# block 1

==> block_1/m1.png <==
Bar = 20 µm. Supply wires on this layer in gray.
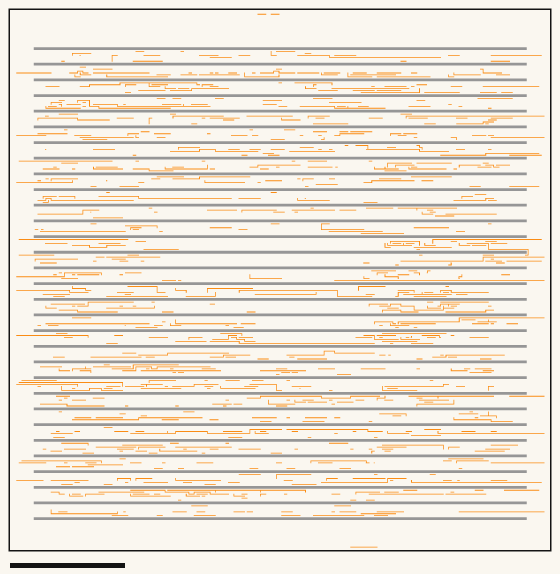
==> block_1/m2.png <==
Bar = 20 µm.
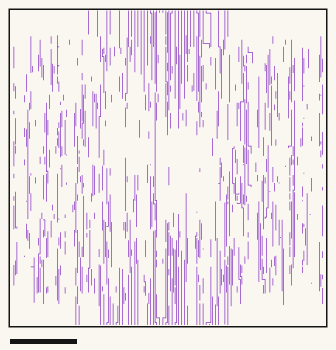
==> block_1/m3.png <==
Cells faint in the background.
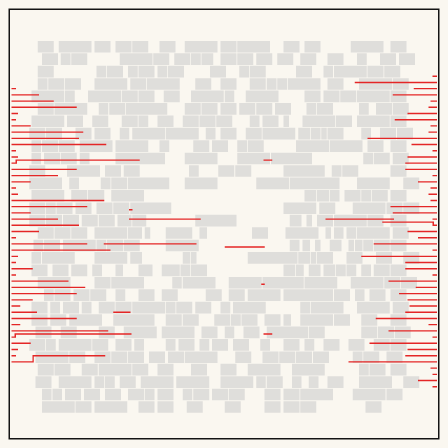
### config.mk
export PLATFORM = sky130hd
export DESIGN_NAME = ex_mem_reg
export DESIGN_NICKNAME = d
export VERILOG_FILES = /design/src/rtl/ex_mem_reg_pkg.sv /design/src/rtl/ex_mem_reg_store_fwd_detect.sv /design/src/rtl/ex_mem_reg.sv
export SDC_FILE = /design/constraint.sdc
export NUM_CORES = 1
export LEC_CHECK = 0
export CORE_MARGIN = 4
export CORE_UTILIZATION = 41
export CTS_BUF_LIST = sky130_fd_sc_hd__clkbuf_16
export CTS_CLUSTER_DIAMETER = 120
export CTS_CLUSTER_SIZE = 25
export DETAILED_ROUTE_END_ITERATION = 6
export PLACE_DENSITY = 0.85
export SETUP_SLACK_MARGIN = 0.15
export SLEW_MARGIN = 15
export SYNTH_ARGS = -nofsm -noshare
export SYNTH_HDL_FRONTEND = slang
export SYNTH_SLANG_ARGS = --single-unit
### constraint.sdc
create_clock -name clk -period 4 [get_ports clk]
set_input_delay 0.8 -clock clk [delete_from_list [all_inputs] [get_ports clk]]
set_output_delay 0.8 -clock clk [all_outputs]
set_load 0.02 [all_outputs]
### src/rtl/ex_mem_reg_pkg.sv
// Shared defaults and control-word layout for the EX/MEM register slice.
package ex_mem_reg_pkg;

  localparam int unsigned EXM_ADDR_W = 10;
  localparam int unsigned EXM_DATA_W = 32;
  localparam int unsigned EXM_REG_W  = 5;

  localparam logic [4:0] REG_ZERO = 5'd0;

  typedef struct packed {
    logic valid;
    logic reg_write;
    logic mem_read;
    logic mem_write;
    logic misalign;
    logic w_src;
    logic range_err;
  } ctrl_t;

  // Control word of an empty MEM slot, loaded on reset and flush.
  localparam ctrl_t BUBBLE = '0;

endpackage

### src/rtl/ex_mem_reg_store_fwd_detect.sv
// Store-after-writeback hazard comparator: flags a store whose rt is written
// by the instruction one stage ahead of it. $0 never forwards.
module store_fwd_detect
  import ex_mem_reg_pkg::*;
#(
  parameter int unsigned REG_W = EXM_REG_W
) (
  input  logic             st_write,
  input  logic             st_valid,
  input  logic             prev_reg_write,
  input  logic             prev_valid,
  input  logic [REG_W-1:0] prev_rd,
  input  logic [REG_W-1:0] st_rt,
  output logic             fwd
);

  always_comb begin
    fwd = st_write & st_valid & prev_reg_write & prev_valid &
          (prev_rd == st_rt) & (st_rt != REG_W'(REG_ZERO));
  end

endmodule

### src/rtl/ex_mem_reg.sv
// EX/MEM pipeline register feeding the data memory, with store gating and
// store-data forwarding select. Optional macro: EX_MEM_RANGE_CHECK_EN.
module ex_mem_reg
  import ex_mem_reg_pkg::*;
#(
  parameter int unsigned ADDR_W = EXM_ADDR_W,
  parameter int unsigned DATA_W = EXM_DATA_W,
  parameter int unsigned REG_W  = EXM_REG_W
) (
  input  logic              clk,
  input  logic              rstn,
  input  logic              stall,
  input  logic              flush,
  input  logic              ex_valid,
  input  logic [DATA_W-1:0] ex_alu_result,
  input  logic [DATA_W-1:0] ex_rt_data,
  input  logic [REG_W-1:0]  ex_rt,
  input  logic [REG_W-1:0]  ex_rd,
  input  logic              ex_mem_write,
  input  logic              ex_mem_read,
  input  logic              ex_reg_write,
  output logic              mem_valid,
  output logic [ADDR_W-1:0] mem_addr,
  output logic [DATA_W-1:0] mem_din,
  output logic              mem_dmwr,
  output logic              mem_w_src,
  output logic [DATA_W-1:0] mem_alu_result,
  output logic [REG_W-1:0]  mem_rd,
  output logic              mem_reg_write,
  output logic              mem_mem_read,
`ifdef EX_MEM_RANGE_CHECK_EN
  output logic              mem_range_err,
`endif
  output logic              mem_misalign
);

  ctrl_t             ctrl_q, ctrl_d;
  logic [DATA_W-1:0] alu_q, alu_d;
  logic [DATA_W-1:0] din_q, din_d;
  logic [REG_W-1:0]  rd_q, rd_d;
  logic              w_src_next;
  logic              ex_ls;

  store_fwd_detect #(.REG_W(REG_W)) u_fwd (
    .st_write       (ex_mem_write),
    .st_valid       (ex_valid),
    .prev_reg_write (ctrl_q.reg_write),
    .prev_valid     (ctrl_q.valid),
    .prev_rd        (rd_q),
    .st_rt          (ex_rt),
    .fwd            (w_src_next)
  );

  always_comb begin
    ex_ls  = ex_valid & (ex_mem_write | ex_mem_read);
    ctrl_d = ctrl_q;
    alu_d  = alu_q;
    din_d  = din_q;
    rd_d   = rd_q;
    if (!stall) begin
      alu_d = ex_alu_result;
      din_d = ex_rt_data;
      rd_d  = ex_rd;
      if (flush) begin
        ctrl_d = BUBBLE;
      end else begin
        ctrl_d.valid     = ex_valid;
        ctrl_d.reg_write = ex_reg_write & ex_valid;
        ctrl_d.mem_read  = ex_mem_read & ex_valid;
        ctrl_d.mem_write = ex_mem_write & ex_valid;
        ctrl_d.misalign  = ex_ls & (ex_alu_result[1:0] != 2'b00);
        ctrl_d.w_src     = w_src_next;
`ifdef EX_MEM_RANGE_CHECK_EN
        ctrl_d.range_err = ex_ls & (ex_alu_result[DATA_W-1:ADDR_W+2] != '0);
`else
        ctrl_d.range_err = 1'b0;
`endif
      end
    end
  end

  always_ff @(posedge clk) begin
    if (!rstn) begin
      ctrl_q <= BUBBLE;
      alu_q  <= '0;
      din_q  <= '0;
      rd_q   <= '0;
    end else begin
      ctrl_q <= ctrl_d;
      alu_q  <= alu_d;
      din_q  <= din_d;
      rd_q   <= rd_d;
    end
  end

  // Write enable looks at the live stall so a held store fires only once.
  always_comb begin
    mem_dmwr = ctrl_q.mem_write & ctrl_q.valid & ~ctrl_q.misalign &
               ~ctrl_q.range_err & ~stall;
  end

  assign mem_valid      = ctrl_q.valid;
  assign mem_addr       = alu_q[ADDR_W+1:2];
  assign mem_din        = din_q;
  assign mem_w_src      = ctrl_q.w_src;
  assign mem_alu_result = alu_q;
  assign mem_rd         = rd_q;
  assign mem_reg_write  = ctrl_q.reg_write;
  assign mem_mem_read   = ctrl_q.mem_read;
  assign mem_misalign   = ctrl_q.misalign;
`ifdef EX_MEM_RANGE_CHECK_EN
  assign mem_range_err  = ctrl_q.range_err;
`endif

endmodule
==> impl_metrics.csv <==
group,metric,value,unit
outcome,status,"finished clean",
job,tool_warnings,26,
place,dp_hpwl,5.708,mm
setup_path,crit_cells,3,
yosys,yosys_area,0.003013,mm²
cells_and_area,nonClkBufAreaFrac,33.50,%
route,postRouteAntennaNets,0,
pwr,swShare,21.61,%
pwr,pwr-share-comb,16.5,%
cells_and_area,largest_class,"non-clock buffers",
route,drc,0,
grt,grt_max_degree,76,
cells_and_area,num_antenna_cells,0,
pwr,p_leak,0.002015,µW
sta,drv_slew,0,
## Picture notes: block_1/m1.png
441 nets have wire on it. The layer holds 38% of the routed length. The layer carries 2960 µm of wire. The longest straight run is 36.3 µm.
met1 usage: 18.89%
routed wire length: 7.749 mm

## Picture notes: block_1/m2.png
The layer holds 51% of the routed length. The longest straight run is 34.8 µm.
DR vias: 2382
routing usage on met2: 30.87%

## Picture notes: block_1/m3.png
The layer carries 781 µm of wire. The wires run mostly horizontal. The longest straight run is 26.9 µm. The layer holds 10% of the routed length. 97 nets have wire on it.
met3 GRT Util: 6.571%


# block 2

==> block_2/m1.png <==
Bar = 50 µm. Supply wires on this layer in gray.
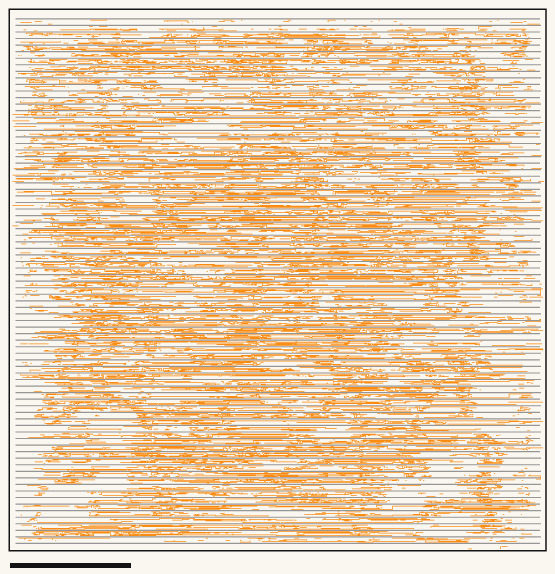
`config.mk`:
```
export PLATFORM = sky130hd
export DESIGN_NAME = alu_ctrl_exec
export DESIGN_NICKNAME = d
export VERILOG_FILES = /design/src/rtl/alu_ctrl_exec.sv
export SDC_FILE = /design/constraint.sdc
export NUM_CORES = 1
export LEC_CHECK = 0
export CAP_MARGIN = 30
export CORE_AREA = 2 2 220 222
export DETAILED_ROUTE_END_ITERATION = 6
export DIE_AREA = 0 0 222 224
export MAX_ROUTING_LAYER = met4
export PLACE_DENSITY = 0.49
export SLEW_MARGIN = 20
export SYNTH_ARGS = -nofsm -noshare
export SYNTH_HDL_FRONTEND = slang
export SYNTH_SLANG_ARGS = --single-unit
```
`constraint.sdc`:
```
create_clock -name clk -period 6.1 [get_ports clk]
set_clock_uncertainty 0.15 [all_clocks]
set_input_delay 1.22 -clock clk [delete_from_list [all_inputs] [get_ports clk]]
set_output_delay 1.22 -clock clk [all_outputs]
set_load 0.02 [all_outputs]
```
`src/rtl/alu_ctrl_exec.sv`:
```
// ALU control decoder plus execute unit for the multi-cycle core.
// Decodes ALUOp/funct3/funct7/opcode into a 4-bit control code, executes
// single-cycle ops in one cycle and MUL as an XLEN-step shift-add, and
// holds the result behind a valid/ready handshake.
module alu_ctrl_exec #(
  parameter int XLEN = 32,
  parameter int SHW  = $clog2(XLEN)
) (
  input  logic            clk,
  input  logic            rst,
  input  logic            in_valid,
  output logic            in_ready,
  input  logic [2:0]      alu_op,
  input  logic [2:0]      funct3,
  input  logic [6:0]      funct7,
  input  logic [6:0]      opcode,
  input  logic [XLEN-1:0] op_a,
  input  logic [XLEN-1:0] op_b,
  output logic            out_valid,
  input  logic            out_ready,
  output logic [XLEN-1:0] result,
  output logic [3:0]      alu_ctrl_q,
  output logic            illegal_op,
  output logic            busy
);

  localparam logic [3:0] C_ADD   = 4'b0000;
  localparam logic [3:0] C_SUB   = 4'b0001;
  localparam logic [3:0] C_AND   = 4'b0010;
  localparam logic [3:0] C_OR    = 4'b0011;
  localparam logic [3:0] C_XOR   = 4'b0100;
  localparam logic [3:0] C_SLL   = 4'b0101;
  localparam logic [3:0] C_SRL   = 4'b0110;
  localparam logic [3:0] C_SRA   = 4'b0111;
  localparam logic [3:0] C_SLT   = 4'b1000;
  localparam logic [3:0] C_SLTU  = 4'b1001;
  localparam logic [3:0] C_MUL   = 4'b1010;
  localparam logic [3:0] C_PASSB = 4'b1011;

  localparam logic [6:0] OPC_RTYPE = 7'b0110011;

  localparam logic [1:0] S_IDLE = 2'd0;
  localparam logic [1:0] S_MUL  = 2'd1;
  localparam logic [1:0] S_HOLD = 2'd2;

  logic [1:0]      state_reg;
  logic [XLEN-1:0] result_reg;
  logic [3:0]      ctrl_reg;
  logic            illegal_reg;
  logic [XLEN-1:0] acc_reg;
  logic [XLEN-1:0] mcand_reg;
  logic [XLEN-1:0] mplier_reg;
  logic [SHW-1:0]  count_reg;

  logic [3:0]      dec_ctrl;
  logic            dec_illegal;
  logic [XLEN-1:0] alu_out;
  logic [XLEN-1:0] acc_next;
  logic [SHW-1:0]  sh;
  logic            accept;

  // funct3 map shared by R-type and I-type; 000 and 101 are resolved by the caller
  function automatic logic [3:0] f3_map(input logic [2:0] f3);
    case (f3)
      3'b001:  f3_map = C_SLL;
      3'b010:  f3_map = C_SLT;
      3'b011:  f3_map = C_SLTU;
      3'b100:  f3_map = C_XOR;
      3'b110:  f3_map = C_OR;
      3'b111:  f3_map = C_AND;
      default: f3_map = C_ADD;
    endcase
  endfunction

  // Control decode; unsupported encodings fall back to ADD and flag illegal
  always_comb begin
    dec_ctrl    = C_ADD;
    dec_illegal = 1'b0;
    case (alu_op)
      3'b000: dec_ctrl = C_ADD;
      3'b001: dec_ctrl = C_SUB;
      3'b010: begin
        if (opcode != OPC_RTYPE) begin
          dec_illegal = 1'b1;
        end else if (funct7 == 7'h01) begin
          if (funct3 == 3'b000) dec_ctrl = C_MUL;
          else                  dec_illegal = 1'b1;
        end else if (funct7 != 7'h00 && funct7 != 7'h20) begin
          dec_illegal = 1'b1;
        end else if (funct3 == 3'b000) begin
          dec_ctrl = (funct7 == 7'h20) ? C_SUB : C_ADD;
        end else if (funct3 == 3'b101) begin
          dec_ctrl = (funct7 == 7'h20) ? C_SRA : C_SRL;
        end else begin
          dec_ctrl = f3_map(funct3);
        end
      end
      3'b011: begin
        if (funct3 == 3'b000)      dec_ctrl = C_ADD;
        else if (funct3 == 3'b101) dec_ctrl = (funct7 == 7'h20) ? C_SRA : C_SRL;
        else                       dec_ctrl = f3_map(funct3);
      end
      3'b100:  dec_ctrl = C_PASSB;
      default: dec_illegal = 1'b1;
    endcase
  end

  assign sh = op_b[SHW-1:0];

  // Single-cycle datapath evaluated on the acceptance cycle's inputs
  always_comb begin
    alu_out = '0;
    case (dec_ctrl)
      C_ADD:   alu_out = op_a + op_b;
      C_SUB:   alu_out = op_a - op_b;
      C_AND:   alu_out = op_a & op_b;
      C_OR:    alu_out = op_a | op_b;
      C_XOR:   alu_out = op_a ^ op_b;
      C_SLL:   alu_out = op_a << sh;
      C_SRL:   alu_out = op_a >> sh;
      C_SRA:   alu_out = $signed(op_a) >>> sh;
      C_SLT:   alu_out = {{(XLEN-1){1'b0}}, ($signed(op_a) < $signed(op_b))};
      C_SLTU:  alu_out = {{(XLEN-1){1'b0}}, (op_a < op_b)};
      C_PASSB: alu_out = op_b;
      default: alu_out = '0;
    endcase
  end

  // One shift-add step; the final step's sum is written straight to result
  always_comb begin
    acc_next = acc_reg + (mplier_reg[0] ? mcand_reg : '0);
  end

  assign in_ready   = (state_reg == S_IDLE) || ((state_reg == S_HOLD) && out_ready);
  assign accept     = in_valid && in_ready;
  assign out_valid  = (state_reg == S_HOLD);
  assign busy       = (state_reg == S_MUL);
  assign result     = result_reg;
  assign alu_ctrl_q = ctrl_reg;
  assign illegal_op = illegal_reg;

  // Handshake FSM, operand capture and iterative multiplier
  always_ff @(posedge clk) begin
    if (rst) begin
      state_reg   <= S_IDLE;
      result_reg  <= '0;
      ctrl_reg    <= C_ADD;
      illegal_reg <= 1'b0;
      acc_reg     <= '0;
      mcand_reg   <= '0;
      mplier_reg  <= '0;
      count_reg   <= '0;
    end else begin
      case (state_reg)
        S_MUL: begin
          acc_reg    <= acc_next;
          mcand_reg  <= mcand_reg << 1;
          mplier_reg <= mplier_reg >> 1;
          count_reg  <= count_reg + SHW'(1);
          if (count_reg == SHW'(XLEN-1)) begin
            result_reg <= acc_next;
            state_reg  <= S_HOLD;
          end
        end
        default: begin
          if (accept) begin
            ctrl_reg    <= dec_ctrl;
            illegal_reg <= dec_illegal;
            if (dec_ctrl == C_MUL) begin
              mcand_reg  <= op_a;
              mplier_reg <= op_b;
              acc_reg    <= '0;
              count_reg  <= '0;
              state_reg  <= S_MUL;
            end else begin
              result_reg <= alu_out;
              state_reg  <= S_HOLD;
            end
          end else if (state_reg == S_HOLD && out_ready) begin
            state_reg <= S_IDLE;
          end
        end
      endcase
    end
  end

endmodule

```
==> impl_metrics.csv <==
group,metric,value,unit
yosys,yosysUniqueCellTypes,90,
die,initCoreUtil,35.76,%
cts,cts.sinks,140,
setup_path,endpoint,"result[19]",
place,io_buffers,127,
yosys,syn_area,0.01693,mm²
cells_and_area,seq_cells,140,
outcome,status,"finished clean",
grt,grt_pass1_wl,134.6,mm
yosys,postSynthNetCount,2549,
yosys,syn-mean-instance-area,7.272,µm²
cells_and_area,area_delta_synth_final,16.04,%
die,die_area,0.04973,mm²
route,routed.top_layer,"met4",
cells_and_area,fill_cells,5017,
grt,met3_usage,5.863,%
pwr,power_clock,1100,µW
setup_path,cpLargestDelayFamily,"AND-OR/OR-AND gates",
setup_path,startpoint,"op_a[10]",
route,met3_length,6.973,mm
sta,drv_slew,0,
grt,top_usage_layer,"met2",
pwr,total_power,3553,µW
yosys,ys_sh_aoi,32.72,%
## Picture notes: block_2/m1.png
The layer holds 41% of the routed length. The longest straight run is 70.8 µm. The layer carries 38.4 mm of wire. 2397 nets have wire on it.
routed wire length: 94.11 mm
DR vias: 19910
met1 usage: 46.94%


# block 3

==> block_3/m1.png <==
Bar = 20 µm. Supply wires on this layer in gray.
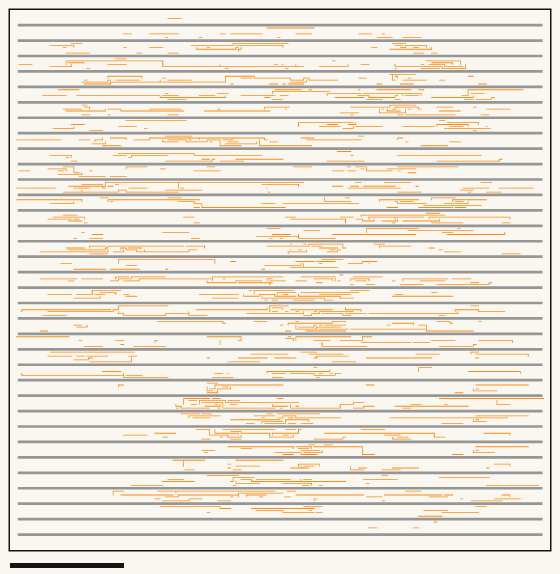
==> block_3/m2.png <==
Bar = 20 µm.
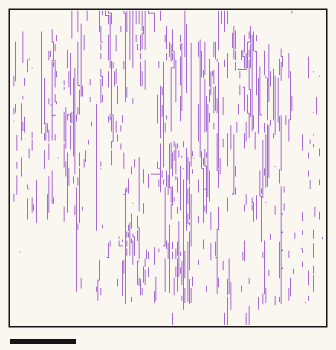
$ cat src/rtl/spi_bus_arbiter_if.sv
// Requester/engine-facing bus of the SPI arbiter.
// master: arbiter side. slave: requesters plus the SPI shift engine.
interface spi_bus_arbiter_if #(
  parameter int unsigned NUM_REQ = 4
);
  logic [NUM_REQ-1:0]   req;
  logic [NUM_REQ-1:0]   req_last;
  logic [NUM_REQ-1:0]   req_tx_valid;
  logic [8*NUM_REQ-1:0] req_tx_data;
  logic [NUM_REQ-1:0]   gnt;
  logic                 tx_ready;
  logic [NUM_REQ-1:0]   rx_valid;
  logic [7:0]           rx_data;
  logic [NUM_REQ-1:0]   cs_n;
  logic                 eng_start;
  logic [7:0]           eng_tx_data;
  logic                 eng_done;
  logic [7:0]           eng_rx_data;
  logic                 timeout_err;

  modport master (
    input  req, req_last, req_tx_valid, req_tx_data, eng_done, eng_rx_data,
    output gnt, tx_ready, rx_valid, rx_data, cs_n, eng_start, eng_tx_data, timeout_err
  );

  modport slave (
    output req, req_last, req_tx_valid, req_tx_data, eng_done, eng_rx_data,
    input  gnt, tx_ready, rx_valid, rx_data, cs_n, eng_start, eng_tx_data, timeout_err
  );
endinterface

$ cat src/rtl/spi_bus_arbiter.sv
// Round-robin arbiter sharing one SPI byte engine between NUM_REQ requesters.
// Owns chip selects, CS setup/hold timing and per-byte sequencing.
// Optional READY-state watchdog: define SPI_ARB_TIMEOUT_EN.
module spi_bus_arbiter #(
  parameter int unsigned NUM_REQ  = 4,
  parameter int unsigned CS_SETUP = 2,
  parameter int unsigned CS_HOLD  = 2,
  parameter int unsigned TIMEOUT  = 255
) (
  input  logic              clk,
  input  logic              rst_n,
  spi_bus_arbiter_if.master bus
);

  localparam int unsigned IDX_W = (NUM_REQ > 1) ? $clog2(NUM_REQ) : 1;
  localparam int unsigned CNT_W = 8;

  localparam logic [2:0] ST_IDLE  = 3'd0;
  localparam logic [2:0] ST_SETUP = 3'd1;
  localparam logic [2:0] ST_READY = 3'd2;
  localparam logic [2:0] ST_BUSY  = 3'd3;
  localparam logic [2:0] ST_HOLD  = 3'd4;

  logic [2:0]         state_q, state_d;
  logic [IDX_W-1:0]   g_q, g_d;
  logic [IDX_W-1:0]   rr_q, rr_d;
  logic [CNT_W-1:0]   cnt_q, cnt_d;
  logic               last_q, last_d;
  logic [NUM_REQ-1:0] gnt_q, gnt_d;
  logic [NUM_REQ-1:0] cs_n_q, cs_n_d;
  logic [NUM_REQ-1:0] rx_valid_q, rx_valid_d;
  logic               tx_ready_q, tx_ready_d;
  logic               eng_start_q, eng_start_d;
  logic [7:0]         rx_data_q, rx_data_d;
  logic [7:0]         eng_tx_data_q, eng_tx_data_d;
`ifdef SPI_ARB_TIMEOUT_EN
  logic               timeout_err_q, timeout_err_d;
`endif

  logic               pick_found;
  logic [IDX_W-1:0]   pick_idx;
  logic [31:0]        cand;
  logic               sel_req;
  logic               sel_valid;
  logic               sel_last;
  logic [7:0]         sel_data;

  // Round-robin pick: first requesting index at or above rr pointer, wrapping
  always_comb begin
    pick_found = 1'b0;
    pick_idx   = '0;
    cand       = '0;
    for (int unsigned i = 0; i < NUM_REQ; i++) begin
      cand = 32'(rr_q) + i;
      if (cand >= NUM_REQ) cand = cand - NUM_REQ;
      if (!pick_found && bus.req[cand[IDX_W-1:0]]) begin
        pick_found = 1'b1;
        pick_idx   = cand[IDX_W-1:0];
      end
    end
  end

  // Select the granted requester's handshake signals
  always_comb begin
    sel_req   = 1'b0;
    sel_valid = 1'b0;
    sel_last  = 1'b0;
    sel_data  = '0;
    for (int unsigned i = 0; i < NUM_REQ; i++) begin
      if (g_q == IDX_W'(i)) begin
        sel_req   = bus.req[i];
        sel_valid = bus.req_tx_valid[i];
        sel_last  = bus.req_last[i];
        sel_data  = bus.req_tx_data[8*i +: 8];
      end
    end
  end

  // Next-state and next-output logic
  always_comb begin
    state_d       = state_q;
    g_d           = g_q;
    rr_d          = rr_q;
    cnt_d         = cnt_q;
    last_d        = last_q;
    gnt_d         = gnt_q;
    cs_n_d        = cs_n_q;
    tx_ready_d    = tx_ready_q;
    rx_valid_d    = '0;
    rx_data_d     = rx_data_q;
    eng_start_d   = 1'b0;
    eng_tx_data_d = eng_tx_data_q;
`ifdef SPI_ARB_TIMEOUT_EN
    timeout_err_d = 1'b0;
`endif
    case (state_q)
      ST_IDLE: begin
        if (pick_found) begin
          state_d          = ST_SETUP;
          g_d              = pick_idx;
          gnt_d            = '0;
          gnt_d[pick_idx]  = 1'b1;
          cs_n_d           = '1;
          cs_n_d[pick_idx] = 1'b0;
          cnt_d            = '0;
        end
      end
      ST_SETUP: begin
        if (cnt_q == CNT_W'(CS_SETUP - 1)) begin
          state_d    = ST_READY;
          tx_ready_d = 1'b1;
          cnt_d      = '0;
        end else begin
          cnt_d = cnt_q + 1'b1;
        end
      end
      ST_READY: begin
        if (!sel_req) begin
          // requester withdrew: release without starting a byte
          state_d    = ST_HOLD;
          tx_ready_d = 1'b0;
          cnt_d      = '0;
        end else if (sel_valid) begin
          state_d       = ST_BUSY;
          tx_ready_d    = 1'b0;
          eng_start_d   = 1'b1;
          eng_tx_data_d = sel_data;
          last_d        = sel_last;
        end
`ifdef SPI_ARB_TIMEOUT_EN
        else if (cnt_q == CNT_W'(TIMEOUT - 1)) begin
          state_d       = ST_HOLD;
          tx_ready_d    = 1'b0;
          timeout_err_d = 1'b1;
          cnt_d         = '0;
        end else begin
          cnt_d = cnt_q + 1'b1;
        end
`endif
      end
      ST_BUSY: begin
        if (bus.eng_done) begin
          rx_data_d  = bus.eng_rx_data;
          rx_valid_d = gnt_q;
          cnt_d      = '0;
          if (last_q) begin
            state_d = ST_HOLD;
          end else begin
            state_d    = ST_READY;
            tx_ready_d = 1'b1;
          end
        end
      end
      ST_HOLD: begin
        if (cnt_q == CNT_W'(CS_HOLD - 1)) begin
          state_d = ST_IDLE;
          gnt_d   = '0;
          cs_n_d  = '1;
          rr_d    = (32'(g_q) == NUM_REQ - 1) ? '0 : g_q + 1'b1;
          cnt_d   = '0;
        end else begin
          cnt_d = cnt_q + 1'b1;
        end
      end
      default: begin
        state_d    = ST_IDLE;
        gnt_d      = '0;
        cs_n_d     = '1;
        tx_ready_d = 1'b0;
      end
    endcase
  end

  // State and output registers
  always_ff @(posedge clk or negedge rst_n) begin
    if (!rst_n) begin
      state_q       <= ST_IDLE;
      g_q           <= '0;
      rr_q          <= '0;
      cnt_q         <= '0;
      last_q        <= 1'b0;
      gnt_q         <= '0;
      cs_n_q        <= '1;
      tx_ready_q    <= 1'b0;
      rx_valid_q    <= '0;
      rx_data_q     <= '0;
      eng_start_q   <= 1'b0;
      eng_tx_data_q <= '0;
`ifdef SPI_ARB_TIMEOUT_EN
      timeout_err_q <= 1'b0;
`endif
    end else begin
      state_q       <= state_d;
      g_q           <= g_d;
      rr_q          <= rr_d;
      cnt_q         <= cnt_d;
      last_q        <= last_d;
      gnt_q         <= gnt_d;
      cs_n_q        <= cs_n_d;
      tx_ready_q    <= tx_ready_d;
      rx_valid_q    <= rx_valid_d;
      rx_data_q     <= rx_data_d;
      eng_start_q   <= eng_start_d;
      eng_tx_data_q <= eng_tx_data_d;
`ifdef SPI_ARB_TIMEOUT_EN
      timeout_err_q <= timeout_err_d;
`endif
    end
  end

  assign bus.gnt         = gnt_q;
  assign bus.cs_n        = cs_n_q;
  assign bus.tx_ready    = tx_ready_q;
  assign bus.rx_valid    = rx_valid_q;
  assign bus.rx_data     = rx_data_q;
  assign bus.eng_start   = eng_start_q;
  assign bus.eng_tx_data = eng_tx_data_q;
`ifdef SPI_ARB_TIMEOUT_EN
  assign bus.timeout_err = timeout_err_q;
`else
  assign bus.timeout_err = 1'b0;
`endif

endmodule
$ cat src/flat_wrapper.sv
// flat-port wrapper written by rule: the top's interface ports become plain ports
module spi_bus_arbiter_flat 
#(
  parameter int unsigned NUM_REQ  = 4,
  parameter int unsigned CS_SETUP = 2,
  parameter int unsigned CS_HOLD  = 2,
  parameter int unsigned TIMEOUT  = 255
)
  (clk, rst_n, bus_req, bus_req_last, bus_req_tx_valid, bus_req_tx_data, bus_eng_done, bus_eng_rx_data, bus_gnt, bus_tx_ready, bus_rx_valid, bus_rx_data, bus_cs_n, bus_eng_start, bus_eng_tx_data, bus_timeout_err);
  spi_bus_arbiter_if #(.NUM_REQ(NUM_REQ)) bus_i ();
  input  logic clk;
  input  logic rst_n;
  input wire logic [$bits(bus_i.req)-1:0] bus_req;
  input wire logic [$bits(bus_i.req_last)-1:0] bus_req_last;
  input wire logic [$bits(bus_i.req_tx_valid)-1:0] bus_req_tx_valid;
  input wire logic [$bits(bus_i.req_tx_data)-1:0] bus_req_tx_data;
  input wire logic [$bits(bus_i.eng_done)-1:0] bus_eng_done;
  input wire logic [$bits(bus_i.eng_rx_data)-1:0] bus_eng_rx_data;
  output wire logic [$bits(bus_i.gnt)-1:0] bus_gnt;
  output wire logic [$bits(bus_i.tx_ready)-1:0] bus_tx_ready;
  output wire logic [$bits(bus_i.rx_valid)-1:0] bus_rx_valid;
  output wire logic [$bits(bus_i.rx_data)-1:0] bus_rx_data;
  output wire logic [$bits(bus_i.cs_n)-1:0] bus_cs_n;
  output wire logic [$bits(bus_i.eng_start)-1:0] bus_eng_start;
  output wire logic [$bits(bus_i.eng_tx_data)-1:0] bus_eng_tx_data;
  output wire logic [$bits(bus_i.timeout_err)-1:0] bus_timeout_err;
  assign bus_i.req = bus_req;
  assign bus_i.req_last = bus_req_last;
  assign bus_i.req_tx_valid = bus_req_tx_valid;
  assign bus_i.req_tx_data = bus_req_tx_data;
  assign bus_i.eng_done = bus_eng_done;
  assign bus_i.eng_rx_data = bus_eng_rx_data;
  assign bus_gnt = bus_i.gnt;
  assign bus_tx_ready = bus_i.tx_ready;
  assign bus_rx_valid = bus_i.rx_valid;
  assign bus_rx_data = bus_i.rx_data;
  assign bus_cs_n = bus_i.cs_n;
  assign bus_eng_start = bus_i.eng_start;
  assign bus_eng_tx_data = bus_i.eng_tx_data;
  assign bus_timeout_err = bus_i.timeout_err;
  spi_bus_arbiter #(.NUM_REQ(NUM_REQ), .CS_SETUP(CS_SETUP), .CS_HOLD(CS_HOLD), .TIMEOUT(TIMEOUT)) u_core (.clk(clk), .rst_n(rst_n), .bus(bus_i));
endmodule
$ cat config.mk
export PLATFORM = sky130hd
export DESIGN_NAME = spi_bus_arbiter_flat
export DESIGN_NICKNAME = d
export VERILOG_FILES = /design/src/rtl/spi_bus_arbiter_if.sv /design/src/rtl/spi_bus_arbiter.sv /design/src/flat_wrapper.sv
export SDC_FILE = /design/constraint.sdc
export NUM_CORES = 1
export LEC_CHECK = 0
export CELL_PAD_IN_SITES_DETAIL_PLACEMENT = 1
export CELL_PAD_IN_SITES_GLOBAL_PLACEMENT = 1
export CORE_UTILIZATION = 29
export DETAILED_ROUTE_END_ITERATION = 12
export PLACE_DENSITY_LB_ADDON = 0.1
export SKIP_CTS_REPAIR_TIMING = 1
export SYNTH_ARGS = -nofsm -noshare
export SYNTH_HDL_FRONTEND = slang
export SYNTH_SLANG_ARGS = --single-unit
$ cat constraint.sdc
create_clock -name clk -period 2.9 [get_ports clk]
set_input_delay 0.435 -clock clk [delete_from_list [all_inputs] [get_ports clk]]
set_output_delay 0.435 -clock clk [all_outputs]
set_load 0.03 [all_outputs]
==> impl_metrics.csv <==
group,metric,value,unit
cells_and_area,logic_area,0.001225,mm²
die,die_h,95.15,µm
setup_path,startpoint,"u_core.g_q[1]",
pwr,seq_power_share,30.9,%
pwr,p_seq,1080,µW
cells_and_area,drive_above_1_share,12.14,%
yosys,yosys_area,0.002516,mm²
route,drc,0,
yosys,most_common_cell,"dfrtp_1",
yosys,ys_sh_mux,9.647,%
pwr,powerComb,1920,µW
cells_and_area,regArea,0.001156,mm²
sta,setup_viol_count_final,0,
die,die_area,0.009053,mm²
setup_path,cp_max_fo,21,
pwr,power_density,971.6,mW/mm²
outcome,status,"finished clean",
setup_path,required,3.09,ns
die,rows,33,
pwr,power_leader,"combinational logic",
sta,post-route-min-period,2.540,ns
pwr,power.switching,1494,µW
die,taps,105,
place,postPlaceCellArea,0.003476,mm²
yosys,ys_sh_simple,16.11,%
yosys,topCellsByArea,"dfrtp_1 42%, o21ai_0 7.0%, mux2_4 4.8%",
cts,cts.sinks,46,
cells_and_area,nonClkBufAreaFrac,24.97,%
About block_3/m1.png:
The layer holds 47% of the routed length. The layer carries 3050 µm of wire.
met1 usage: 20.53%
routed wire length: 6.543 mm
DR vias: 2193

About block_3/m2.png:
The layer holds 45% of the routed length. The wires run mostly vertical. The layer carries 2960 µm of wire. 344 nets have wire on it.
routing usage on met2: 24.94%


# block 4

==> block_4/m1.png <==
Bar = 10 µm. Supply wires on this layer in gray.
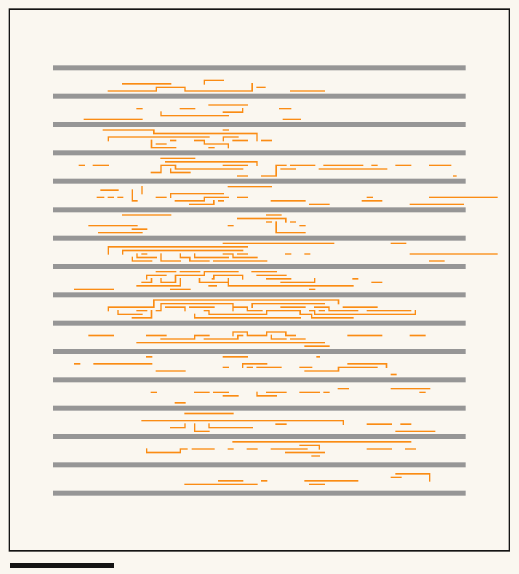
==> block_4/m2.png <==
Bar = 10 µm.
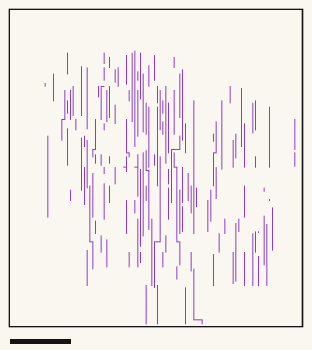
==> block_4/m3.png <==
Cells faint in the background.
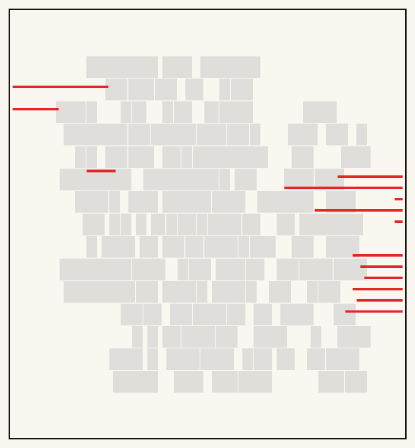
$ cat src/rtl/fsm_data_phase.sv
`timescale 1ns/1ps
`default_nettype none
// ============================================================================
//  Module      : fsm_data_phase
//  Description : ASCON-128 data-phase controller (AD absorb, domain sep, PT encrypt)
//  Revision    : 1.0
// ============================================================================
module fsm_data_phase #(
    parameter int NB_AD_BLOCKS = 1,
    parameter int NB_PT_BLOCKS = 4
) (
    input  logic       clock_i,
    input  logic       reset_i,
    input  logic       start_i,
    input  logic       data_valid_i,
    input  logic [3:0] round_i,
    output logic       data_ready_o,
    output logic       en_cpt_perm_o,
    output logic       init_p6_o,
    output logic       input_mode_o,
    output logic       en_reg_state_o,
    output logic       xor_data_o,
    output logic       xor_ext_o,
    output logic       en_cipher_o,
    output logic       end_o
);

    localparam int MAX_BLOCKS = (NB_AD_BLOCKS > NB_PT_BLOCKS) ? NB_AD_BLOCKS : NB_PT_BLOCKS;
    localparam int CNT_W      = $clog2(MAX_BLOCKS) + 1;

    // AD count is checked after its increment, PT count before it.
    localparam logic [CNT_W-1:0] AD_LAST    = CNT_W'(NB_AD_BLOCKS);
    localparam logic [CNT_W-1:0] PT_LAST    = CNT_W'(NB_PT_BLOCKS - 1);
    localparam logic [CNT_W-1:0] CNT_ONE    = CNT_W'(1);
    localparam logic [3:0]       LAST_ROUND = 4'd11;

    typedef enum logic [2:0] {
        IDLE    = 3'd0,
        AD_WAIT = 3'd1,
        AD_RND  = 3'd2,
        PT_WAIT = 3'd3,
        PT_RND  = 3'd4,
        DONE    = 3'd5
    } state_t;

    state_t           state_q, state_d;
    logic [CNT_W-1:0] blk_cnt_q, blk_cnt_d;

    always_ff @(posedge clock_i) begin
        if (reset_i) begin
            state_q   <= IDLE;
            blk_cnt_q <= '0;
        end else begin
            state_q   <= state_d;
            blk_cnt_q <= blk_cnt_d;
        end
    end

    always_comb begin
        state_d        = state_q;
        blk_cnt_d      = blk_cnt_q;
        data_ready_o   = 1'b0;
        en_cpt_perm_o  = 1'b0;
        init_p6_o      = 1'b0;
        input_mode_o   = 1'b0;
        en_reg_state_o = 1'b0;
        xor_data_o     = 1'b0;
        xor_ext_o      = 1'b0;
        en_cipher_o    = 1'b0;
        end_o          = 1'b0;

        case (state_q)
            IDLE: begin
                blk_cnt_d = '0;
                if (start_i) begin
                    state_d = AD_WAIT;
                end
            end

            AD_WAIT: begin
                data_ready_o = 1'b1;
                if (data_valid_i) begin
                    xor_data_o     = 1'b1;
                    en_reg_state_o = 1'b1;
                    en_cpt_perm_o  = 1'b1;
                    init_p6_o      = 1'b1;
                    blk_cnt_d      = blk_cnt_q + CNT_ONE;
                    state_d        = AD_RND;
                end
            end

            AD_RND: begin
                en_cpt_perm_o  = 1'b1;
                en_reg_state_o = 1'b1;
                input_mode_o   = 1'b1;
                if (round_i == LAST_ROUND) begin
                    if (blk_cnt_q == AD_LAST) begin
                        xor_ext_o = 1'b1;
                        blk_cnt_d = '0;
                        state_d   = PT_WAIT;
                    end else begin
                        state_d   = AD_WAIT;
                    end
                end
            end

            PT_WAIT: begin
                data_ready_o = 1'b1;
                if (data_valid_i) begin
                    xor_data_o     = 1'b1;
                    en_reg_state_o = 1'b1;
                    en_cipher_o    = 1'b1;
                    if (blk_cnt_q == PT_LAST) begin
                        state_d = DONE;
                    end else begin
                        // Final block skips p6: finalisation owns the next permutation.
                        en_cpt_perm_o = 1'b1;
                        init_p6_o     = 1'b1;
                        blk_cnt_d     = blk_cnt_q + CNT_ONE;
                        state_d       = PT_RND;
                    end
                end
            end

            PT_RND: begin
                en_cpt_perm_o  = 1'b1;
                en_reg_state_o = 1'b1;
                input_mode_o   = 1'b1;
                if (round_i == LAST_ROUND) begin
                    state_d = PT_WAIT;
                end
            end

            DONE: begin
                end_o   = 1'b1;
                state_d = IDLE;
            end

            default: begin
                state_d   = IDLE;
                blk_cnt_d = '0;
            end
        endcase
    end

endmodule
`default_nettype wire

$ cat config.mk
export PLATFORM = sky130hd
export DESIGN_NAME = fsm_data_phase
export DESIGN_NICKNAME = d
export VERILOG_FILES = /design/src/rtl/fsm_data_phase.sv
export SDC_FILE = /design/constraint.sdc
export NUM_CORES = 1
export LEC_CHECK = 0
export ABC_AREA = 1
export ABC_CLOCK_PERIOD_IN_PS = 1200
export CORE_ASPECT_RATIO = 1.1
export CORE_MARGIN = 4
export CORE_UTILIZATION = 30
export DETAILED_ROUTE_END_ITERATION = 10
export PLACE_DENSITY = 0.56
export REMOVE_ABC_BUFFERS = 1
export SYNTH_ARGS = -nofsm -noshare
export SYNTH_HDL_FRONTEND = slang
export SYNTH_SLANG_ARGS = --single-unit
$ cat constraint.sdc
create_clock -name clock_i -period 1.2 [get_ports clock_i]
set_input_delay 0.18 -clock clock_i [delete_from_list [all_inputs] [get_ports clock_i]]
set_output_delay 0.18 -clock clock_i [all_outputs]
set_load 0.02 [all_outputs]
==> impl_metrics.csv <==
group,metric,value,unit
pwr,swShare,38.16,%
cells_and_area,lay_top_count,"buf_4",
sta,drv_slew,0,
grt,top_usage_layer,"met2",
pwr,intPower,620.6,µW
sta,skew,0.006294,ns
yosys,edf_count,0,
route,met1_length,639,µm
outcome,violations,"setup timing",
yosys,topCellsByArea,"dfxtp_1 23%, nor2_1 12%, inv_1 8.6%",
die,die_area,0.002476,mm²
grt,grt_max_degree,7,
cells_and_area,seq_cells,6,
grt,antenna_found_initial,0,
sta,setup_viol_count_final,13,
yosys,yosysTopAreaCellShare,22.97,%
yosys,ys_sh_mux,0,%
place,place.gp.congestion,0.7586,
pwr,powerComb,569,µW
pwr,power_clock,179,µW
setup_path,max_stage_delay,0.35,ns
setup_path,r2r_slack,-0.23,ns
pwr,power_density,921.9,mW/mm²
sta,setup_ws,-0.2570,ns
cells_and_area,finalNonFillerCells,137,
die,taps,17,
outcome,status,"complete, but fails checks",
cts,cts_resized,87,
setup_path,worst_r2r_endpoint,"blk_cnt_q[1]",
About block_4/m1.png:
The layer carries 640 µm of wire. The longest straight run is 19.3 µm. The wires run mostly horizontal.
met1 usage: 16.56%
routed wire length: 1.487 mm

About block_4/m2.png:
The wires run mostly vertical. The layer holds 51% of the routed length. The layer carries 762 µm of wire. The longest straight run is 21.8 µm.
routing usage on met2: 23.57%
DR vias: 632

About block_4/m3.png:
The layer holds 5.8% of the routed length. 14 nets have wire on it. The longest straight run is 14.0 µm. The wires run mostly horizontal. The layer carries 85.8 µm of wire.
met3 GRT Util: 3.460%


# block 5

===== src/rtl/mips_pkg.sv =====
// Shared definitions for the multi-cycle MIPS sequencer and control unit:
// opcode/funct encodings, phase indices, the one-hot phase type and the
// instruction class enumeration.
package mips_pkg;

  // Width of the one-hot phase vector p[4:0].
  localparam int PHASE_W = 5;

  // Primary opcode field values (IR[31:26]).
  localparam logic [5:0] OP_RTYPE = 6'b000000;
  localparam logic [5:0] OP_LW    = 6'b100011;
  localparam logic [5:0] OP_SW    = 6'b101011;
  localparam logic [5:0] OP_BEQ   = 6'b000100;
  localparam logic [5:0] OP_BNE   = 6'b000101;
  localparam logic [5:0] OP_J     = 6'b000010;
  localparam logic [5:0] OP_JAL   = 6'b000011;

  // R-type function field value (IR[5:0]) for add.
  localparam logic [5:0] FUNCT_ADD = 6'b100000;

  // Phase indices; a phase index i corresponds to p[i] being set.
  localparam logic [2:0] P0 = 3'd0;
  localparam logic [2:0] P1 = 3'd1;
  localparam logic [2:0] P2 = 3'd2;
  localparam logic [2:0] P3 = 3'd3;
  localparam logic [2:0] P4 = 3'd4;

  // One-hot phase encoding used directly as the sequencer state.
  typedef enum logic [PHASE_W-1:0] {
    PH0 = 5'b00001,
    PH1 = 5'b00010,
    PH2 = 5'b00100,
    PH3 = 5'b01000,
    PH4 = 5'b10000
  } phase_t;

  // Instruction classes; each class owns one phase sequence length.
  typedef enum logic [2:0] {
    CLS_ALU,
    CLS_LOAD,
    CLS_STORE,
    CLS_BRANCH,
    CLS_JUMP,
    CLS_ILLEGAL
  } instr_class_t;

  localparam logic [PHASE_W-1:0] PHASE_ONE = PHASE_W'(1);

  // Convert a phase index into its one-hot phase vector.
  function automatic logic [PHASE_W-1:0] phase_onehot(input logic [2:0] idx);
    return PHASE_ONE << idx;
  endfunction

  // Classes whose p3 is a data-memory access and therefore waits on mem_ready.
  function automatic logic class_has_mem_p3(input instr_class_t cls);
    return (cls == CLS_LOAD) || (cls == CLS_STORE);
  endfunction

endpackage


===== src/rtl/phase_sequencer_instr_class.sv =====
// Combinational instruction classifier. Maps (op, funct) to an instruction
// class and the index of the final phase of that class. Shared with the
// control unit decode so that class boundaries live in one place.
module instr_class
  import mips_pkg::*;
(
  input  logic [5:0]   op,
  input  logic [5:0]   irfunc,
  output instr_class_t cls,
  output logic [2:0]   final_phase
);

  // Decode opcode (and funct for R-type) into a class, then the class into
  // its last phase. Anything unrecognised stops after p1.
  always_comb begin
    cls         = CLS_ILLEGAL;
    final_phase = P1;

    case (op)
      OP_RTYPE: begin
        if (irfunc == FUNCT_ADD) begin
          cls = CLS_ALU;
        end
      end
      OP_LW:         cls = CLS_LOAD;
      OP_SW:         cls = CLS_STORE;
      OP_BEQ, OP_BNE: cls = CLS_BRANCH;
      OP_J, OP_JAL:  cls = CLS_JUMP;
      default:       cls = CLS_ILLEGAL;
    endcase

    case (cls)
      CLS_ALU:     final_phase = P4;
      CLS_LOAD:    final_phase = P4;
      CLS_STORE:   final_phase = P3;
      CLS_BRANCH:  final_phase = P2;
      CLS_JUMP:    final_phase = P4;
      default:     final_phase = P1;
    endcase
  end

endmodule


===== src/rtl/phase_sequencer.sv =====
// Phase sequencer for the multi-cycle MIPS control unit. Produces the one-hot
// phase vector, holds the instruction register, stalls on memory phases,
// flags retirement / illegal encodings and keeps cycle and retire counters.
module phase_sequencer
  import mips_pkg::*;
#(
  parameter int CNT_W   = 32,
  parameter int INSTR_W = 32
) (
  input  logic               clk,
  input  logic               reset,
  input  logic [INSTR_W-1:0] instr_in,
  input  logic               mem_ready,
  output logic [PHASE_W-1:0] p,
  output logic [5:0]         op,
  output logic [5:0]         irfunc,
  output logic [INSTR_W-1:0] instr,
  output logic               last_phase,
  output logic               retire,
  output logic               illegal_op,
  output logic [CNT_W-1:0]   cycle_cnt,
  output logic [CNT_W-1:0]   instret_cnt
);

  localparam logic [CNT_W-1:0] CNT_ONE = {{(CNT_W-1){1'b0}}, 1'b1};

  phase_t             phase_reg, phase_next;
  logic [INSTR_W-1:0] ir_reg, ir_next;
  logic               retire_reg, retire_next;
  logic               illegal_reg, illegal_next;
  logic [CNT_W-1:0]   cycle_reg;
  logic [CNT_W-1:0]   instret_reg, instret_next;

  instr_class_t       cls;
  logic [2:0]         final_idx;
  logic [PHASE_W-1:0] final_onehot;
  logic               is_last;
  logic               is_stall;
  logic               advance;

  // Class and final phase always come from the registered IR.
  instr_class u_class (
    .op          (ir_reg[31:26]),
    .irfunc      (ir_reg[5:0]),
    .cls         (cls),
    .final_phase (final_idx)
  );

  // Final phase never decodes to p0, so last_phase is naturally low in p0.
  assign final_onehot = phase_onehot(final_idx);
  assign is_last      = (phase_reg == final_onehot);

  // Fetch (p0) always waits for memory; p3 waits only for loads and stores.
  assign is_stall = (phase_reg == PH0) ||
                    ((phase_reg == PH3) && class_has_mem_p3(cls));
  assign advance  = !is_stall || mem_ready;

  // State register: phase, IR, event pulses and counters.
  always_ff @(posedge clk) begin
    if (reset) begin
      phase_reg   <= PH0;
      ir_reg      <= '0;
      retire_reg  <= 1'b0;
      illegal_reg <= 1'b0;
      cycle_reg   <= '0;
      instret_reg <= '0;
    end else begin
      phase_reg   <= phase_next;
      ir_reg      <= ir_next;
      retire_reg  <= retire_next;
      illegal_reg <= illegal_next;
      cycle_reg   <= cycle_reg + CNT_ONE;
      instret_reg <= instret_next;
    end
  end

  // Next phase, IR capture and retire/illegal decisions for this cycle.
  always_comb begin
    phase_next   = phase_reg;
    ir_next      = ir_reg;
    retire_next  = 1'b0;
    illegal_next = 1'b0;
    instret_next = instret_reg;

    case (phase_reg)
      PH0: begin
        if (advance) begin
          ir_next    = instr_in;
          phase_next = PH1;
        end
      end
      PH1, PH2, PH3, PH4: begin
        if (advance) begin
          if (is_last) begin
            phase_next = PH0;
            if (cls == CLS_ILLEGAL) begin
              illegal_next = 1'b1;
            end else begin
              retire_next  = 1'b1;
              instret_next = instret_reg + CNT_ONE;
            end
          end else begin
            case (phase_reg)
              PH1:     phase_next = PH2;
              PH2:     phase_next = PH3;
              PH3:     phase_next = PH4;
              default: phase_next = PH0;
            endcase
          end
        end
      end
      // A corrupted (non-one-hot) phase restarts at fetch without retiring.
      default: phase_next = PH0;
    endcase
  end

  assign p           = phase_reg;
  assign op          = ir_reg[31:26];
  assign irfunc      = ir_reg[5:0];
  assign instr       = ir_reg;
  assign last_phase  = is_last;
  assign retire      = retire_reg;
  assign illegal_op  = illegal_reg;
  assign cycle_cnt   = cycle_reg;
  assign instret_cnt = instret_reg;

endmodule


===== config.mk =====
export PLATFORM = sky130hd
export DESIGN_NAME = phase_sequencer
export DESIGN_NICKNAME = d
export VERILOG_FILES = /design/src/rtl/mips_pkg.sv /design/src/rtl/phase_sequencer_instr_class.sv /design/src/rtl/phase_sequencer.sv
export SDC_FILE = /design/constraint.sdc
export NUM_CORES = 1
export LEC_CHECK = 0
export CORE_MARGIN = 2
export CORE_UTILIZATION = 50
export DETAILED_ROUTE_END_ITERATION = 10
export GPL_TIMING_DRIVEN = 0
export HOLD_SLACK_MARGIN = 0.03
export MAX_ROUTING_LAYER = met4
export PLACE_DENSITY = 0.88
export SLEW_MARGIN = 30
export SYNTH_ARGS = -nofsm -noshare
export SYNTH_HDL_FRONTEND = slang
export SYNTH_HIERARCHICAL = 1
export SYNTH_SLANG_ARGS = --single-unit

===== constraint.sdc =====
create_clock -name clk -period 6.31 [get_ports clk]
set_clock_uncertainty 0.05 [all_clocks]
set_input_delay 1.262 -clock clk [delete_from_list [all_inputs] [get_ports clk]]
set_output_delay 1.262 -clock clk [all_outputs]
set_load 0.005 [all_outputs]

==> block_5/m1.png <==
Bar = 20 µm. Supply wires on this layer in gray.
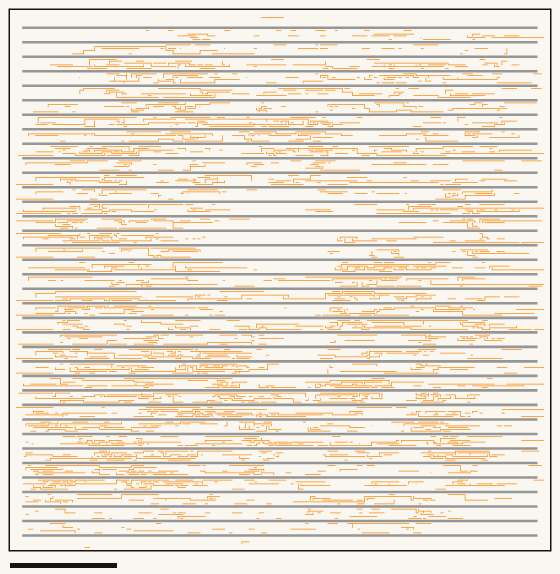
The longest straight run is 28.5 µm. The wires run mostly horizontal. The layer holds 42% of the routed length. The layer carries 5430 µm of wire.
DR vias: 4834
met1 usage: 29.64%

==> impl_metrics.csv <==
group,metric,value,unit
yosys,ys_seq_share,43.62,%
setup_path,crit_chain,"or4b_1 > nor3_4 > o211ai_1 > nor4b_2 > a21oi_1 > a32oi_2 > clkdlybuf4s50_1",
place,place.gp.congestion,0.8897,
pwr,p_leak,0.002250,µW
pwr,pwr-share-comb,16.6,%
pwr,power.switching,367.9,µW
die,taps,111,
pwr,powerComb,226,µW
yosys,top_logic_kind,"simple AND/OR/NAND/NOR gates",
setup_path,critPathArrivalTime,3.10,ns
setup_path,worst_r2r_endpoint,"instret_cnt[29]",
yosys,topCellsByArea,"dfxtp_1 44%, nand2_1 7.5%, a21oi_1 7.5%",
cells_and_area,logic_area,0.002410,mm²
sta,post-route-min-period,4.411,ns
pwr,clock_power_share,32.6,%
setup_path,slowest_stage,"clkdlybuf4s50_1",
setup_path,crit_cells,7,
sta,setup_viol_count_final,0,
setup_path,r2r_slack,2.80,ns
cts,clk_pin_slew_worst_paths,0.10,ns
cells_and_area,clkbuf_count,10,
sta,relSlewSlack,55.79,%
hold_path,hold_class,"reg2reg",
yosys,synthAdderAreaFrac,0.5294,%
yosys,xor_share,5.373,%
die,die_h,101.2,µm
pwr,intPower,990.0,µW
yosys,syn_area,0.004727,mm²
sta,hold_violations,0,
outcome,status,"finished clean",
setup_path,rr_startpoint,"instr[3]",
pwr,ir_worst_vdd,0.1254,mV
setup_path,ff2ff_path_depth,12,
cts,clockRootBuffer,"clkbuf_8",
hold_path,timing.hold.worst_path_depth,2,
cts,cts_tree,"built",
setup_path,cp_num_buf_inv,1,
route,met3_length,689,µm
hold_path,hold_start,"instr[21]",
cts,clockBufferDepth,2,
grt,grt_pass1_wl,20.66,mm
yosys,ys_ff,103,

# block 6

==> block_6/congestion_map.png <==
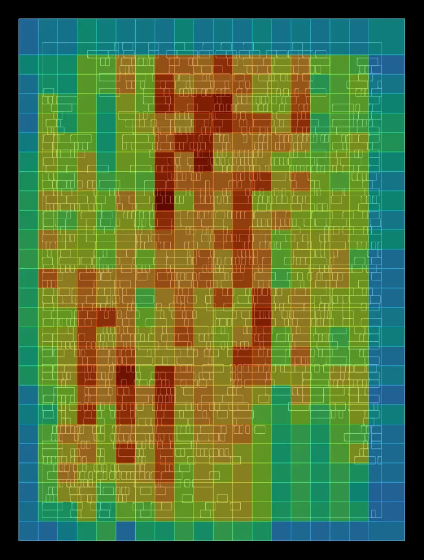
==> block_6/m2.png <==
Bar = 50 µm.
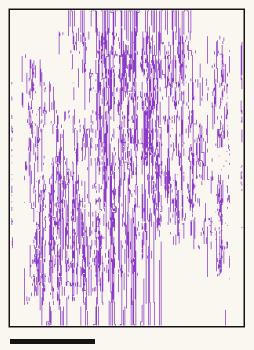
**config.mk**
```make
export PLATFORM = sky130hd
export DESIGN_NAME = if_stage
export DESIGN_NICKNAME = d
export VERILOG_FILES = /design/src/rtl/if_stage.sv
export SDC_FILE = /design/constraint.sdc
export NUM_CORES = 1
export LEC_CHECK = 0
export ABC_AREA = 1
export CAP_MARGIN = 5
export CORE_ASPECT_RATIO = 1.4
export CORE_MARGIN = 8
export CORE_UTILIZATION = 35
export CTS_BUF_LIST = sky130_fd_sc_hd__clkbuf_16
export DETAILED_ROUTE_END_ITERATION = 12
export SYNTH_ARGS = -nofsm -noshare
export SYNTH_HDL_FRONTEND = slang
export SYNTH_SLANG_ARGS = --single-unit
```
**constraint.sdc**
```tcl
create_clock -name clk -period 4.3 [get_ports clk]
set_clock_uncertainty 0.1 [all_clocks]
set_input_delay 0.645 -clock clk [delete_from_list [all_inputs] [get_ports clk]]
set_output_delay 0.645 -clock clk [all_outputs]
set_load 0.02 [all_outputs]
```
**src/rtl/if_stage.sv**
```systemverilog
// Instruction-fetch stage: one PC register driving instruction memory and an
// IF/ID pipeline register with stall, flush, redirect and a fetch counter.
module if_stage #(
   parameter int unsigned          XLEN     = 32,
   parameter logic [XLEN-1:0]      RESET_PC = 32'h0000_0000
) (
   input  logic            clk,
   input  logic            rst,
   input  logic            stall,
   input  logic            flush,
   input  logic            redirect,
   input  logic [XLEN-1:0] redirect_pc,
   output logic [XLEN-1:0] imem_addr,
   input  logic [31:0]     imem_instr,
   output logic [XLEN-1:0] if_id_pc,
   output logic [XLEN-1:0] if_id_pc4,
   output logic [31:0]     if_id_instr,
   output logic            if_id_valid,
   output logic [31:0]     fetch_count
);

   logic [XLEN-1:0] r_pc;
   logic [XLEN-1:0] r_if_id_pc;
   logic [XLEN-1:0] r_if_id_pc4;
   logic [31:0]     r_if_id_instr;
   logic            r_if_id_valid;
   logic [31:0]     r_fetch_count;

   logic [XLEN-1:0] w_pc_plus4;
   logic [XLEN-1:0] w_pc_next;
   logic            w_ifid_load;
   logic            w_ifid_bubble;

   assign w_pc_plus4 = r_pc + XLEN'(4);

   // Priority below reset: redirect > stall > advance. A redirect always
   // squashes IF/ID, even when the stage is stalled or flushed.
   always_comb begin
      w_pc_next     = r_pc;
      w_ifid_load   = 1'b0;
      w_ifid_bubble = 1'b0;
      if (redirect) begin
         w_pc_next     = {redirect_pc[XLEN-1:2], 2'b00};
         w_ifid_bubble = 1'b1;
      end else if (stall) begin
         w_ifid_bubble = flush;
      end else begin
         w_pc_next = w_pc_plus4;
         if (flush) w_ifid_bubble = 1'b1;
         else       w_ifid_load   = 1'b1;
      end
   end

   always_ff @(posedge clk) begin
      if (rst) begin
         r_pc          <= RESET_PC;
         r_if_id_pc    <= '0;
         r_if_id_pc4   <= '0;
         r_if_id_instr <= '0;
         r_if_id_valid <= 1'b0;
         r_fetch_count <= '0;
      end else begin
         r_pc <= w_pc_next;
         if (w_ifid_bubble) begin
            r_if_id_pc    <= '0;
            r_if_id_pc4   <= '0;
            r_if_id_instr <= '0;
            r_if_id_valid <= 1'b0;
         end else if (w_ifid_load) begin
            r_if_id_pc    <= r_pc;
            r_if_id_pc4   <= w_pc_plus4;
            r_if_id_instr <= imem_instr;
            r_if_id_valid <= 1'b1;
            r_fetch_count <= r_fetch_count + 32'd1;
         end
      end
   end

   assign imem_addr   = r_pc;
   assign if_id_pc    = r_if_id_pc;
   assign if_id_pc4   = r_if_id_pc4;
   assign if_id_instr = r_if_id_instr;
   assign if_id_valid = r_if_id_valid;
   assign fetch_count = r_fetch_count;

endmodule
```
==> impl_metrics.csv <==
group,metric,value,unit
pwr,power.switching,864.8,µW
cts,cts.sinks,155,
hold_path,hold_class,"reg2reg",
pwr,total_power,3297,µW
cells_and_area,sh_seq_area,30.77,%
grt,grt_max_degree,89,
outcome,status,"finished clean",
cells_and_area,fill_cells,2112,
setup_path,crit_cells,7,
setup_path,max_stage_delay,0.62,ns
yosys,async_reset_ff_share,0,%
cells_and_area,nonClkBufAreaFrac,22.61,%
sta,hold_violations,0,
place,dp_hpwl,18.22,mm
grt,grt_usage,19.74,%
sta,fmax,355.8,MHz
sta,drv_slew,0,
die,die_area,0.02537,mm²
setup_path,critPathMostFrequentCell,"inv_1",
pwr,ir_worst_vdd,0.2471,mV
cts,cts_tree,"built",
cells_and_area,logic_area,0.003420,mm²
pwr,p_seq,1520,µW
sta,post-route-min-period,2.811,ns
pwr,power_density,326.9,mW/mm²
yosys,synthAdderAreaFrac,0.3493,%
sta,relSlewSlack,39.34,%
cells_and_area,final_cell_mix,"231 x nor2_1, 220 x clkdlybuf4s50_1, 213 x nand2_1",
route,routed.top_layer,"met4",
setup_path,critPathArrivalTime,3.06,ns
## Picture notes: block_6/congestion_map.png
routing usage on met2: 33.89%
utilization after layout: 49.61%
DR WL/cell: 16.51 µm

## Picture notes: block_6/m2.png
1027 nets have wire on it. The longest straight run is 64.6 µm. The layer carries 12200 µm of wire.
DR vias: 7311
routed wire length: 25.27 mm


# block 7

==> block_7/congestion_map.png <==
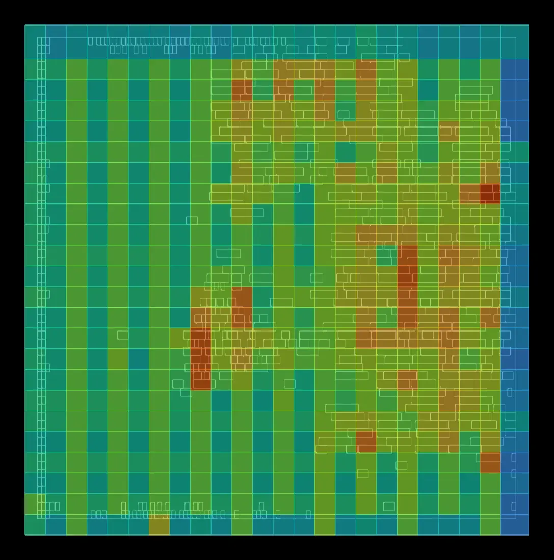
`src/rtl/split_router.sv`:
```
// split_router: buffered multicast fork; flits from one static source port are replicated to every port in a static mask.
// Define SPLIT_ROUTER_PERF_EN to build the forwarded-flit and head-stall counters.
`ifndef DW
`define DW 34
`endif
`ifndef BODY
`define BODY 2'b10
`endif
`ifndef SPLIT_ROUTER_BUFFER_DEPTH_LOG
`define SPLIT_ROUTER_BUFFER_DEPTH_LOG 2
`endif

module split_router #(
  parameter logic [4:0]  input_sel   = 5'b10000,
  parameter logic [4:0]  output_mask = 5'b01000,
  parameter int unsigned depth_log   = `SPLIT_ROUTER_BUFFER_DEPTH_LOG
) (
  input  logic            clk,
  input  logic            rst,
  input  logic [`DW-1:0]  data_i  [5],
  input  logic            valid_i [5],
  output logic            ready_o [5],
  output logic [`DW-1:0]  data_o  [5],
  output logic            valid_o [5],
  input  logic            ready_i [5],
  output logic [31:0]     fwd_cnt_o,
  output logic [31:0]     stall_cnt_o
);

  localparam int unsigned DEPTH = 1 << depth_log;

  logic [`DW-1:0]     mem_q [DEPTH];
  logic [depth_log:0] wr_ptr_q, wr_ptr_d;
  logic [depth_log:0] rd_ptr_q, rd_ptr_d;
  logic [4:0]         done_q, done_d;
  logic [4:0]         acc;
  logic [`DW-1:0]     in_data;
  logic [`DW-1:0]     head;
  logic               in_valid;
  logic               full;
  logic               empty;
  logic               wr_en;
  logic               pop;

  // Pointers carry one extra wrap bit to tell full from empty.
  assign empty = (wr_ptr_q == rd_ptr_q);
  assign full  = (wr_ptr_q[depth_log-1:0] == rd_ptr_q[depth_log-1:0]) &&
                 (wr_ptr_q[depth_log] != rd_ptr_q[depth_log]);
  assign head  = mem_q[rd_ptr_q[depth_log-1:0]];

  always_comb begin
    in_data  = '0;
    in_valid = 1'b0;
    for (int i = 0; i < 5; i++) begin
      if (input_sel[i]) begin
        in_data  = data_i[i];
        in_valid = valid_i[i];
      end
    end
  end

  always_comb begin
    for (int i = 0; i < 5; i++) begin
      ready_o[i] = input_sel[i] & ~full & ~rst;
      valid_o[i] = output_mask[i] & ~empty & ~done_q[i] & ~rst;
      data_o[i]  = output_mask[i] ? head : {`BODY, {(`DW-2){1'b0}}};
      acc[i]     = valid_o[i] & ready_i[i];
    end
  end

  // The head retires once every masked branch has taken it, now or earlier.
  assign wr_en = in_valid & ~full & ~rst;
  assign pop   = ~empty & ~rst & (&(~output_mask | done_q | acc));

  always_comb begin
    wr_ptr_d = wr_en ? wr_ptr_q + 1'b1 : wr_ptr_q;
    rd_ptr_d = pop ? rd_ptr_q + 1'b1 : rd_ptr_q;
    done_d   = pop ? 5'b0 : (done_q | acc);
  end

  always_ff @(posedge clk) begin
    if (rst) begin
      wr_ptr_q <= '0;
      rd_ptr_q <= '0;
      done_q   <= '0;
    end else begin
      wr_ptr_q <= wr_ptr_d;
      rd_ptr_q <= rd_ptr_d;
      done_q   <= done_d;
    end
  end

  always_ff @(posedge clk) begin
    if (wr_en) mem_q[wr_ptr_q[depth_log-1:0]] <= in_data;
  end

`ifdef SPLIT_ROUTER_PERF_EN
  logic [31:0] fwd_cnt_q, fwd_cnt_d;
  logic [31:0] stall_cnt_q, stall_cnt_d;

  always_comb begin
    fwd_cnt_d   = pop ? fwd_cnt_q + 32'd1 : fwd_cnt_q;
    stall_cnt_d = (~empty & ~pop) ? stall_cnt_q + 32'd1 : stall_cnt_q;
  end

  always_ff @(posedge clk) begin
    if (rst) begin
      fwd_cnt_q   <= '0;
      stall_cnt_q <= '0;
    end else begin
      fwd_cnt_q   <= fwd_cnt_d;
      stall_cnt_q <= stall_cnt_d;
    end
  end

  assign fwd_cnt_o   = fwd_cnt_q;
  assign stall_cnt_o = stall_cnt_q;
`else
  assign fwd_cnt_o   = '0;
  assign stall_cnt_o = '0;
`endif

`ifndef SYNTHESIS
  logic stalled_q;

  always_ff @(posedge clk) begin
    if (rst) stalled_q <= 1'b0;
    else     stalled_q <= in_valid & full;
  end

  always_ff @(posedge clk) begin
    if (!rst) begin
      assert (output_mask != 5'b0) else $error("split_router: output_mask is zero");
      assert ($onehot(input_sel)) else $error("split_router: input_sel is not one-hot");
      assert ((input_sel & output_mask) == 5'b0) else $error("split_router: input_sel overlaps output_mask");
      assert (!stalled_q || in_valid) else $error("split_router: upstream dropped valid before the flit was accepted");
    end
  end
`endif

endmodule

```
`config.mk`:
```
export PLATFORM = sky130hd
export DESIGN_NAME = split_router
export DESIGN_NICKNAME = d
export VERILOG_FILES = /design/src/rtl/split_router.sv
export SDC_FILE = /design/constraint.sdc
export NUM_CORES = 1
export LEC_CHECK = 0
export CAP_MARGIN = 0
export CORE_AREA = 4 4 164 166
export DETAILED_ROUTE_END_ITERATION = 12
export DIE_AREA = 0 0 168 170
export GPL_ROUTABILITY_DRIVEN = 0
export PLACE_DENSITY = 0.65
export SYNTH_ARGS = -nofsm -noshare
export SYNTH_HDL_FRONTEND = slang
export SYNTH_SLANG_ARGS = --single-unit
```
`constraint.sdc`:
```
create_clock -name clk -period 3.95 [get_ports clk]
set_clock_uncertainty 0.2 [all_clocks]
set_input_delay 0.5925 -clock clk [delete_from_list [all_inputs] [get_ports clk]]
set_output_delay 0.5925 -clock clk [all_outputs]
set_load 0.01 [all_outputs]
```
==> impl_metrics.csv <==
group,metric,value,unit
place,dp.cells,862,
outcome,status,"finished clean",
setup_path,startpoint,"rst",
die,taps,335,
route,wl,12.09,mm
yosys,post-synth-top-area-cell,"edfxtp_1",
sta,rsz0062_at_grt,"false",
grt,grt_max_degree,31,
cells_and_area,drive_above_1_share,14.85,%
yosys,syn_area,0.007096,mm²
cts,cts.sinks,145,
hold_path,timing.hold.worst_path_depth,2,
cells_and_area,regArea,0.004267,mm²
setup_path,worstSetupPathType,"in2out",
cts,clk_pin_slew_worst_paths,0.07,ns
sta,worstMarginPinSlew,0.5103,ns
cells_and_area,largest_reg_flops,136,
sta,timing.hold.ws,0.3046,ns
yosys,ys_sh_mux,10.79,%
yosys,xor_share,1.058,%
cells_and_area,finalInstanceArea,0.008133,mm²
place,post-place-ws,0.7146,ns
yosys,yosysTopAreaCellShare,57.56,%
setup_path,r2r_slack,1.54,ns
die,die_h,170,µm
sta,drv_slew,0,
yosys,synth-main-ff-cell,"edfxtp_1",
cells_and_area,nets,733,
cts,cts_setup_buffers,0,
sta,hold_violations,0,
## Picture notes: block_7/congestion_map.png
Total GRT Usage: 8.032%
utilization after layout: 31.75%
DR WL/cell: 13.52 µm
met3 GRT Util: 3.438%
met1 usage: 9.892%


# block 8

==> block_8/m1.png <==
Bar = 50 µm. Supply wires on this layer in gray.
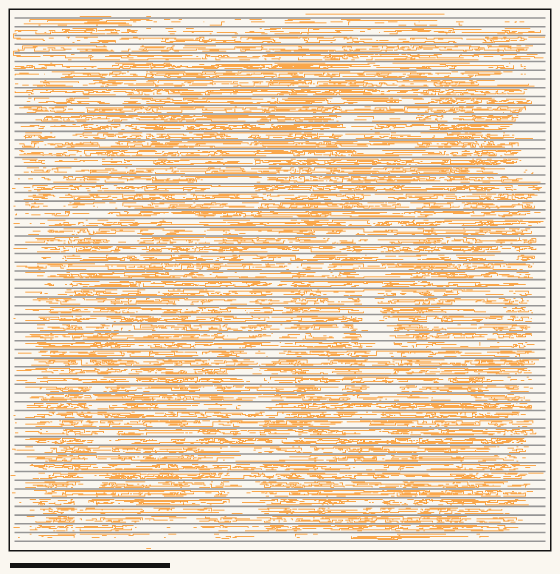
==> block_8/m2.png <==
Bar = 50 µm.
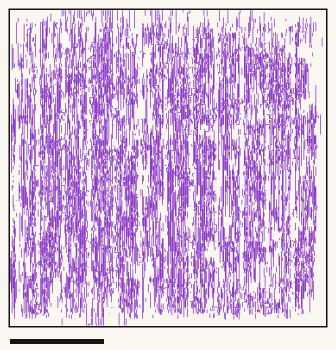
==> src/rtl/m_ext_muldiv_unit.sv <==
// rtl/m_ext_muldiv_unit.sv - iterative RV32M multiply/divide execute unit
module m_ext_muldiv_unit #(
  parameter int XLEN = 32
) (
  input  logic            clk,
  input  logic            rst,
  input  logic            start,
  input  logic            mul_en,
  input  logic            mulh_en,
  input  logic            mulhsu_en,
  input  logic            mulhu_en,
  input  logic            div_en,
  input  logic            divu_en,
  input  logic            rem_en,
  input  logic            remu_en,
  input  logic [XLEN-1:0] rs1_data,
  input  logic [XLEN-1:0] rs2_data,
  input  logic [4:0]      rd_in,
  output logic            busy,
  output logic            done,
  output logic [XLEN-1:0] result,
  output logic [4:0]      rd_out,
  output logic            rd_wr_en
);

  typedef enum logic [1:0] {S_IDLE = 2'd0, S_CALC = 2'd1, S_DONE = 2'd2} state_t;
  typedef enum logic [2:0] {
    OP_MUL, OP_MULH, OP_MULHSU, OP_MULHU, OP_DIV, OP_DIVU, OP_REM, OP_REMU
  } op_t;

  localparam int CW = $clog2(XLEN + 1);
  localparam logic [XLEN-1:0] SMIN = {1'b1, {(XLEN-1){1'b0}}};

  state_t          state_q, state_d;
  op_t             op_q, op_in;
  logic [7:0]      en_vec;
  logic            one_hot, accept, calc_last;
  logic [XLEN-1:0] hi_q, lo_q, b_q;
  logic            neg_q, special_q;
  logic [4:0]      rd_q;
  logic [CW-1:0]   cnt_q;

  logic            is_div, is_rem, a_signed, b_signed, a_neg, b_neg;
  logic            div_zero, div_ovf, neg_in, is_div_q;
  logic [XLEN-1:0] a_mag, b_mag, spec_val;

  logic [XLEN:0]     mul_sum, div_shift, div_diff;
  logic              div_ok;
  logic [2*XLEN-1:0] prod, prod_fix;
  logic [XLEN-1:0]   quo_fix, rem_fix, final_res;

  assign en_vec  = {remu_en, rem_en, divu_en, div_en, mulhu_en, mulhsu_en, mulh_en, mul_en};
  assign one_hot = (en_vec != 8'd0) && ((en_vec & (en_vec - 8'd1)) == 8'd0);
  assign accept  = (state_q == S_IDLE) && start && one_hot;
  // Special cases skip the iterations and finish after a single CALC cycle.
  assign calc_last = special_q || (cnt_q == CW'(XLEN));
  assign is_div_q  = op_q inside {OP_DIV, OP_DIVU, OP_REM, OP_REMU};

  // Decode the one-hot enables and prepare operand magnitudes and special results.
  always_comb begin
    op_in = OP_MUL;
    for (int i = 0; i < 8; i++) begin
      if (en_vec[i]) op_in = op_t'(3'(i));
    end
    is_div   = op_in inside {OP_DIV, OP_DIVU, OP_REM, OP_REMU};
    is_rem   = op_in inside {OP_REM, OP_REMU};
    a_signed = op_in inside {OP_MUL, OP_MULH, OP_MULHSU, OP_DIV, OP_REM};
    b_signed = op_in inside {OP_MUL, OP_MULH, OP_DIV, OP_REM};
    a_neg    = a_signed && rs1_data[XLEN-1];
    b_neg    = b_signed && rs2_data[XLEN-1];
    a_mag    = a_neg ? -rs1_data : rs1_data;
    b_mag    = b_neg ? -rs2_data : rs2_data;
    div_zero = is_div && (rs2_data == '0);
    div_ovf  = (op_in inside {OP_DIV, OP_REM}) && (rs1_data == SMIN) && (rs2_data == '1);
    if (div_zero) spec_val = is_rem ? rs1_data : '1;
    else          spec_val = is_rem ? '0 : SMIN;
    // Remainder follows the dividend sign; quotient and product follow the sign xor.
    neg_in = is_rem ? a_neg : (a_neg ^ b_neg);
  end

  // One shift-add or restoring-subtract step, plus sign fix-up of the final value.
  always_comb begin
    mul_sum   = {1'b0, hi_q} + (lo_q[0] ? {1'b0, b_q} : '0);
    div_shift = {hi_q, lo_q[XLEN-1]};
    div_diff  = div_shift - {1'b0, b_q};
    div_ok    = !div_diff[XLEN];
    prod      = {hi_q, lo_q};
    prod_fix  = neg_q ? -prod : prod;
    quo_fix   = neg_q ? -lo_q : lo_q;
    rem_fix   = neg_q ? -hi_q : hi_q;
    case (op_q)
      OP_MUL:                       final_res = prod_fix[XLEN-1:0];
      OP_MULH, OP_MULHSU, OP_MULHU: final_res = prod_fix[2*XLEN-1:XLEN];
      OP_DIV, OP_DIVU:              final_res = quo_fix;
      default:                      final_res = rem_fix;
    endcase
    if (special_q) final_res = lo_q;
  end

  // State register.
  always_ff @(posedge clk) begin
    if (rst) state_q <= S_IDLE;
    else     state_q <= state_d;
  end

  // Next-state and status outputs.
  always_comb begin
    state_d  = state_q;
    busy     = (state_q != S_IDLE);
    done     = (state_q == S_DONE);
    rd_wr_en = (state_q == S_DONE) && (rd_out != 5'd0);
    case (state_q)
      S_IDLE:  if (accept) state_d = S_CALC;
      S_CALC:  if (calc_last) state_d = S_DONE;
      S_DONE:  state_d = S_IDLE;
      default: state_d = S_IDLE;
    endcase
  end

  // Datapath: load on accept, iterate in CALC, publish result on entering DONE.
  always_ff @(posedge clk) begin
    if (rst) begin
      hi_q      <= '0;
      lo_q      <= '0;
      b_q       <= '0;
      neg_q     <= 1'b0;
      special_q <= 1'b0;
      op_q      <= OP_MUL;
      rd_q      <= 5'd0;
      cnt_q     <= '0;
      result    <= '0;
      rd_out    <= 5'd0;
    end else if (accept) begin
      op_q      <= op_in;
      rd_q      <= rd_in;
      neg_q     <= neg_in;
      special_q <= div_zero || div_ovf;
      cnt_q     <= '0;
      hi_q      <= '0;
      if (div_zero || div_ovf) begin
        lo_q <= spec_val;
        b_q  <= '0;
      end else if (is_div) begin
        lo_q <= a_mag;
        b_q  <= b_mag;
      end else begin
        lo_q <= b_mag;
        b_q  <= a_mag;
      end
    end else if (state_q == S_CALC) begin
      if (calc_last) begin
        result <= final_res;
        rd_out <= rd_q;
      end else begin
        cnt_q <= cnt_q + 1'b1;
        if (is_div_q) begin
          hi_q <= div_ok ? div_diff[XLEN-1:0] : div_shift[XLEN-1:0];
          lo_q <= {lo_q[XLEN-2:0], div_ok};
        end else begin
          hi_q <= mul_sum[XLEN:1];
          lo_q <= {mul_sum[0], lo_q[XLEN-1:1]};
        end
      end
    end
  end

endmodule

==> config.mk <==
export PLATFORM = sky130hd
export DESIGN_NAME = m_ext_muldiv_unit
export DESIGN_NICKNAME = d
export VERILOG_FILES = /design/src/rtl/m_ext_muldiv_unit.sv
export SDC_FILE = /design/constraint.sdc
export NUM_CORES = 1
export LEC_CHECK = 0
export CORE_UTILIZATION = 55
export CTS_BUF_LIST = sky130_fd_sc_hd__clkbuf_8
export CTS_CLUSTER_SIZE = 25
export DETAILED_ROUTE_END_ITERATION = 7
export PLACE_DENSITY = 0.79
export SLEW_MARGIN = 10
export SYNTH_ARGS = -nofsm -noshare
export SYNTH_HDL_FRONTEND = slang
export SYNTH_SLANG_ARGS = --single-unit
export TNS_END_PERCENT = 20
==> constraint.sdc <==
create_clock -name clk -period 3.9 [get_ports clk]
set_input_delay 0.975 -clock clk [delete_from_list [all_inputs] [get_ports clk]]
set_output_delay 0.975 -clock clk [all_outputs]
set_load 0.005 [all_outputs]
==> impl_metrics.csv <==
group,metric,value,unit
sta,setup_viol_count_final,0,
setup_path,cp_num_buf_inv,2,
cts,insertion_delay,0.49,ns
outcome,status,"complete, but fails checks",
yosys,synth-main-ff-cell,"dfxtp_1",
setup_path,crit_path_end_kind,"register",
place,post-place-ws,-0.3940,ns
outcome,violations,"DRC",
pwr,intPower,2512,µW
pwr,clock_power_share,33.1,%
setup_path,ff2ff_path_depth,8,
route,drc,4,
cts,clockRootBuffer,"clkbuf_8",
cts,clockBufferDepth,2,
setup_path,endpoint,"b_q[25]",
cells_and_area,nets,2512,
yosys,postSynthNetCount,2318,
route,routed.top_layer,"met5",
cells_and_area,num_antenna_cells,0,
yosys,top_cells_by_count,"251 x nand2_1, 242 x nor2_1, 157 x o21ai_0",
yosys,ys_sh_simple,23.34,%
yosys,netlist_instances,2165,
sta,setup_ws,0.1178,ns
Notes on block_8/m1.png above:
The longest straight run is 59.3 µm. 2352 nets have wire on it. The wires run mostly horizontal. The layer carries 24.8 mm of wire. The layer holds 39% of the routed length.
met1 usage: 57.24%
routed wire length: 63.73 mm

Notes on block_8/m2.png above:
The wires run mostly vertical. The longest straight run is 53.0 µm. The layer holds 42% of the routed length.
DR vias: 18570
routing usage on met2: 68.74%


# block 9

[config.mk]
export PLATFORM = sky130hd
export DESIGN_NAME = reg_file_scoreboard
export DESIGN_NICKNAME = d
export VERILOG_FILES = /design/src/rtl/reg_file_scoreboard.sv
export SDC_FILE = /design/constraint.sdc
export NUM_CORES = 1
export LEC_CHECK = 0
export CAP_MARGIN = 25
export CORE_MARGIN = 1.5
export CORE_UTILIZATION = 30
export DETAILED_ROUTE_END_ITERATION = 10
export PLACE_DENSITY_LB_ADDON = 0.15
export SETUP_SLACK_MARGIN = 0.2
export SLEW_MARGIN = 5
export SYNTH_ARGS = -nofsm -noshare
export SYNTH_HDL_FRONTEND = slang
export SYNTH_SLANG_ARGS = --single-unit
[constraint.sdc]
create_clock -name Clk_In -period 3.7 [get_ports Clk_In]
set_input_delay 0.555 -clock Clk_In [delete_from_list [all_inputs] [get_ports Clk_In]]
set_output_delay 0.555 -clock Clk_In [all_outputs]
set_load 0.005 [all_outputs]
[src/rtl/reg_file_scoreboard.sv]
// Register file with a per-register busy (pending-write) scoreboard.
//
// After reset the block walks every register, zeroing its data and busy bit one per cycle
// (CLEAR), then enters RUN, where it accepts writes and reserves until the next reset.
//
// Ports:
//   Clk_In       - clock, all state updates on the rising edge
//   Reset_n_In   - synchronous active-low reset, restarts clearing from index 0
//   Rd_Addr_In   - packed read addresses, port p at [p*ADDR_W +: ADDR_W]
//   Rd_Data_Out  - packed combinational read data, port p at [p*DATA_W +: DATA_W]
//   Rd_Busy_Out  - per-port flag: the addressed register has a pending write
//   Wr_En_In     - write strobe (writes data and clears the busy bit)
//   Wr_Addr_In   - write address
//   Wr_Data_In   - write data
//   Rsv_En_In    - reserve strobe (sets the busy bit of a destination at issue)
//   Rsv_Addr_In  - register to reserve
//   Ready_Out    - high once clearing is done; writes and reserves are accepted only then
module reg_file_scoreboard #(
   parameter int unsigned DATA_W   = 32,
   parameter int unsigned REG_CNT  = 32,
   parameter int unsigned ADDR_W   = 5,
   parameter int unsigned RD_PORTS = 2,
   parameter bit          ZERO_REG = 1'b1
) (
   input  logic                         Clk_In,
   input  logic                         Reset_n_In,
   input  logic [RD_PORTS*ADDR_W-1:0]   Rd_Addr_In,
   output logic [RD_PORTS*DATA_W-1:0]   Rd_Data_Out,
   output logic [RD_PORTS-1:0]          Rd_Busy_Out,
   input  logic                         Wr_En_In,
   input  logic [ADDR_W-1:0]            Wr_Addr_In,
   input  logic [DATA_W-1:0]            Wr_Data_In,
   input  logic                         Rsv_En_In,
   input  logic [ADDR_W-1:0]            Rsv_Addr_In,
   output logic                         Ready_Out
);

   typedef enum logic {StClear, StRun} state_e;

   state_e              state_q, state_d;
   logic [ADDR_W-1:0]   clr_cnt_q, clr_cnt_d;
   logic [DATA_W-1:0]   regs_q [REG_CNT];
   logic [REG_CNT-1:0]  busy_q;

   logic                wr_ok;
   logic                rsv_ok;

   // True for addresses that map to a real, writable register.
   function automatic logic addr_ok(input logic [ADDR_W-1:0] a);
      return (32'(a) < REG_CNT) && !(ZERO_REG && (a == '0));
   endfunction

   assign Ready_Out = (state_q == StRun);
   assign wr_ok     = Ready_Out && Wr_En_In  && addr_ok(Wr_Addr_In);
   assign rsv_ok    = Ready_Out && Rsv_En_In && addr_ok(Rsv_Addr_In);

   always_comb begin
      state_d   = state_q;
      clr_cnt_d = clr_cnt_q;
      unique case (state_q)
         StClear: begin
            clr_cnt_d = clr_cnt_q + 1'b1;
            if (32'(clr_cnt_q) == REG_CNT - 1) begin
               state_d   = StRun;
               clr_cnt_d = '0;
            end
         end
         StRun: begin
            state_d = StRun;
         end
         default: state_d = StClear;
      endcase
   end

   always_ff @(posedge Clk_In) begin
      if (!Reset_n_In) begin
         state_q   <= StClear;
         clr_cnt_q <= '0;
      end else begin
         state_q   <= state_d;
         clr_cnt_q <= clr_cnt_d;
      end
   end

   // Storage has no reset of its own; the CLEAR walk zeroes it.
   always_ff @(posedge Clk_In) begin
      if (Reset_n_In) begin
         if (state_q == StClear) begin
            regs_q[clr_cnt_q] <= '0;
            busy_q[clr_cnt_q] <= 1'b0;
         end else begin
            if (wr_ok) begin
               regs_q[Wr_Addr_In] <= Wr_Data_In;
               busy_q[Wr_Addr_In] <= 1'b0;
            end
            // Reserve is assigned last so it wins over a same-address write: it belongs
            // to a younger instruction.
            if (rsv_ok) begin
               busy_q[Rsv_Addr_In] <= 1'b1;
            end
         end
      end
   end

   for (genvar p = 0; p < int'(RD_PORTS); p++) begin : g_rd
      logic [ADDR_W-1:0] addr;
      logic              hit;
      logic              byp;

      assign addr = Rd_Addr_In[p*ADDR_W +: ADDR_W];
      assign hit  = Ready_Out && addr_ok(addr);
      // Bypass tracks only the same-cycle write; a same-cycle reserve is not visible yet.
      assign byp  = wr_ok && (Wr_Addr_In == addr);

      assign Rd_Data_Out[p*DATA_W +: DATA_W] = !hit ? '0 : (byp ? Wr_Data_In : regs_q[addr]);
      assign Rd_Busy_Out[p]                  = hit && !byp && busy_q[addr];
   end

endmodule

==> impl_metrics.csv <==
group,metric,value,unit
sta,post-route-min-period,3.566,ns
place,io_buffers,122,
cells_and_area,regArea,0.03183,mm²
cells_and_area,finalInstanceArea,0.06542,mm²
pwr,pwr-share-comb,8.9,%
yosys,top_logic_kind,"multiplexers",
cts,cts_resized,207,
sta,fmax,280.4,MHz
setup_path,required,3.14,ns
pwr,power_clock,12000,µW
route,drt_iter0_drc,3627,
yosys,edf_count,1056,
sta,setup_viol_count_final,0,
outcome,status,"finished clean",
place,postPlaceCellArea,0.05967,mm²
cells_and_area,clock_area_share,5.916,%
cells_and_area,area_delta_synth_final,25.85,%
==> block_9/m1.png <==
Bar = 100 µm. Supply wires on this layer in gray.
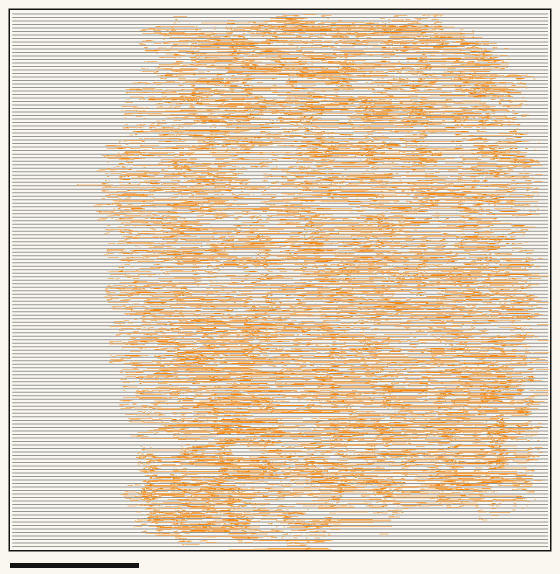
The longest straight run is 116 µm. The wires run mostly horizontal. The layer holds 41% of the routed length. 3501 nets have wire on it. The layer carries 82.2 mm of wire.
met1 usage: 29.83%
DR vias: 34340
routed wire length: 198.8 mm


# block 10

==> block_10/m4.png <==
Bar = 50 µm. Supply wires on this layer in gray.
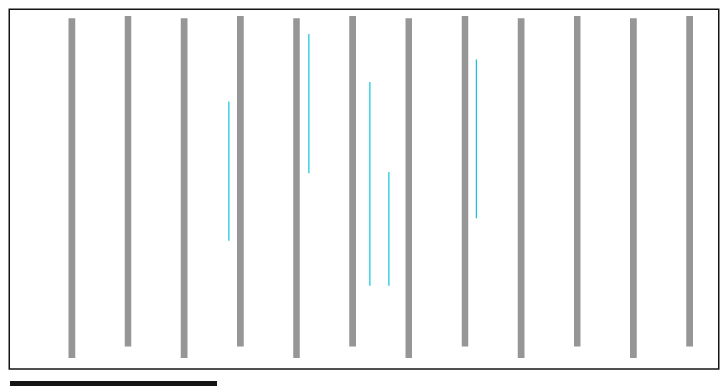
File: src/rtl/uart_inst_loader.sv
// Loads a length-prefixed stream of 32-bit instruction words from a UART byte stream into instruction memory.
// Optional feature: define LOADER_CHECKSUM_EN to require a trailing XOR checksum byte before completion.
module uart_inst_loader #(
  parameter int ADDR_W      = 10,
  parameter int TIMEOUT_CYC = 1000000
) (
  input  logic              clk_100MHz,
  input  logic              rst,
  input  logic              start,
  input  logic [7:0]        rx_data,
  input  logic              rx_valid,
  output logic              imem_we,
  output logic [ADDR_W-1:0] imem_addr,
  output logic [31:0]       imem_wdata,
  output logic              cpu_hold,
  output logic              busy,
  output logic              done,
  output logic              error,
  output logic [15:0]       word_cnt
);

  localparam int TW = $clog2(TIMEOUT_CYC + 1);

  typedef enum logic [2:0] {
    IDLE, LEN_HI, LEN_LO, DATA, WRITE,
`ifdef LOADER_CHECKSUM_EN
    CHK,
`endif
    DONE, ERR
  } state_t;

`ifdef LOADER_CHECKSUM_EN
  localparam state_t END_ST = CHK;
`else
  localparam state_t END_ST = DONE;
`endif

  state_t        state_q, state_d;
  logic [15:0]   len_q, len_d;
  logic [31:0]   asm_q, asm_d;
  logic [1:0]    bcnt_q, bcnt_d;
  logic [15:0]   wcnt_q, wcnt_d;
  logic [TW-1:0] tmo_q, tmo_d;
  logic          timed, in_busy;
`ifdef LOADER_CHECKSUM_EN
  logic [7:0]    chk_q, chk_d;
`endif

  always_comb begin
    in_busy = (state_q == LEN_HI) || (state_q == LEN_LO) || (state_q == DATA) || (state_q == WRITE);
    timed   = (state_q == LEN_HI) || (state_q == LEN_LO) || (state_q == DATA);
`ifdef LOADER_CHECKSUM_EN
    in_busy = in_busy || (state_q == CHK);
    timed   = timed || (state_q == CHK);
`endif
  end

  // NOTE: every next-state variable gets its hold value first so no path can infer a latch.
  always_comb begin
    state_d = state_q;
    len_d   = len_q;
    asm_d   = asm_q;
    bcnt_d  = bcnt_q;
    wcnt_d  = wcnt_q;
    tmo_d   = tmo_q;
`ifdef LOADER_CHECKSUM_EN
    chk_d   = chk_q;
    if (rx_valid && in_busy) chk_d = chk_q ^ rx_data;
`endif
    // The counter may step one past the limit during WRITE, hence the >= test below.
    if (in_busy) tmo_d = rx_valid ? '0 : tmo_q + TW'(1);

    case (state_q)
      IDLE, DONE, ERR: begin
        if (start) begin
          state_d = LEN_HI;
          wcnt_d  = '0;
          tmo_d   = '0;
`ifdef LOADER_CHECKSUM_EN
          chk_d   = '0;
`endif
        end
      end
      LEN_HI: if (rx_valid) begin
        len_d[15:8] = rx_data;
        state_d     = LEN_LO;
      end
      LEN_LO: if (rx_valid) begin
        len_d[7:0] = rx_data;
        bcnt_d     = '0;
        state_d    = ({len_q[15:8], rx_data} == 16'd0) ? END_ST : DATA;
      end
      DATA: if (rx_valid) begin
        asm_d  = {asm_q[23:0], rx_data};
        bcnt_d = bcnt_q + 2'd1;
        if (bcnt_q == 2'd3) state_d = WRITE;
      end
      WRITE: begin
        wcnt_d = wcnt_q + 16'd1;
        if (wcnt_q + 16'd1 != len_q) begin
          state_d = DATA;
          if (rx_valid) begin
            asm_d  = {asm_q[23:0], rx_data};
            bcnt_d = 2'd1;
          end
        end else begin
          state_d = END_ST;
`ifdef LOADER_CHECKSUM_EN
          // A byte arriving in the final WRITE cycle is already the checksum.
          if (rx_valid) state_d = (rx_data == chk_q) ? DONE : ERR;
`endif
        end
      end
`ifdef LOADER_CHECKSUM_EN
      CHK: if (rx_valid) state_d = (rx_data == chk_q) ? DONE : ERR;
`endif
      default: state_d = IDLE;
    endcase

    if (timed && !rx_valid && (tmo_q >= TW'(TIMEOUT_CYC - 1))) state_d = ERR;
  end

  // NOTE: sequential state uses non-blocking assignments and resets asynchronously on rst.
  always_ff @(posedge clk_100MHz or posedge rst) begin
    if (rst) begin
      state_q <= IDLE;
      len_q   <= '0;
      asm_q   <= '0;
      bcnt_q  <= '0;
      wcnt_q  <= '0;
      tmo_q   <= '0;
`ifdef LOADER_CHECKSUM_EN
      chk_q   <= '0;
`endif
    end else begin
      state_q <= state_d;
      len_q   <= len_d;
      asm_q   <= asm_d;
      bcnt_q  <= bcnt_d;
      wcnt_q  <= wcnt_d;
      tmo_q   <= tmo_d;
`ifdef LOADER_CHECKSUM_EN
      chk_q   <= chk_d;
`endif
    end
  end

  assign imem_we    = (state_q == WRITE);
  assign imem_addr  = wcnt_q[ADDR_W-1:0];
  assign imem_wdata = asm_q;
  assign cpu_hold   = (state_q != DONE);
  assign busy       = in_busy;
  assign done       = (state_q == DONE);
  assign error      = (state_q == ERR);
  assign word_cnt   = wcnt_q;

endmodule

File: config.mk
export PLATFORM = sky130hd
export DESIGN_NAME = uart_inst_loader
export DESIGN_NICKNAME = d
export VERILOG_FILES = /design/src/rtl/uart_inst_loader.sv
export SDC_FILE = /design/constraint.sdc
export NUM_CORES = 1
export LEC_CHECK = 0
export CORE_ASPECT_RATIO = 0.5
export CORE_UTILIZATION = 35
export CTS_CLUSTER_SIZE = 20
export DETAILED_ROUTE_END_ITERATION = 10
export PLACE_DENSITY_LB_ADDON = 0.12
export SYNTH_ARGS = -nofsm -noshare
export SYNTH_HDL_FRONTEND = slang
export SYNTH_SLANG_ARGS = --single-unit
File: constraint.sdc
create_clock -name clk_100MHz -period 2.8 [get_ports clk_100MHz]
set_clock_uncertainty 0.05 [all_clocks]
set_input_delay 0.28 -clock clk_100MHz [delete_from_list [all_inputs] [get_ports clk_100MHz]]
set_output_delay 0.28 -clock clk_100MHz [all_outputs]
set_load 0.05 [all_outputs]
==> impl_metrics.csv <==
group,metric,value,unit
outcome,status,"finished clean",
cells_and_area,largest_reg_flops,32,
cells_and_area,final_cell_mix,"77 x dfrtp_1, 72 x clkdlybuf4s50_1, 44 x nor2_1",
setup_path,critPathMostFrequentCell,"a21oi_1",
yosys,synthAdderAreaFrac,0.9502,%
cells_and_area,fin_util,48.95,%
setup_path,critPathArrivalTime,2.92,ns
cells_and_area,lay_top_count,"dfrtp_1",
yosys,ys_ff,89,
setup_path,max_stage_delay,0.49,ns
yosys,topCellsByArea,"dfrtp_1 45%, mux2_4 9.0%, mux2_2 3.8%",
yosys,edf_count,0,
place,post-place-ws,0.02841,ns
setup_path,required,2.98,ns
route,drc,0,
job,drv_cap,0,
sta,fin_crit_sh,97.61,%
cts,cts_setup_buffers,0,
sta,setup_ws,0.06704,ns
cells_and_area,finalInstanceArea,0.006725,mm²
hold_path,hold_class,"in2async",
cts,hold_buffers,0,
setup_path,worst_r2r_endpoint,"imem_wdata[5]",
place,dp_hpwl,9.018,mm
grt,met3_usage,4.429,%
cts,clockRootBuffer,"clkbuf_16",
cts,cts.sinks,89,
die,taps,192,
die,core,0.01374,mm²
Notes on block_10/m4.png above:
The wires run mostly vertical. 4 nets have wire on it.
routed wire length: 13.26 mm
DR vias: 4056


# block 11

## src/rtl/irq_pkg.sv

```systemverilog
// Shared types and constants for the interrupt-entry sequencer.
package irq_pkg;

  localparam int unsigned FLAGS_W           = 3;
  localparam int unsigned STACK_FRAME_WORDS = 3;
  localparam logic [31:0] VEC_ADDR_DEFAULT  = 32'h0000_0000;

  typedef enum logic [3:0] {
    ST_IDLE,
    ST_DRAIN,
    ST_PUSH_PCH,
    ST_PUSH_PCL,
    ST_PUSH_FLG,
    ST_VEC_HI,
    ST_VEC_LO,
    ST_VEC_WAIT,
    ST_LOAD
  } irq_state_t;

endpackage

```

## src/rtl/irq_edge_latch.sv

```systemverilog
// Rising-edge detector on the interrupt line with a sticky pending request.
module irq_edge_latch (
  input  logic clk,
  input  logic reset,
  input  logic interrupt,
  input  logic pending_clr,
  output logic int_edge_c,
  output logic pending
);

  logic int_q;

  assign int_edge_c = interrupt & ~int_q;

  // Clear wins over set so an edge that starts a sequence is not remembered twice.
  always_ff @(posedge clk) begin
    if (reset) begin
      int_q   <= 1'b0;
      pending <= 1'b0;
    end else begin
      int_q <= interrupt;
      if (pending_clr) begin
        pending <= 1'b0;
      end else if (int_edge_c) begin
        pending <= 1'b1;
      end
    end
  end

endmodule

```

## src/rtl/interrupt_sequencer.sv

```systemverilog
// Interrupt entry: drain pipeline, push PC/flags frame, fetch vector, redirect PC.
module interrupt_sequencer
  import irq_pkg::*;
#(
  parameter int unsigned DRAIN_CYCLES = 4,
  parameter logic [31:0] VEC_ADDR     = VEC_ADDR_DEFAULT
) (
  input  logic               clk,
  input  logic               reset,
  input  logic               interrupt,
  input  logic [31:0]        ret_pc,
  input  logic [FLAGS_W-1:0] flags_in,
  input  logic [31:0]        sp_in,
  input  logic               mem_gnt,
  input  logic [15:0]        mem_rdata,
  output logic               stall_fetch,
  output logic               mem_req,
  output logic               mem_we,
  output logic [31:0]        mem_addr,
  output logic [15:0]        mem_wdata,
  output logic               sp_we,
  output logic [31:0]        sp_wdata,
  output logic               pc_load,
  output logic [31:0]        pc_load_value,
  output logic               int_ack
);

  localparam int unsigned      CNT_W    = (DRAIN_CYCLES > 1) ? $clog2(DRAIN_CYCLES) : 1;
  localparam logic [CNT_W-1:0] CNT_LAST = CNT_W'(DRAIN_CYCLES - 1);

  irq_state_t         state, state_n;
  logic [CNT_W-1:0]   cnt, cnt_n;
  logic [31:0]        pc_r, pc_n, sp_r, sp_n;
  logic [FLAGS_W-1:0] flg_r, flg_n;
  logic [15:0]        vec_hi, vec_hi_n, vec_lo_n;
  logic               hi_taken, hi_taken_n;
  logic               int_edge_c, pending, pending_clr_c;

  logic               stall_n, req_n, we_n, pc_load_n, sp_we_n, ack_n;
  logic [31:0]        addr_n, pcv_n, spw_n;
  logic [15:0]        wdata_n;

  assign pending_clr_c = (state == ST_IDLE) && (int_edge_c || pending);

  irq_edge_latch u_edge (
    .clk        (clk),
    .reset      (reset),
    .interrupt  (interrupt),
    .pending_clr(pending_clr_c),
    .int_edge_c (int_edge_c),
    .pending    (pending)
  );

  // Next state, datapath captures, and the Moore outputs of the next state.
  always_comb begin
    state_n    = state;
    cnt_n      = cnt;
    pc_n       = pc_r;
    sp_n       = sp_r;
    flg_n      = flg_r;
    vec_hi_n   = vec_hi;
    vec_lo_n   = 16'h0000;
    hi_taken_n = hi_taken;

    unique case (state)
      ST_IDLE: begin
        if (int_edge_c || pending) begin
          state_n = ST_DRAIN;
          cnt_n   = '0;
        end
      end
      ST_DRAIN: begin
        if (cnt == CNT_LAST) begin
          pc_n    = ret_pc;
          flg_n   = flags_in;
          sp_n    = sp_in;
          state_n = ST_PUSH_PCH;
        end else begin
          cnt_n = cnt + CNT_W'(1);
        end
      end
      ST_PUSH_PCH: if (mem_req && mem_gnt) state_n = ST_PUSH_PCL;
      ST_PUSH_PCL: if (mem_req && mem_gnt) state_n = ST_PUSH_FLG;
      ST_PUSH_FLG: if (mem_req && mem_gnt) state_n = ST_VEC_HI;
      ST_VEC_HI: begin
        if (mem_req && mem_gnt) begin
          state_n    = ST_VEC_LO;
          hi_taken_n = 1'b0;
        end
      end
      ST_VEC_LO: begin
        // Read data for the high half is only valid on the first VEC_LO cycle.
        if (!hi_taken) begin
          vec_hi_n   = mem_rdata;
          hi_taken_n = 1'b1;
        end
        if (mem_req && mem_gnt) state_n = ST_VEC_WAIT;
      end
      ST_VEC_WAIT: begin
        vec_lo_n = mem_rdata;
        state_n  = ST_LOAD;
      end
      ST_LOAD: state_n = ST_IDLE;
      default: state_n = ST_IDLE;
    endcase

    stall_n   = (state_n != ST_IDLE);
    req_n     = 1'b0;
    we_n      = 1'b0;
    addr_n    = 32'h0;
    wdata_n   = 16'h0;
    pc_load_n = 1'b0;
    pcv_n     = 32'h0;
    sp_we_n   = 1'b0;
    spw_n     = 32'h0;
    ack_n     = 1'b0;

    case (state_n)
      ST_PUSH_PCH: begin
        req_n = 1'b1; we_n = 1'b1; addr_n = sp_n;         wdata_n = pc_n[31:16];
      end
      ST_PUSH_PCL: begin
        req_n = 1'b1; we_n = 1'b1; addr_n = sp_n - 32'd1; wdata_n = pc_n[15:0];
      end
      ST_PUSH_FLG: begin
        req_n = 1'b1; we_n = 1'b1; addr_n = sp_n - 32'd2; wdata_n = 16'(flg_n);
      end
      ST_VEC_HI: begin
        req_n = 1'b1; addr_n = VEC_ADDR;
      end
      ST_VEC_LO: begin
        req_n = 1'b1; addr_n = VEC_ADDR + 32'd1;
      end
      ST_LOAD: begin
        pc_load_n = 1'b1;
        pcv_n     = {vec_hi_n, vec_lo_n};
        sp_we_n   = 1'b1;
        spw_n     = sp_n - 32'(STACK_FRAME_WORDS);
        ack_n     = 1'b1;
      end
      default: ;
    endcase
  end

  // State, datapath and output registers.
  always_ff @(posedge clk) begin
    if (reset) begin
      state         <= ST_IDLE;
      cnt           <= '0;
      pc_r          <= 32'h0;
      sp_r          <= 32'h0;
      flg_r         <= '0;
      vec_hi        <= 16'h0;
      hi_taken      <= 1'b0;
      stall_fetch   <= 1'b0;
      mem_req       <= 1'b0;
      mem_we        <= 1'b0;
      mem_addr      <= 32'h0;
      mem_wdata     <= 16'h0;
      pc_load       <= 1'b0;
      pc_load_value <= 32'h0;
      sp_we         <= 1'b0;
      sp_wdata      <= 32'h0;
      int_ack       <= 1'b0;
    end else begin
      state         <= state_n;
      cnt           <= cnt_n;
      pc_r          <= pc_n;
      sp_r          <= sp_n;
      flg_r         <= flg_n;
      vec_hi        <= vec_hi_n;
      hi_taken      <= hi_taken_n;
      stall_fetch   <= stall_n;
      mem_req       <= req_n;
      mem_we        <= we_n;
      mem_addr      <= addr_n;
      mem_wdata     <= wdata_n;
      pc_load       <= pc_load_n;
      pc_load_value <= pcv_n;
      sp_we         <= sp_we_n;
      sp_wdata      <= spw_n;
      int_ack       <= ack_n;
    end
  end

endmodule

```

## config.mk

```make
export PLATFORM = sky130hd
export DESIGN_NAME = interrupt_sequencer
export DESIGN_NICKNAME = d
export VERILOG_FILES = /design/src/rtl/irq_pkg.sv /design/src/rtl/irq_edge_latch.sv /design/src/rtl/interrupt_sequencer.sv
export SDC_FILE = /design/constraint.sdc
export NUM_CORES = 1
export LEC_CHECK = 0
export CAP_MARGIN = 20
export CORE_MARGIN = 5
export CORE_UTILIZATION = 30
export DETAILED_ROUTE_END_ITERATION = 7
export PLACE_DENSITY = 0.64
export SYNTH_ARGS = -nofsm -noshare
export SYNTH_HDL_FRONTEND = slang
export SYNTH_SLANG_ARGS = --single-unit
```

## constraint.sdc

```tcl
create_clock -name clk -period 5.3 [get_ports clk]
set_clock_uncertainty 0.05 [all_clocks]
set_input_delay 0.795 -clock clk [delete_from_list [all_inputs] [get_ports clk]]
set_output_delay 0.795 -clock clk [all_outputs]
set_load 0.02 [all_outputs]
```

==> impl_metrics.csv <==
group,metric,value,unit
outcome,status,"finished clean",
die,rows,64,
route,routed.top_layer,"met4",
grt,grt.met1_usage,22.65,%
cts,insertion_delay,0.53,ns
cells_and_area,final_cell_mix,"208 x dfxtp_1, 203 x clkdlybuf4s50_1, 185 x nor2_1",
pwr,powerComb,167,µW
job,drv_cap,0,
setup_path,critPathArrivalTime,4.36,ns
yosys,yosysUniqueCellTypes,81,
place,post-place-ws,1.313,ns
setup_path,cp_num_buf_inv,1,
setup_path,crit_path_end_kind,"register",
cells_and_area,nonClkBufAreaFrac,17.22,%
cells_and_area,drive_above_1_share,7.470,%
pwr,p_leak,0.004631,µW
yosys,synthAdderAreaFrac,0.4016,%
place,place.gp.congestion,0.9277,
hold_path,hold_start,"pc_r[29]",
sta,setup_viol_count_final,0,
yosys,edf_count,0,
pwr,total_power,3536,µW
yosys,yosysTopAreaCellShare,44.55,%
==> block_11/m2.png <==
Bar = 50 µm.
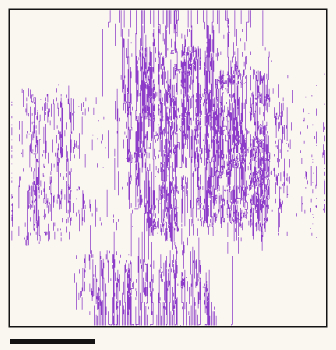
The longest straight run is 54.6 µm. The layer carries 14300 µm of wire. The wires run mostly vertical. 1098 nets have wire on it.
routing usage on met2: 27.58%
DR vias: 8648
routed wire length: 32.06 mm

==> block_11/m4.png <==
Bar = 50 µm. Supply wires on this layer in gray.
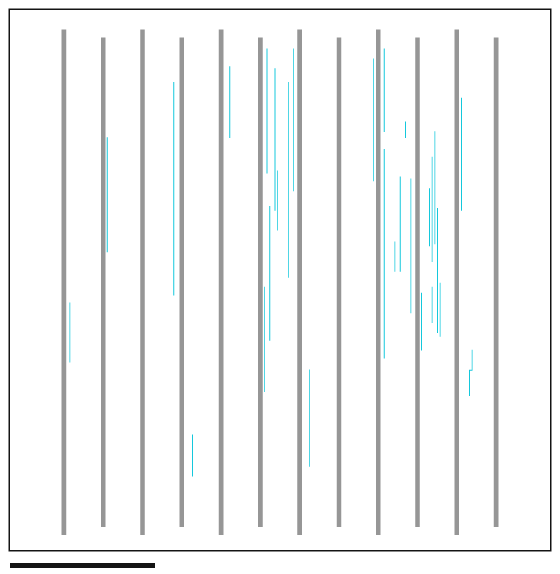
The wires run mostly vertical. The longest straight run is 73.4 µm. The layer holds 3.1% of the routed length.

==> block_11/congestion_map.png <==
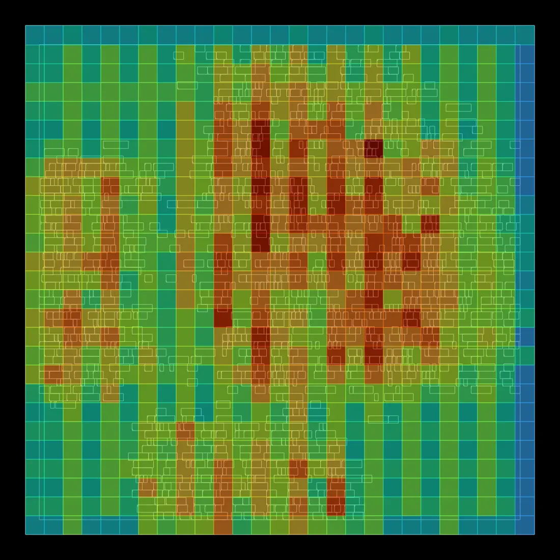
met3 GRT Util: 5.643%
Total GRT Usage: 17.41%
DR WL/cell: 19.52 µm
GRT busiest layer: met2


# block 12

==> block_12/m1.png <==
Bar = 20 µm. Supply wires on this layer in gray.
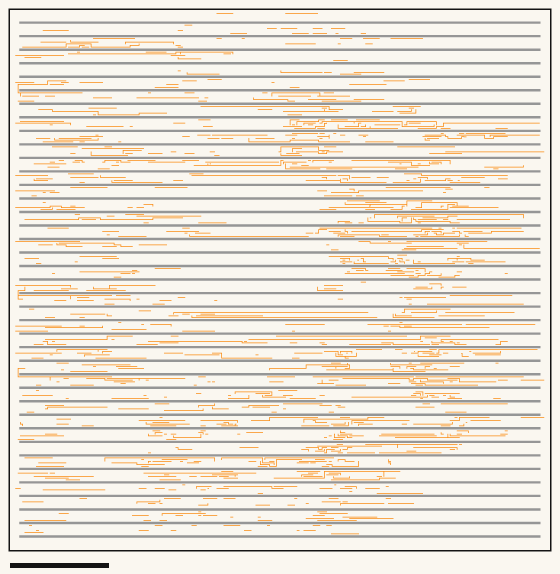
==> src/rtl/load_extract_unit.sv <==
// load_extract_unit: read-side partner of the store byte-insert logic.
// Takes a load request (byte address, size, signedness), issues a word-aligned
// read over a req/gnt/rvalid port, then picks the addressed byte/halfword lane,
// sign- or zero-extends it and hands the 32-bit result back over valid/ready.
// Misaligned or reserved-size requests answer with an error and never touch
// memory.
// Optional build macro: LOAD_TIMEOUT_EN adds a watchdog on the WAIT state that
// returns an error result (32'hDEAD_BEEF) after TIMEOUT_CYCLES without rvalid.

module load_extract_unit #(
  parameter int ADDR_W         = 32,
  parameter int TIMEOUT_CYCLES = 16
) (
  input  logic              clk,
  input  logic              nrst,
  input  logic              ld_valid,
  output logic              ld_ready,
  input  logic [ADDR_W-1:0] ld_addr,
  input  logic [1:0]        ld_size,
  input  logic              ld_unsigned,
  output logic              mem_req,
  output logic [ADDR_W-1:0] mem_addr,
  input  logic              mem_gnt,
  input  logic              mem_rvalid,
  input  logic [31:0]       mem_rdata,
  output logic              res_valid,
  output logic [31:0]       res_data,
  output logic              res_err,
  input  logic              res_ready
);

  typedef enum logic [1:0] {
    ST_IDLE,
    ST_REQ,
    ST_WAIT,
    ST_RESP
  } state_e;

  localparam logic [1:0] SZ_BYTE = 2'b00;
  localparam logic [1:0] SZ_HALF = 2'b01;
  localparam logic [1:0] SZ_WORD = 2'b10;

  state_e            state_q, state_d;
  logic [1:0]        off_q, off_d;
  logic [1:0]        size_q, size_d;
  logic              uns_q, uns_d;
  logic [ADDR_W-1:0] mem_addr_q, mem_addr_d;
  logic [31:0]       res_data_q, res_data_d;
  logic              res_err_q, res_err_d;

  logic              req_bad;
  logic [7:0]        byte_lane;
  logic [15:0]       half_lane;
  logic [31:0]       extracted;

`ifdef LOAD_TIMEOUT_EN
  localparam int CNT_W = $clog2(TIMEOUT_CYCLES + 1);
  logic [CNT_W-1:0]  cnt_q, cnt_d;
`endif

  // Handshake outputs are pure decodes of the state, so reset drops them at once.
  assign ld_ready  = (state_q == ST_IDLE);
  assign mem_req   = (state_q == ST_REQ);
  assign res_valid = (state_q == ST_RESP);
  assign mem_addr  = mem_addr_q;
  assign res_data  = res_data_q;
  assign res_err   = res_err_q;

  // Flag requests that cannot be served by one aligned word read.
  always_comb begin
    req_bad = 1'b0;
    if (ld_size == 2'b11) begin
      req_bad = 1'b1;
    end else if ((ld_size == SZ_HALF) && ld_addr[0]) begin
      req_bad = 1'b1;
    end else if ((ld_size == SZ_WORD) && (ld_addr[1:0] != 2'b00)) begin
      req_bad = 1'b1;
    end
  end

  // Pick the little-endian lane from the returned word and extend it.
  always_comb begin
    byte_lane = mem_rdata[8*off_q +: 8];
    half_lane = off_q[1] ? mem_rdata[31:16] : mem_rdata[15:0];
    case (size_q)
      SZ_BYTE: extracted = {{24{~uns_q & byte_lane[7]}}, byte_lane};
      SZ_HALF: extracted = {{16{~uns_q & half_lane[15]}}, half_lane};
      default: extracted = mem_rdata;
    endcase
  end

  // Next-state and datapath register updates for the load sequence.
  always_comb begin
    state_d    = state_q;
    off_d      = off_q;
    size_d     = size_q;
    uns_d      = uns_q;
    mem_addr_d = mem_addr_q;
    res_data_d = res_data_q;
    res_err_d  = res_err_q;
`ifdef LOAD_TIMEOUT_EN
    cnt_d      = cnt_q;
`endif
    case (state_q)
      ST_IDLE: begin
        if (ld_valid) begin
          off_d      = ld_addr[1:0];
          size_d     = ld_size;
          uns_d      = ld_unsigned;
          mem_addr_d = {ld_addr[ADDR_W-1:2], 2'b00};
          if (req_bad) begin
            res_err_d  = 1'b1;
            res_data_d = 32'h0;
            state_d    = ST_RESP;
          end else begin
            state_d = ST_REQ;
          end
        end
      end
      ST_REQ: begin
        if (mem_gnt) begin
          state_d = ST_WAIT;
`ifdef LOAD_TIMEOUT_EN
          cnt_d   = '0;
`endif
        end
      end
      ST_WAIT: begin
        if (mem_rvalid) begin
          res_data_d = extracted;
          res_err_d  = 1'b0;
          state_d    = ST_RESP;
        end
`ifdef LOAD_TIMEOUT_EN
        else if (cnt_q == CNT_W'(TIMEOUT_CYCLES - 1)) begin
          res_data_d = 32'hDEAD_BEEF;
          res_err_d  = 1'b1;
          state_d    = ST_RESP;
        end else begin
          cnt_d = cnt_q + CNT_W'(1);
        end
`endif
      end
      ST_RESP: begin
        if (res_ready) begin
          state_d = ST_IDLE;
        end
      end
      default: begin
        state_d = ST_IDLE;
      end
    endcase
  end

  // State and datapath registers with asynchronous active-low reset.
  always_ff @(posedge clk or negedge nrst) begin
    if (!nrst) begin
      state_q    <= ST_IDLE;
      off_q      <= 2'b00;
      size_q     <= 2'b00;
      uns_q      <= 1'b0;
      mem_addr_q <= '0;
      res_data_q <= 32'h0;
      res_err_q  <= 1'b0;
    end else begin
      state_q    <= state_d;
      off_q      <= off_d;
      size_q     <= size_d;
      uns_q      <= uns_d;
      mem_addr_q <= mem_addr_d;
      res_data_q <= res_data_d;
      res_err_q  <= res_err_d;
    end
  end

`ifdef LOAD_TIMEOUT_EN
  // Watchdog counter of WAIT cycles spent without read data.
  always_ff @(posedge clk or negedge nrst) begin
    if (!nrst) begin
      cnt_q <= '0;
    end else begin
      cnt_q <= cnt_d;
    end
  end
`endif

endmodule

==> config.mk <==
export PLATFORM = sky130hd
export DESIGN_NAME = load_extract_unit
export DESIGN_NICKNAME = d
export VERILOG_FILES = /design/src/rtl/load_extract_unit.sv
export SDC_FILE = /design/constraint.sdc
export NUM_CORES = 1
export LEC_CHECK = 0
export CORE_MARGIN = 1.5
export CORE_UTILIZATION = 30
export CTS_BUF_LIST = sky130_fd_sc_hd__clkbuf_4
export DETAILED_ROUTE_END_ITERATION = 10
export REMOVE_ABC_BUFFERS = 1
export SYNTH_ARGS = -nofsm -noshare
export SYNTH_HDL_FRONTEND = slang
export SYNTH_SLANG_ARGS = --single-unit
==> constraint.sdc <==
create_clock -name clk -period 1.88 [get_ports clk]
set_input_delay 0.564 -clock clk [delete_from_list [all_inputs] [get_ports clk]]
set_output_delay 0.564 -clock clk [all_outputs]
set_load 0.01 [all_outputs]
==> impl_metrics.csv <==
group,metric,value,unit
cells_and_area,nonClkBufAreaFrac,30.47,%
outcome,status,"finished clean",
die,die_x,108.6,µm
yosys,ys_ff,70,
setup_path,crit_chain,"buf_4 > ha_2 > buf_6",
sta,setup_ws,0.05676,ns
cells_and_area,finalNonFillerCells,586,
setup_path,crit_cells,3,
route,met1_length,4.030,mm
yosys,most_common_cell,"dfrtp_1",
yosys,ys_sh_mux,15.78,%
sta,rsz0062_at_grt,"true",
setup_path,slowest_stage,"dfrtp_1",
setup_path,rr_startpoint,"state_q[1]",
job,drv_cap,0,
pwr,power_leader,"combinational logic",
cells_and_area,num_antenna_cells,0,
yosys,syn-mean-instance-area,11.79,µm²
## Picture notes: block_12/m1.png
427 nets have wire on it. The wires run mostly horizontal. The layer carries 4030 µm of wire.
met1 usage: 21.88%
DR vias: 2860
routed wire length: 9.683 mm


# block 13

==> block_13/m1.png <==
Bar = 20 µm. Supply wires on this layer in gray.
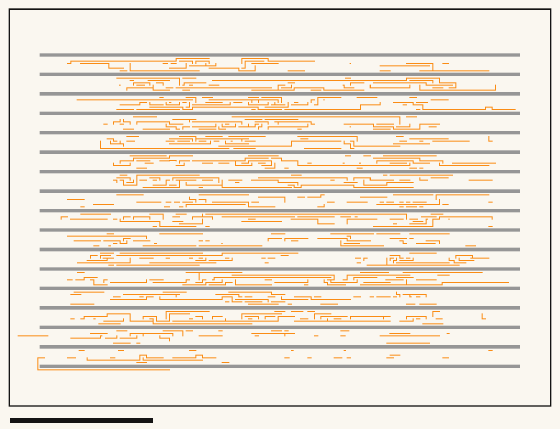
==> block_13/m2.png <==
Bar = 20 µm.
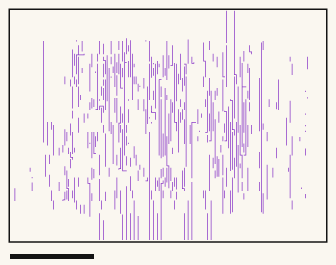
### config.mk
export PLATFORM = sky130hd
export DESIGN_NAME = id_scan_arb
export DESIGN_NICKNAME = d
export VERILOG_FILES = /design/src/rtl/id_scan_arb.sv
export SDC_FILE = /design/constraint.sdc
export NUM_CORES = 1
export LEC_CHECK = 0
export ABC_AREA = 1
export CAP_MARGIN = 20
export CORE_ASPECT_RATIO = 0.7
export CORE_MARGIN = 4
export CORE_UTILIZATION = 52
export CTS_BUF_LIST = sky130_fd_sc_hd__clkbuf_4 sky130_fd_sc_hd__clkbuf_8
export DETAILED_ROUTE_END_ITERATION = 12
export HOLD_SLACK_MARGIN = 0.03
export PLACE_DENSITY = 0.85
export SLEW_MARGIN = 20
export SYNTH_ARGS = -nofsm -noshare
export SYNTH_HDL_FRONTEND = slang
export SYNTH_SLANG_ARGS = --single-unit
export TNS_END_PERCENT = 50
### constraint.sdc
create_clock -name clk -period 2.3 [get_ports clk]
set_clock_uncertainty 0.15 [all_clocks]
set_input_delay 0.23 -clock clk [delete_from_list [all_inputs] [get_ports clk]]
set_output_delay 0.23 -clock clk [all_outputs]
set_load 0.02 [all_outputs]
### src/rtl/id_scan_arb.sv
// Two-requester round-robin arbiter feeding a letters-then-digits string recognizer.
// One string is scanned at a time. Each string ends with a one-cycle result report.
module id_scan_arb (
    input  logic       clk,
    input  logic       reset,
    input  logic [1:0] req_valid,
    input  logic [7:0] req_char0,
    input  logic [7:0] req_char1,
    input  logic [1:0] req_last,
    output logic [1:0] req_ready,
    output logic       busy,
    output logic       grant_id,
    output logic       done,
    output logic       done_id,
    output logic       match,
    output logic [7:0] hit_cnt
);

    typedef enum logic [1:0] {IDLE, SCAN, REPORT} state_t;
    typedef enum logic [1:0] {R_NONE, R_ALPHA, R_DIGIT} rec_t;

    state_t     state_q, state_d;
    rec_t       rec_q, rec_d, rec_nxt;
    logic [7:0] cnt_q, cnt_d, cnt_nxt;
    logic       ptr_q, ptr_d;
    logic       grant_q, grant_d;
    logic       done_q, done_d;
    logic       done_id_q, done_id_d;
    logic       match_q, match_d;
    logic [7:0] hit_q, hit_d;
    logic       busy_q, busy_d;
    logic [1:0] ready_q, ready_d;

    logic [7:0] sel_char;
    logic       is_letter, is_num, accept;

    always_comb begin
        sel_char  = grant_q ? req_char1 : req_char0;
        is_letter = (sel_char >= 8'h41 && sel_char <= 8'h5A) ||
                    (sel_char >= 8'h61 && sel_char <= 8'h7A);
        is_num    = (sel_char >= 8'h30 && sel_char <= 8'h39);

        rec_nxt = R_NONE;
        case (rec_q)
            R_ALPHA, R_DIGIT: rec_nxt = is_letter ? R_ALPHA : (is_num ? R_DIGIT : R_NONE);
            default:          rec_nxt = is_letter ? R_ALPHA : R_NONE;
        endcase
        cnt_nxt = (rec_nxt == R_DIGIT && cnt_q != 8'hFF) ? cnt_q + 8'd1 : cnt_q;

        accept = (state_q == SCAN) && req_valid[grant_q];

        state_d   = state_q;
        rec_d     = rec_q;
        cnt_d     = cnt_q;
        ptr_d     = ptr_q;
        grant_d   = grant_q;
        done_d    = 1'b0;
        done_id_d = done_id_q;
        match_d   = match_q;
        hit_d     = hit_q;

        case (state_q)
            IDLE: begin
                if (|req_valid) begin
                    // Single requester wins outright; on a tie the pointer decides.
                    grant_d = (&req_valid) ? ptr_q : req_valid[1];
                    state_d = SCAN;
                    rec_d   = R_NONE;
                    cnt_d   = '0;
                end
            end
            SCAN: begin
                if (accept) begin
                    rec_d = rec_nxt;
                    cnt_d = cnt_nxt;
                    if (req_last[grant_q]) begin
                        // Result is latched here so it is already on the outputs in REPORT.
                        state_d   = REPORT;
                        done_d    = 1'b1;
                        done_id_d = grant_q;
                        match_d   = (rec_nxt == R_DIGIT);
                        hit_d     = cnt_nxt;
                        ptr_d     = ~grant_q;
                    end
                end
            end
            REPORT:  state_d = IDLE;
            default: state_d = IDLE;
        endcase

        busy_d  = (state_d != IDLE);
        ready_d = (state_d == SCAN) ? (grant_d ? 2'b10 : 2'b01) : 2'b00;
    end

    always_ff @(posedge clk) begin
        if (reset) begin
            state_q   <= IDLE;
            rec_q     <= R_NONE;
            cnt_q     <= '0;
            ptr_q     <= 1'b0;
            grant_q   <= 1'b0;
            done_q    <= 1'b0;
            done_id_q <= 1'b0;
            match_q   <= 1'b0;
            hit_q     <= '0;
            busy_q    <= 1'b0;
            ready_q   <= '0;
        end else begin
            state_q   <= state_d;
            rec_q     <= rec_d;
            cnt_q     <= cnt_d;
            ptr_q     <= ptr_d;
            grant_q   <= grant_d;
            done_q    <= done_d;
            done_id_q <= done_id_d;
            match_q   <= match_d;
            hit_q     <= hit_d;
            busy_q    <= busy_d;
            ready_q   <= ready_d;
        end
    end

    assign req_ready = ready_q;
    assign busy      = busy_q;
    assign grant_id  = grant_q;
    assign done      = done_q;
    assign done_id   = done_id_q;
    assign match     = match_q;
    assign hit_cnt   = hit_q;

endmodule
==> impl_metrics.csv <==
group,metric,value,unit
place,dp.cells,320,
sta,fin_crit_sh,86.03,%
cells_and_area,nNonClkInverters,42,
sta,tns,0,ns
outcome,status,"finished clean",
cells_and_area,clock_area_share,3.373,%
cts,hold_buffers,0,
place,io_buffers,36,
setup_path,ff2ff_path_depth,9,
sta,rsz0062_at_grt,"false",
sta,setup_viol_count_final,0,
cells_and_area,finalInstanceArea,0.002115,mm²
grt,grt_pass1_vias,1407,
sta,worstMarginPinSlew,0.4518,ns
die,die_x,75.49,µm
route,wl_per_cell,11.36,µm
grt,grt_usage,18.57,%
## Picture notes: block_13/m1.png
The longest straight run is 28.1 µm. The wires run mostly horizontal.
met1 usage: 27.62%
DR vias: 1598
routed wire length: 3.680 mm

## Picture notes: block_13/m2.png
The layer carries 1520 µm of wire. The wires run mostly vertical. The layer holds 41% of the routed length. The longest straight run is 40.5 µm.
routing usage on met2: 27.68%



## Gallery

Track usage over the die.
shot_01.png
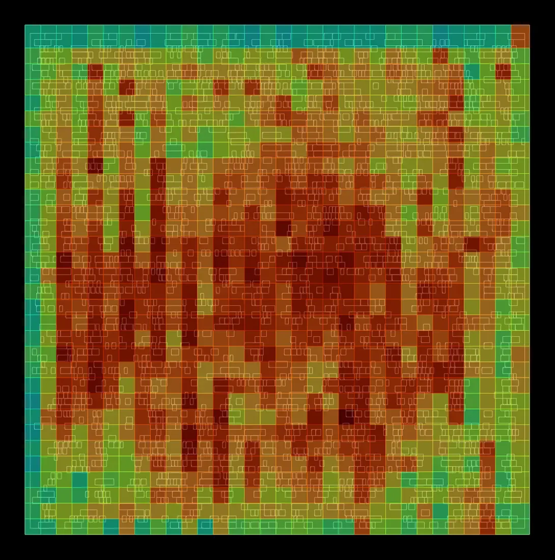
shot_02.png
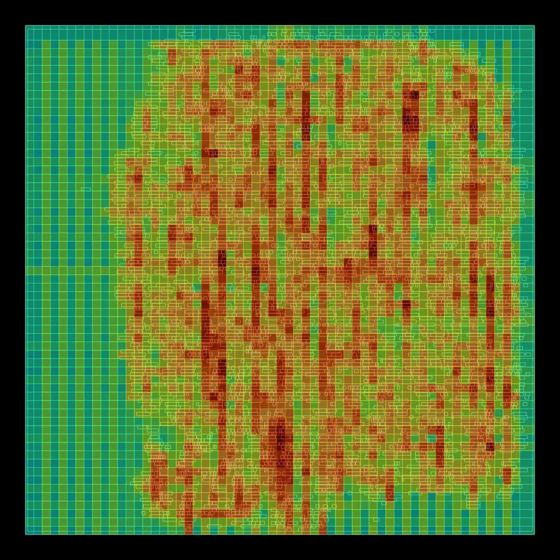
shot_03.png
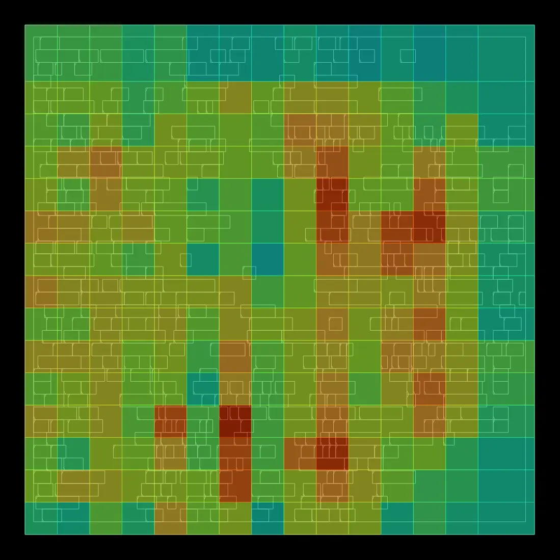
shot_04.png
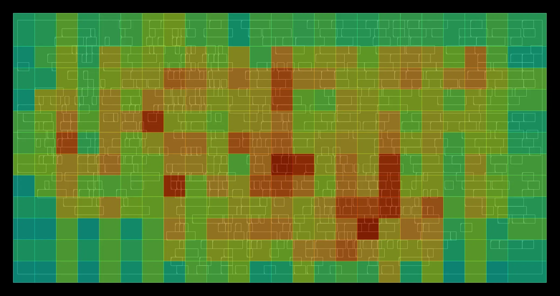
shot_05.png
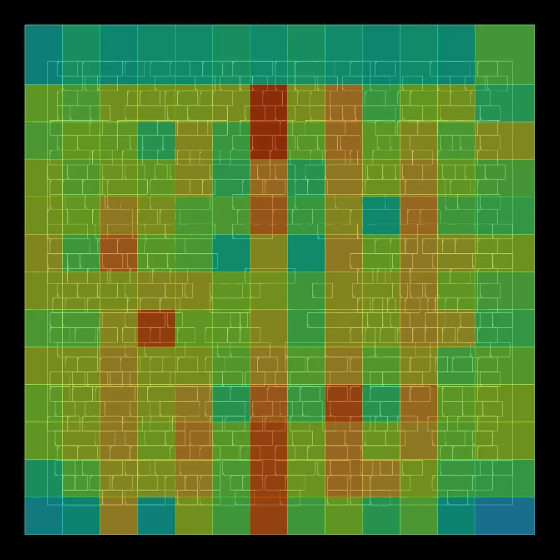
shot_06.png
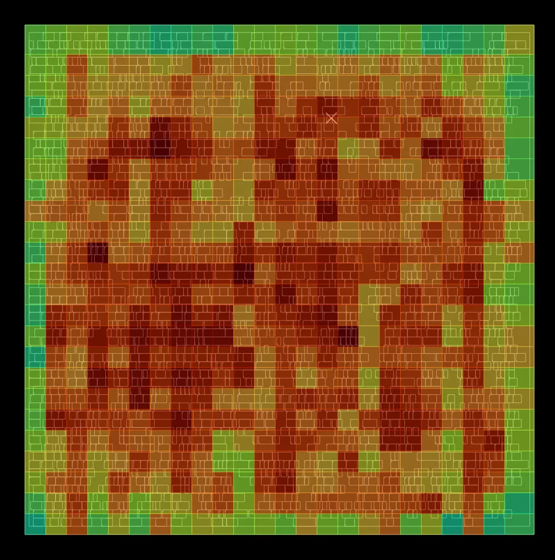
For block 1, see shot_05.png.
For block 9, see shot_02.png.
For block 12, see shot_03.png.
For block 10, see shot_04.png.
For block 2, see shot_01.png.
For block 8, see shot_06.png.
Of these, highest track usage: shot_06.png


==> notes/layouts.md <==
Pictures saved along the way, in no particular order.

Routed clock nets over the placement.
panel A
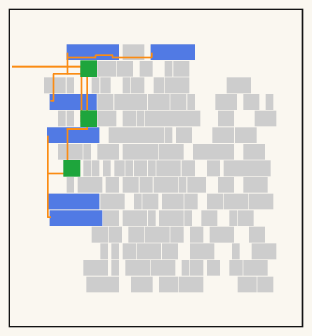
panel B
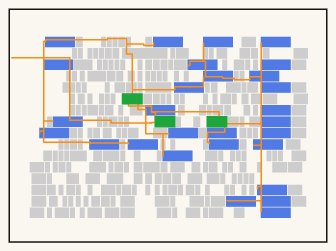
panel C
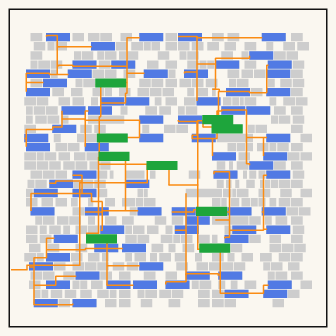
panel D
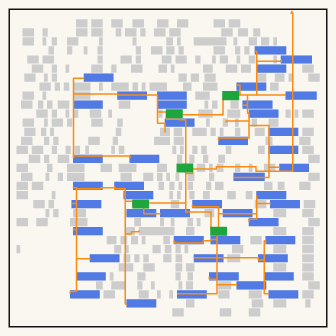
panel E
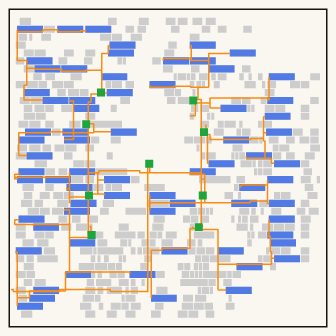
- panel D = block 3
- panel B = block 13
- panel E = block 12
- panel A = block 4
- panel C = block 1

No activity file was given, so power comes from the tool's default toggle rates.
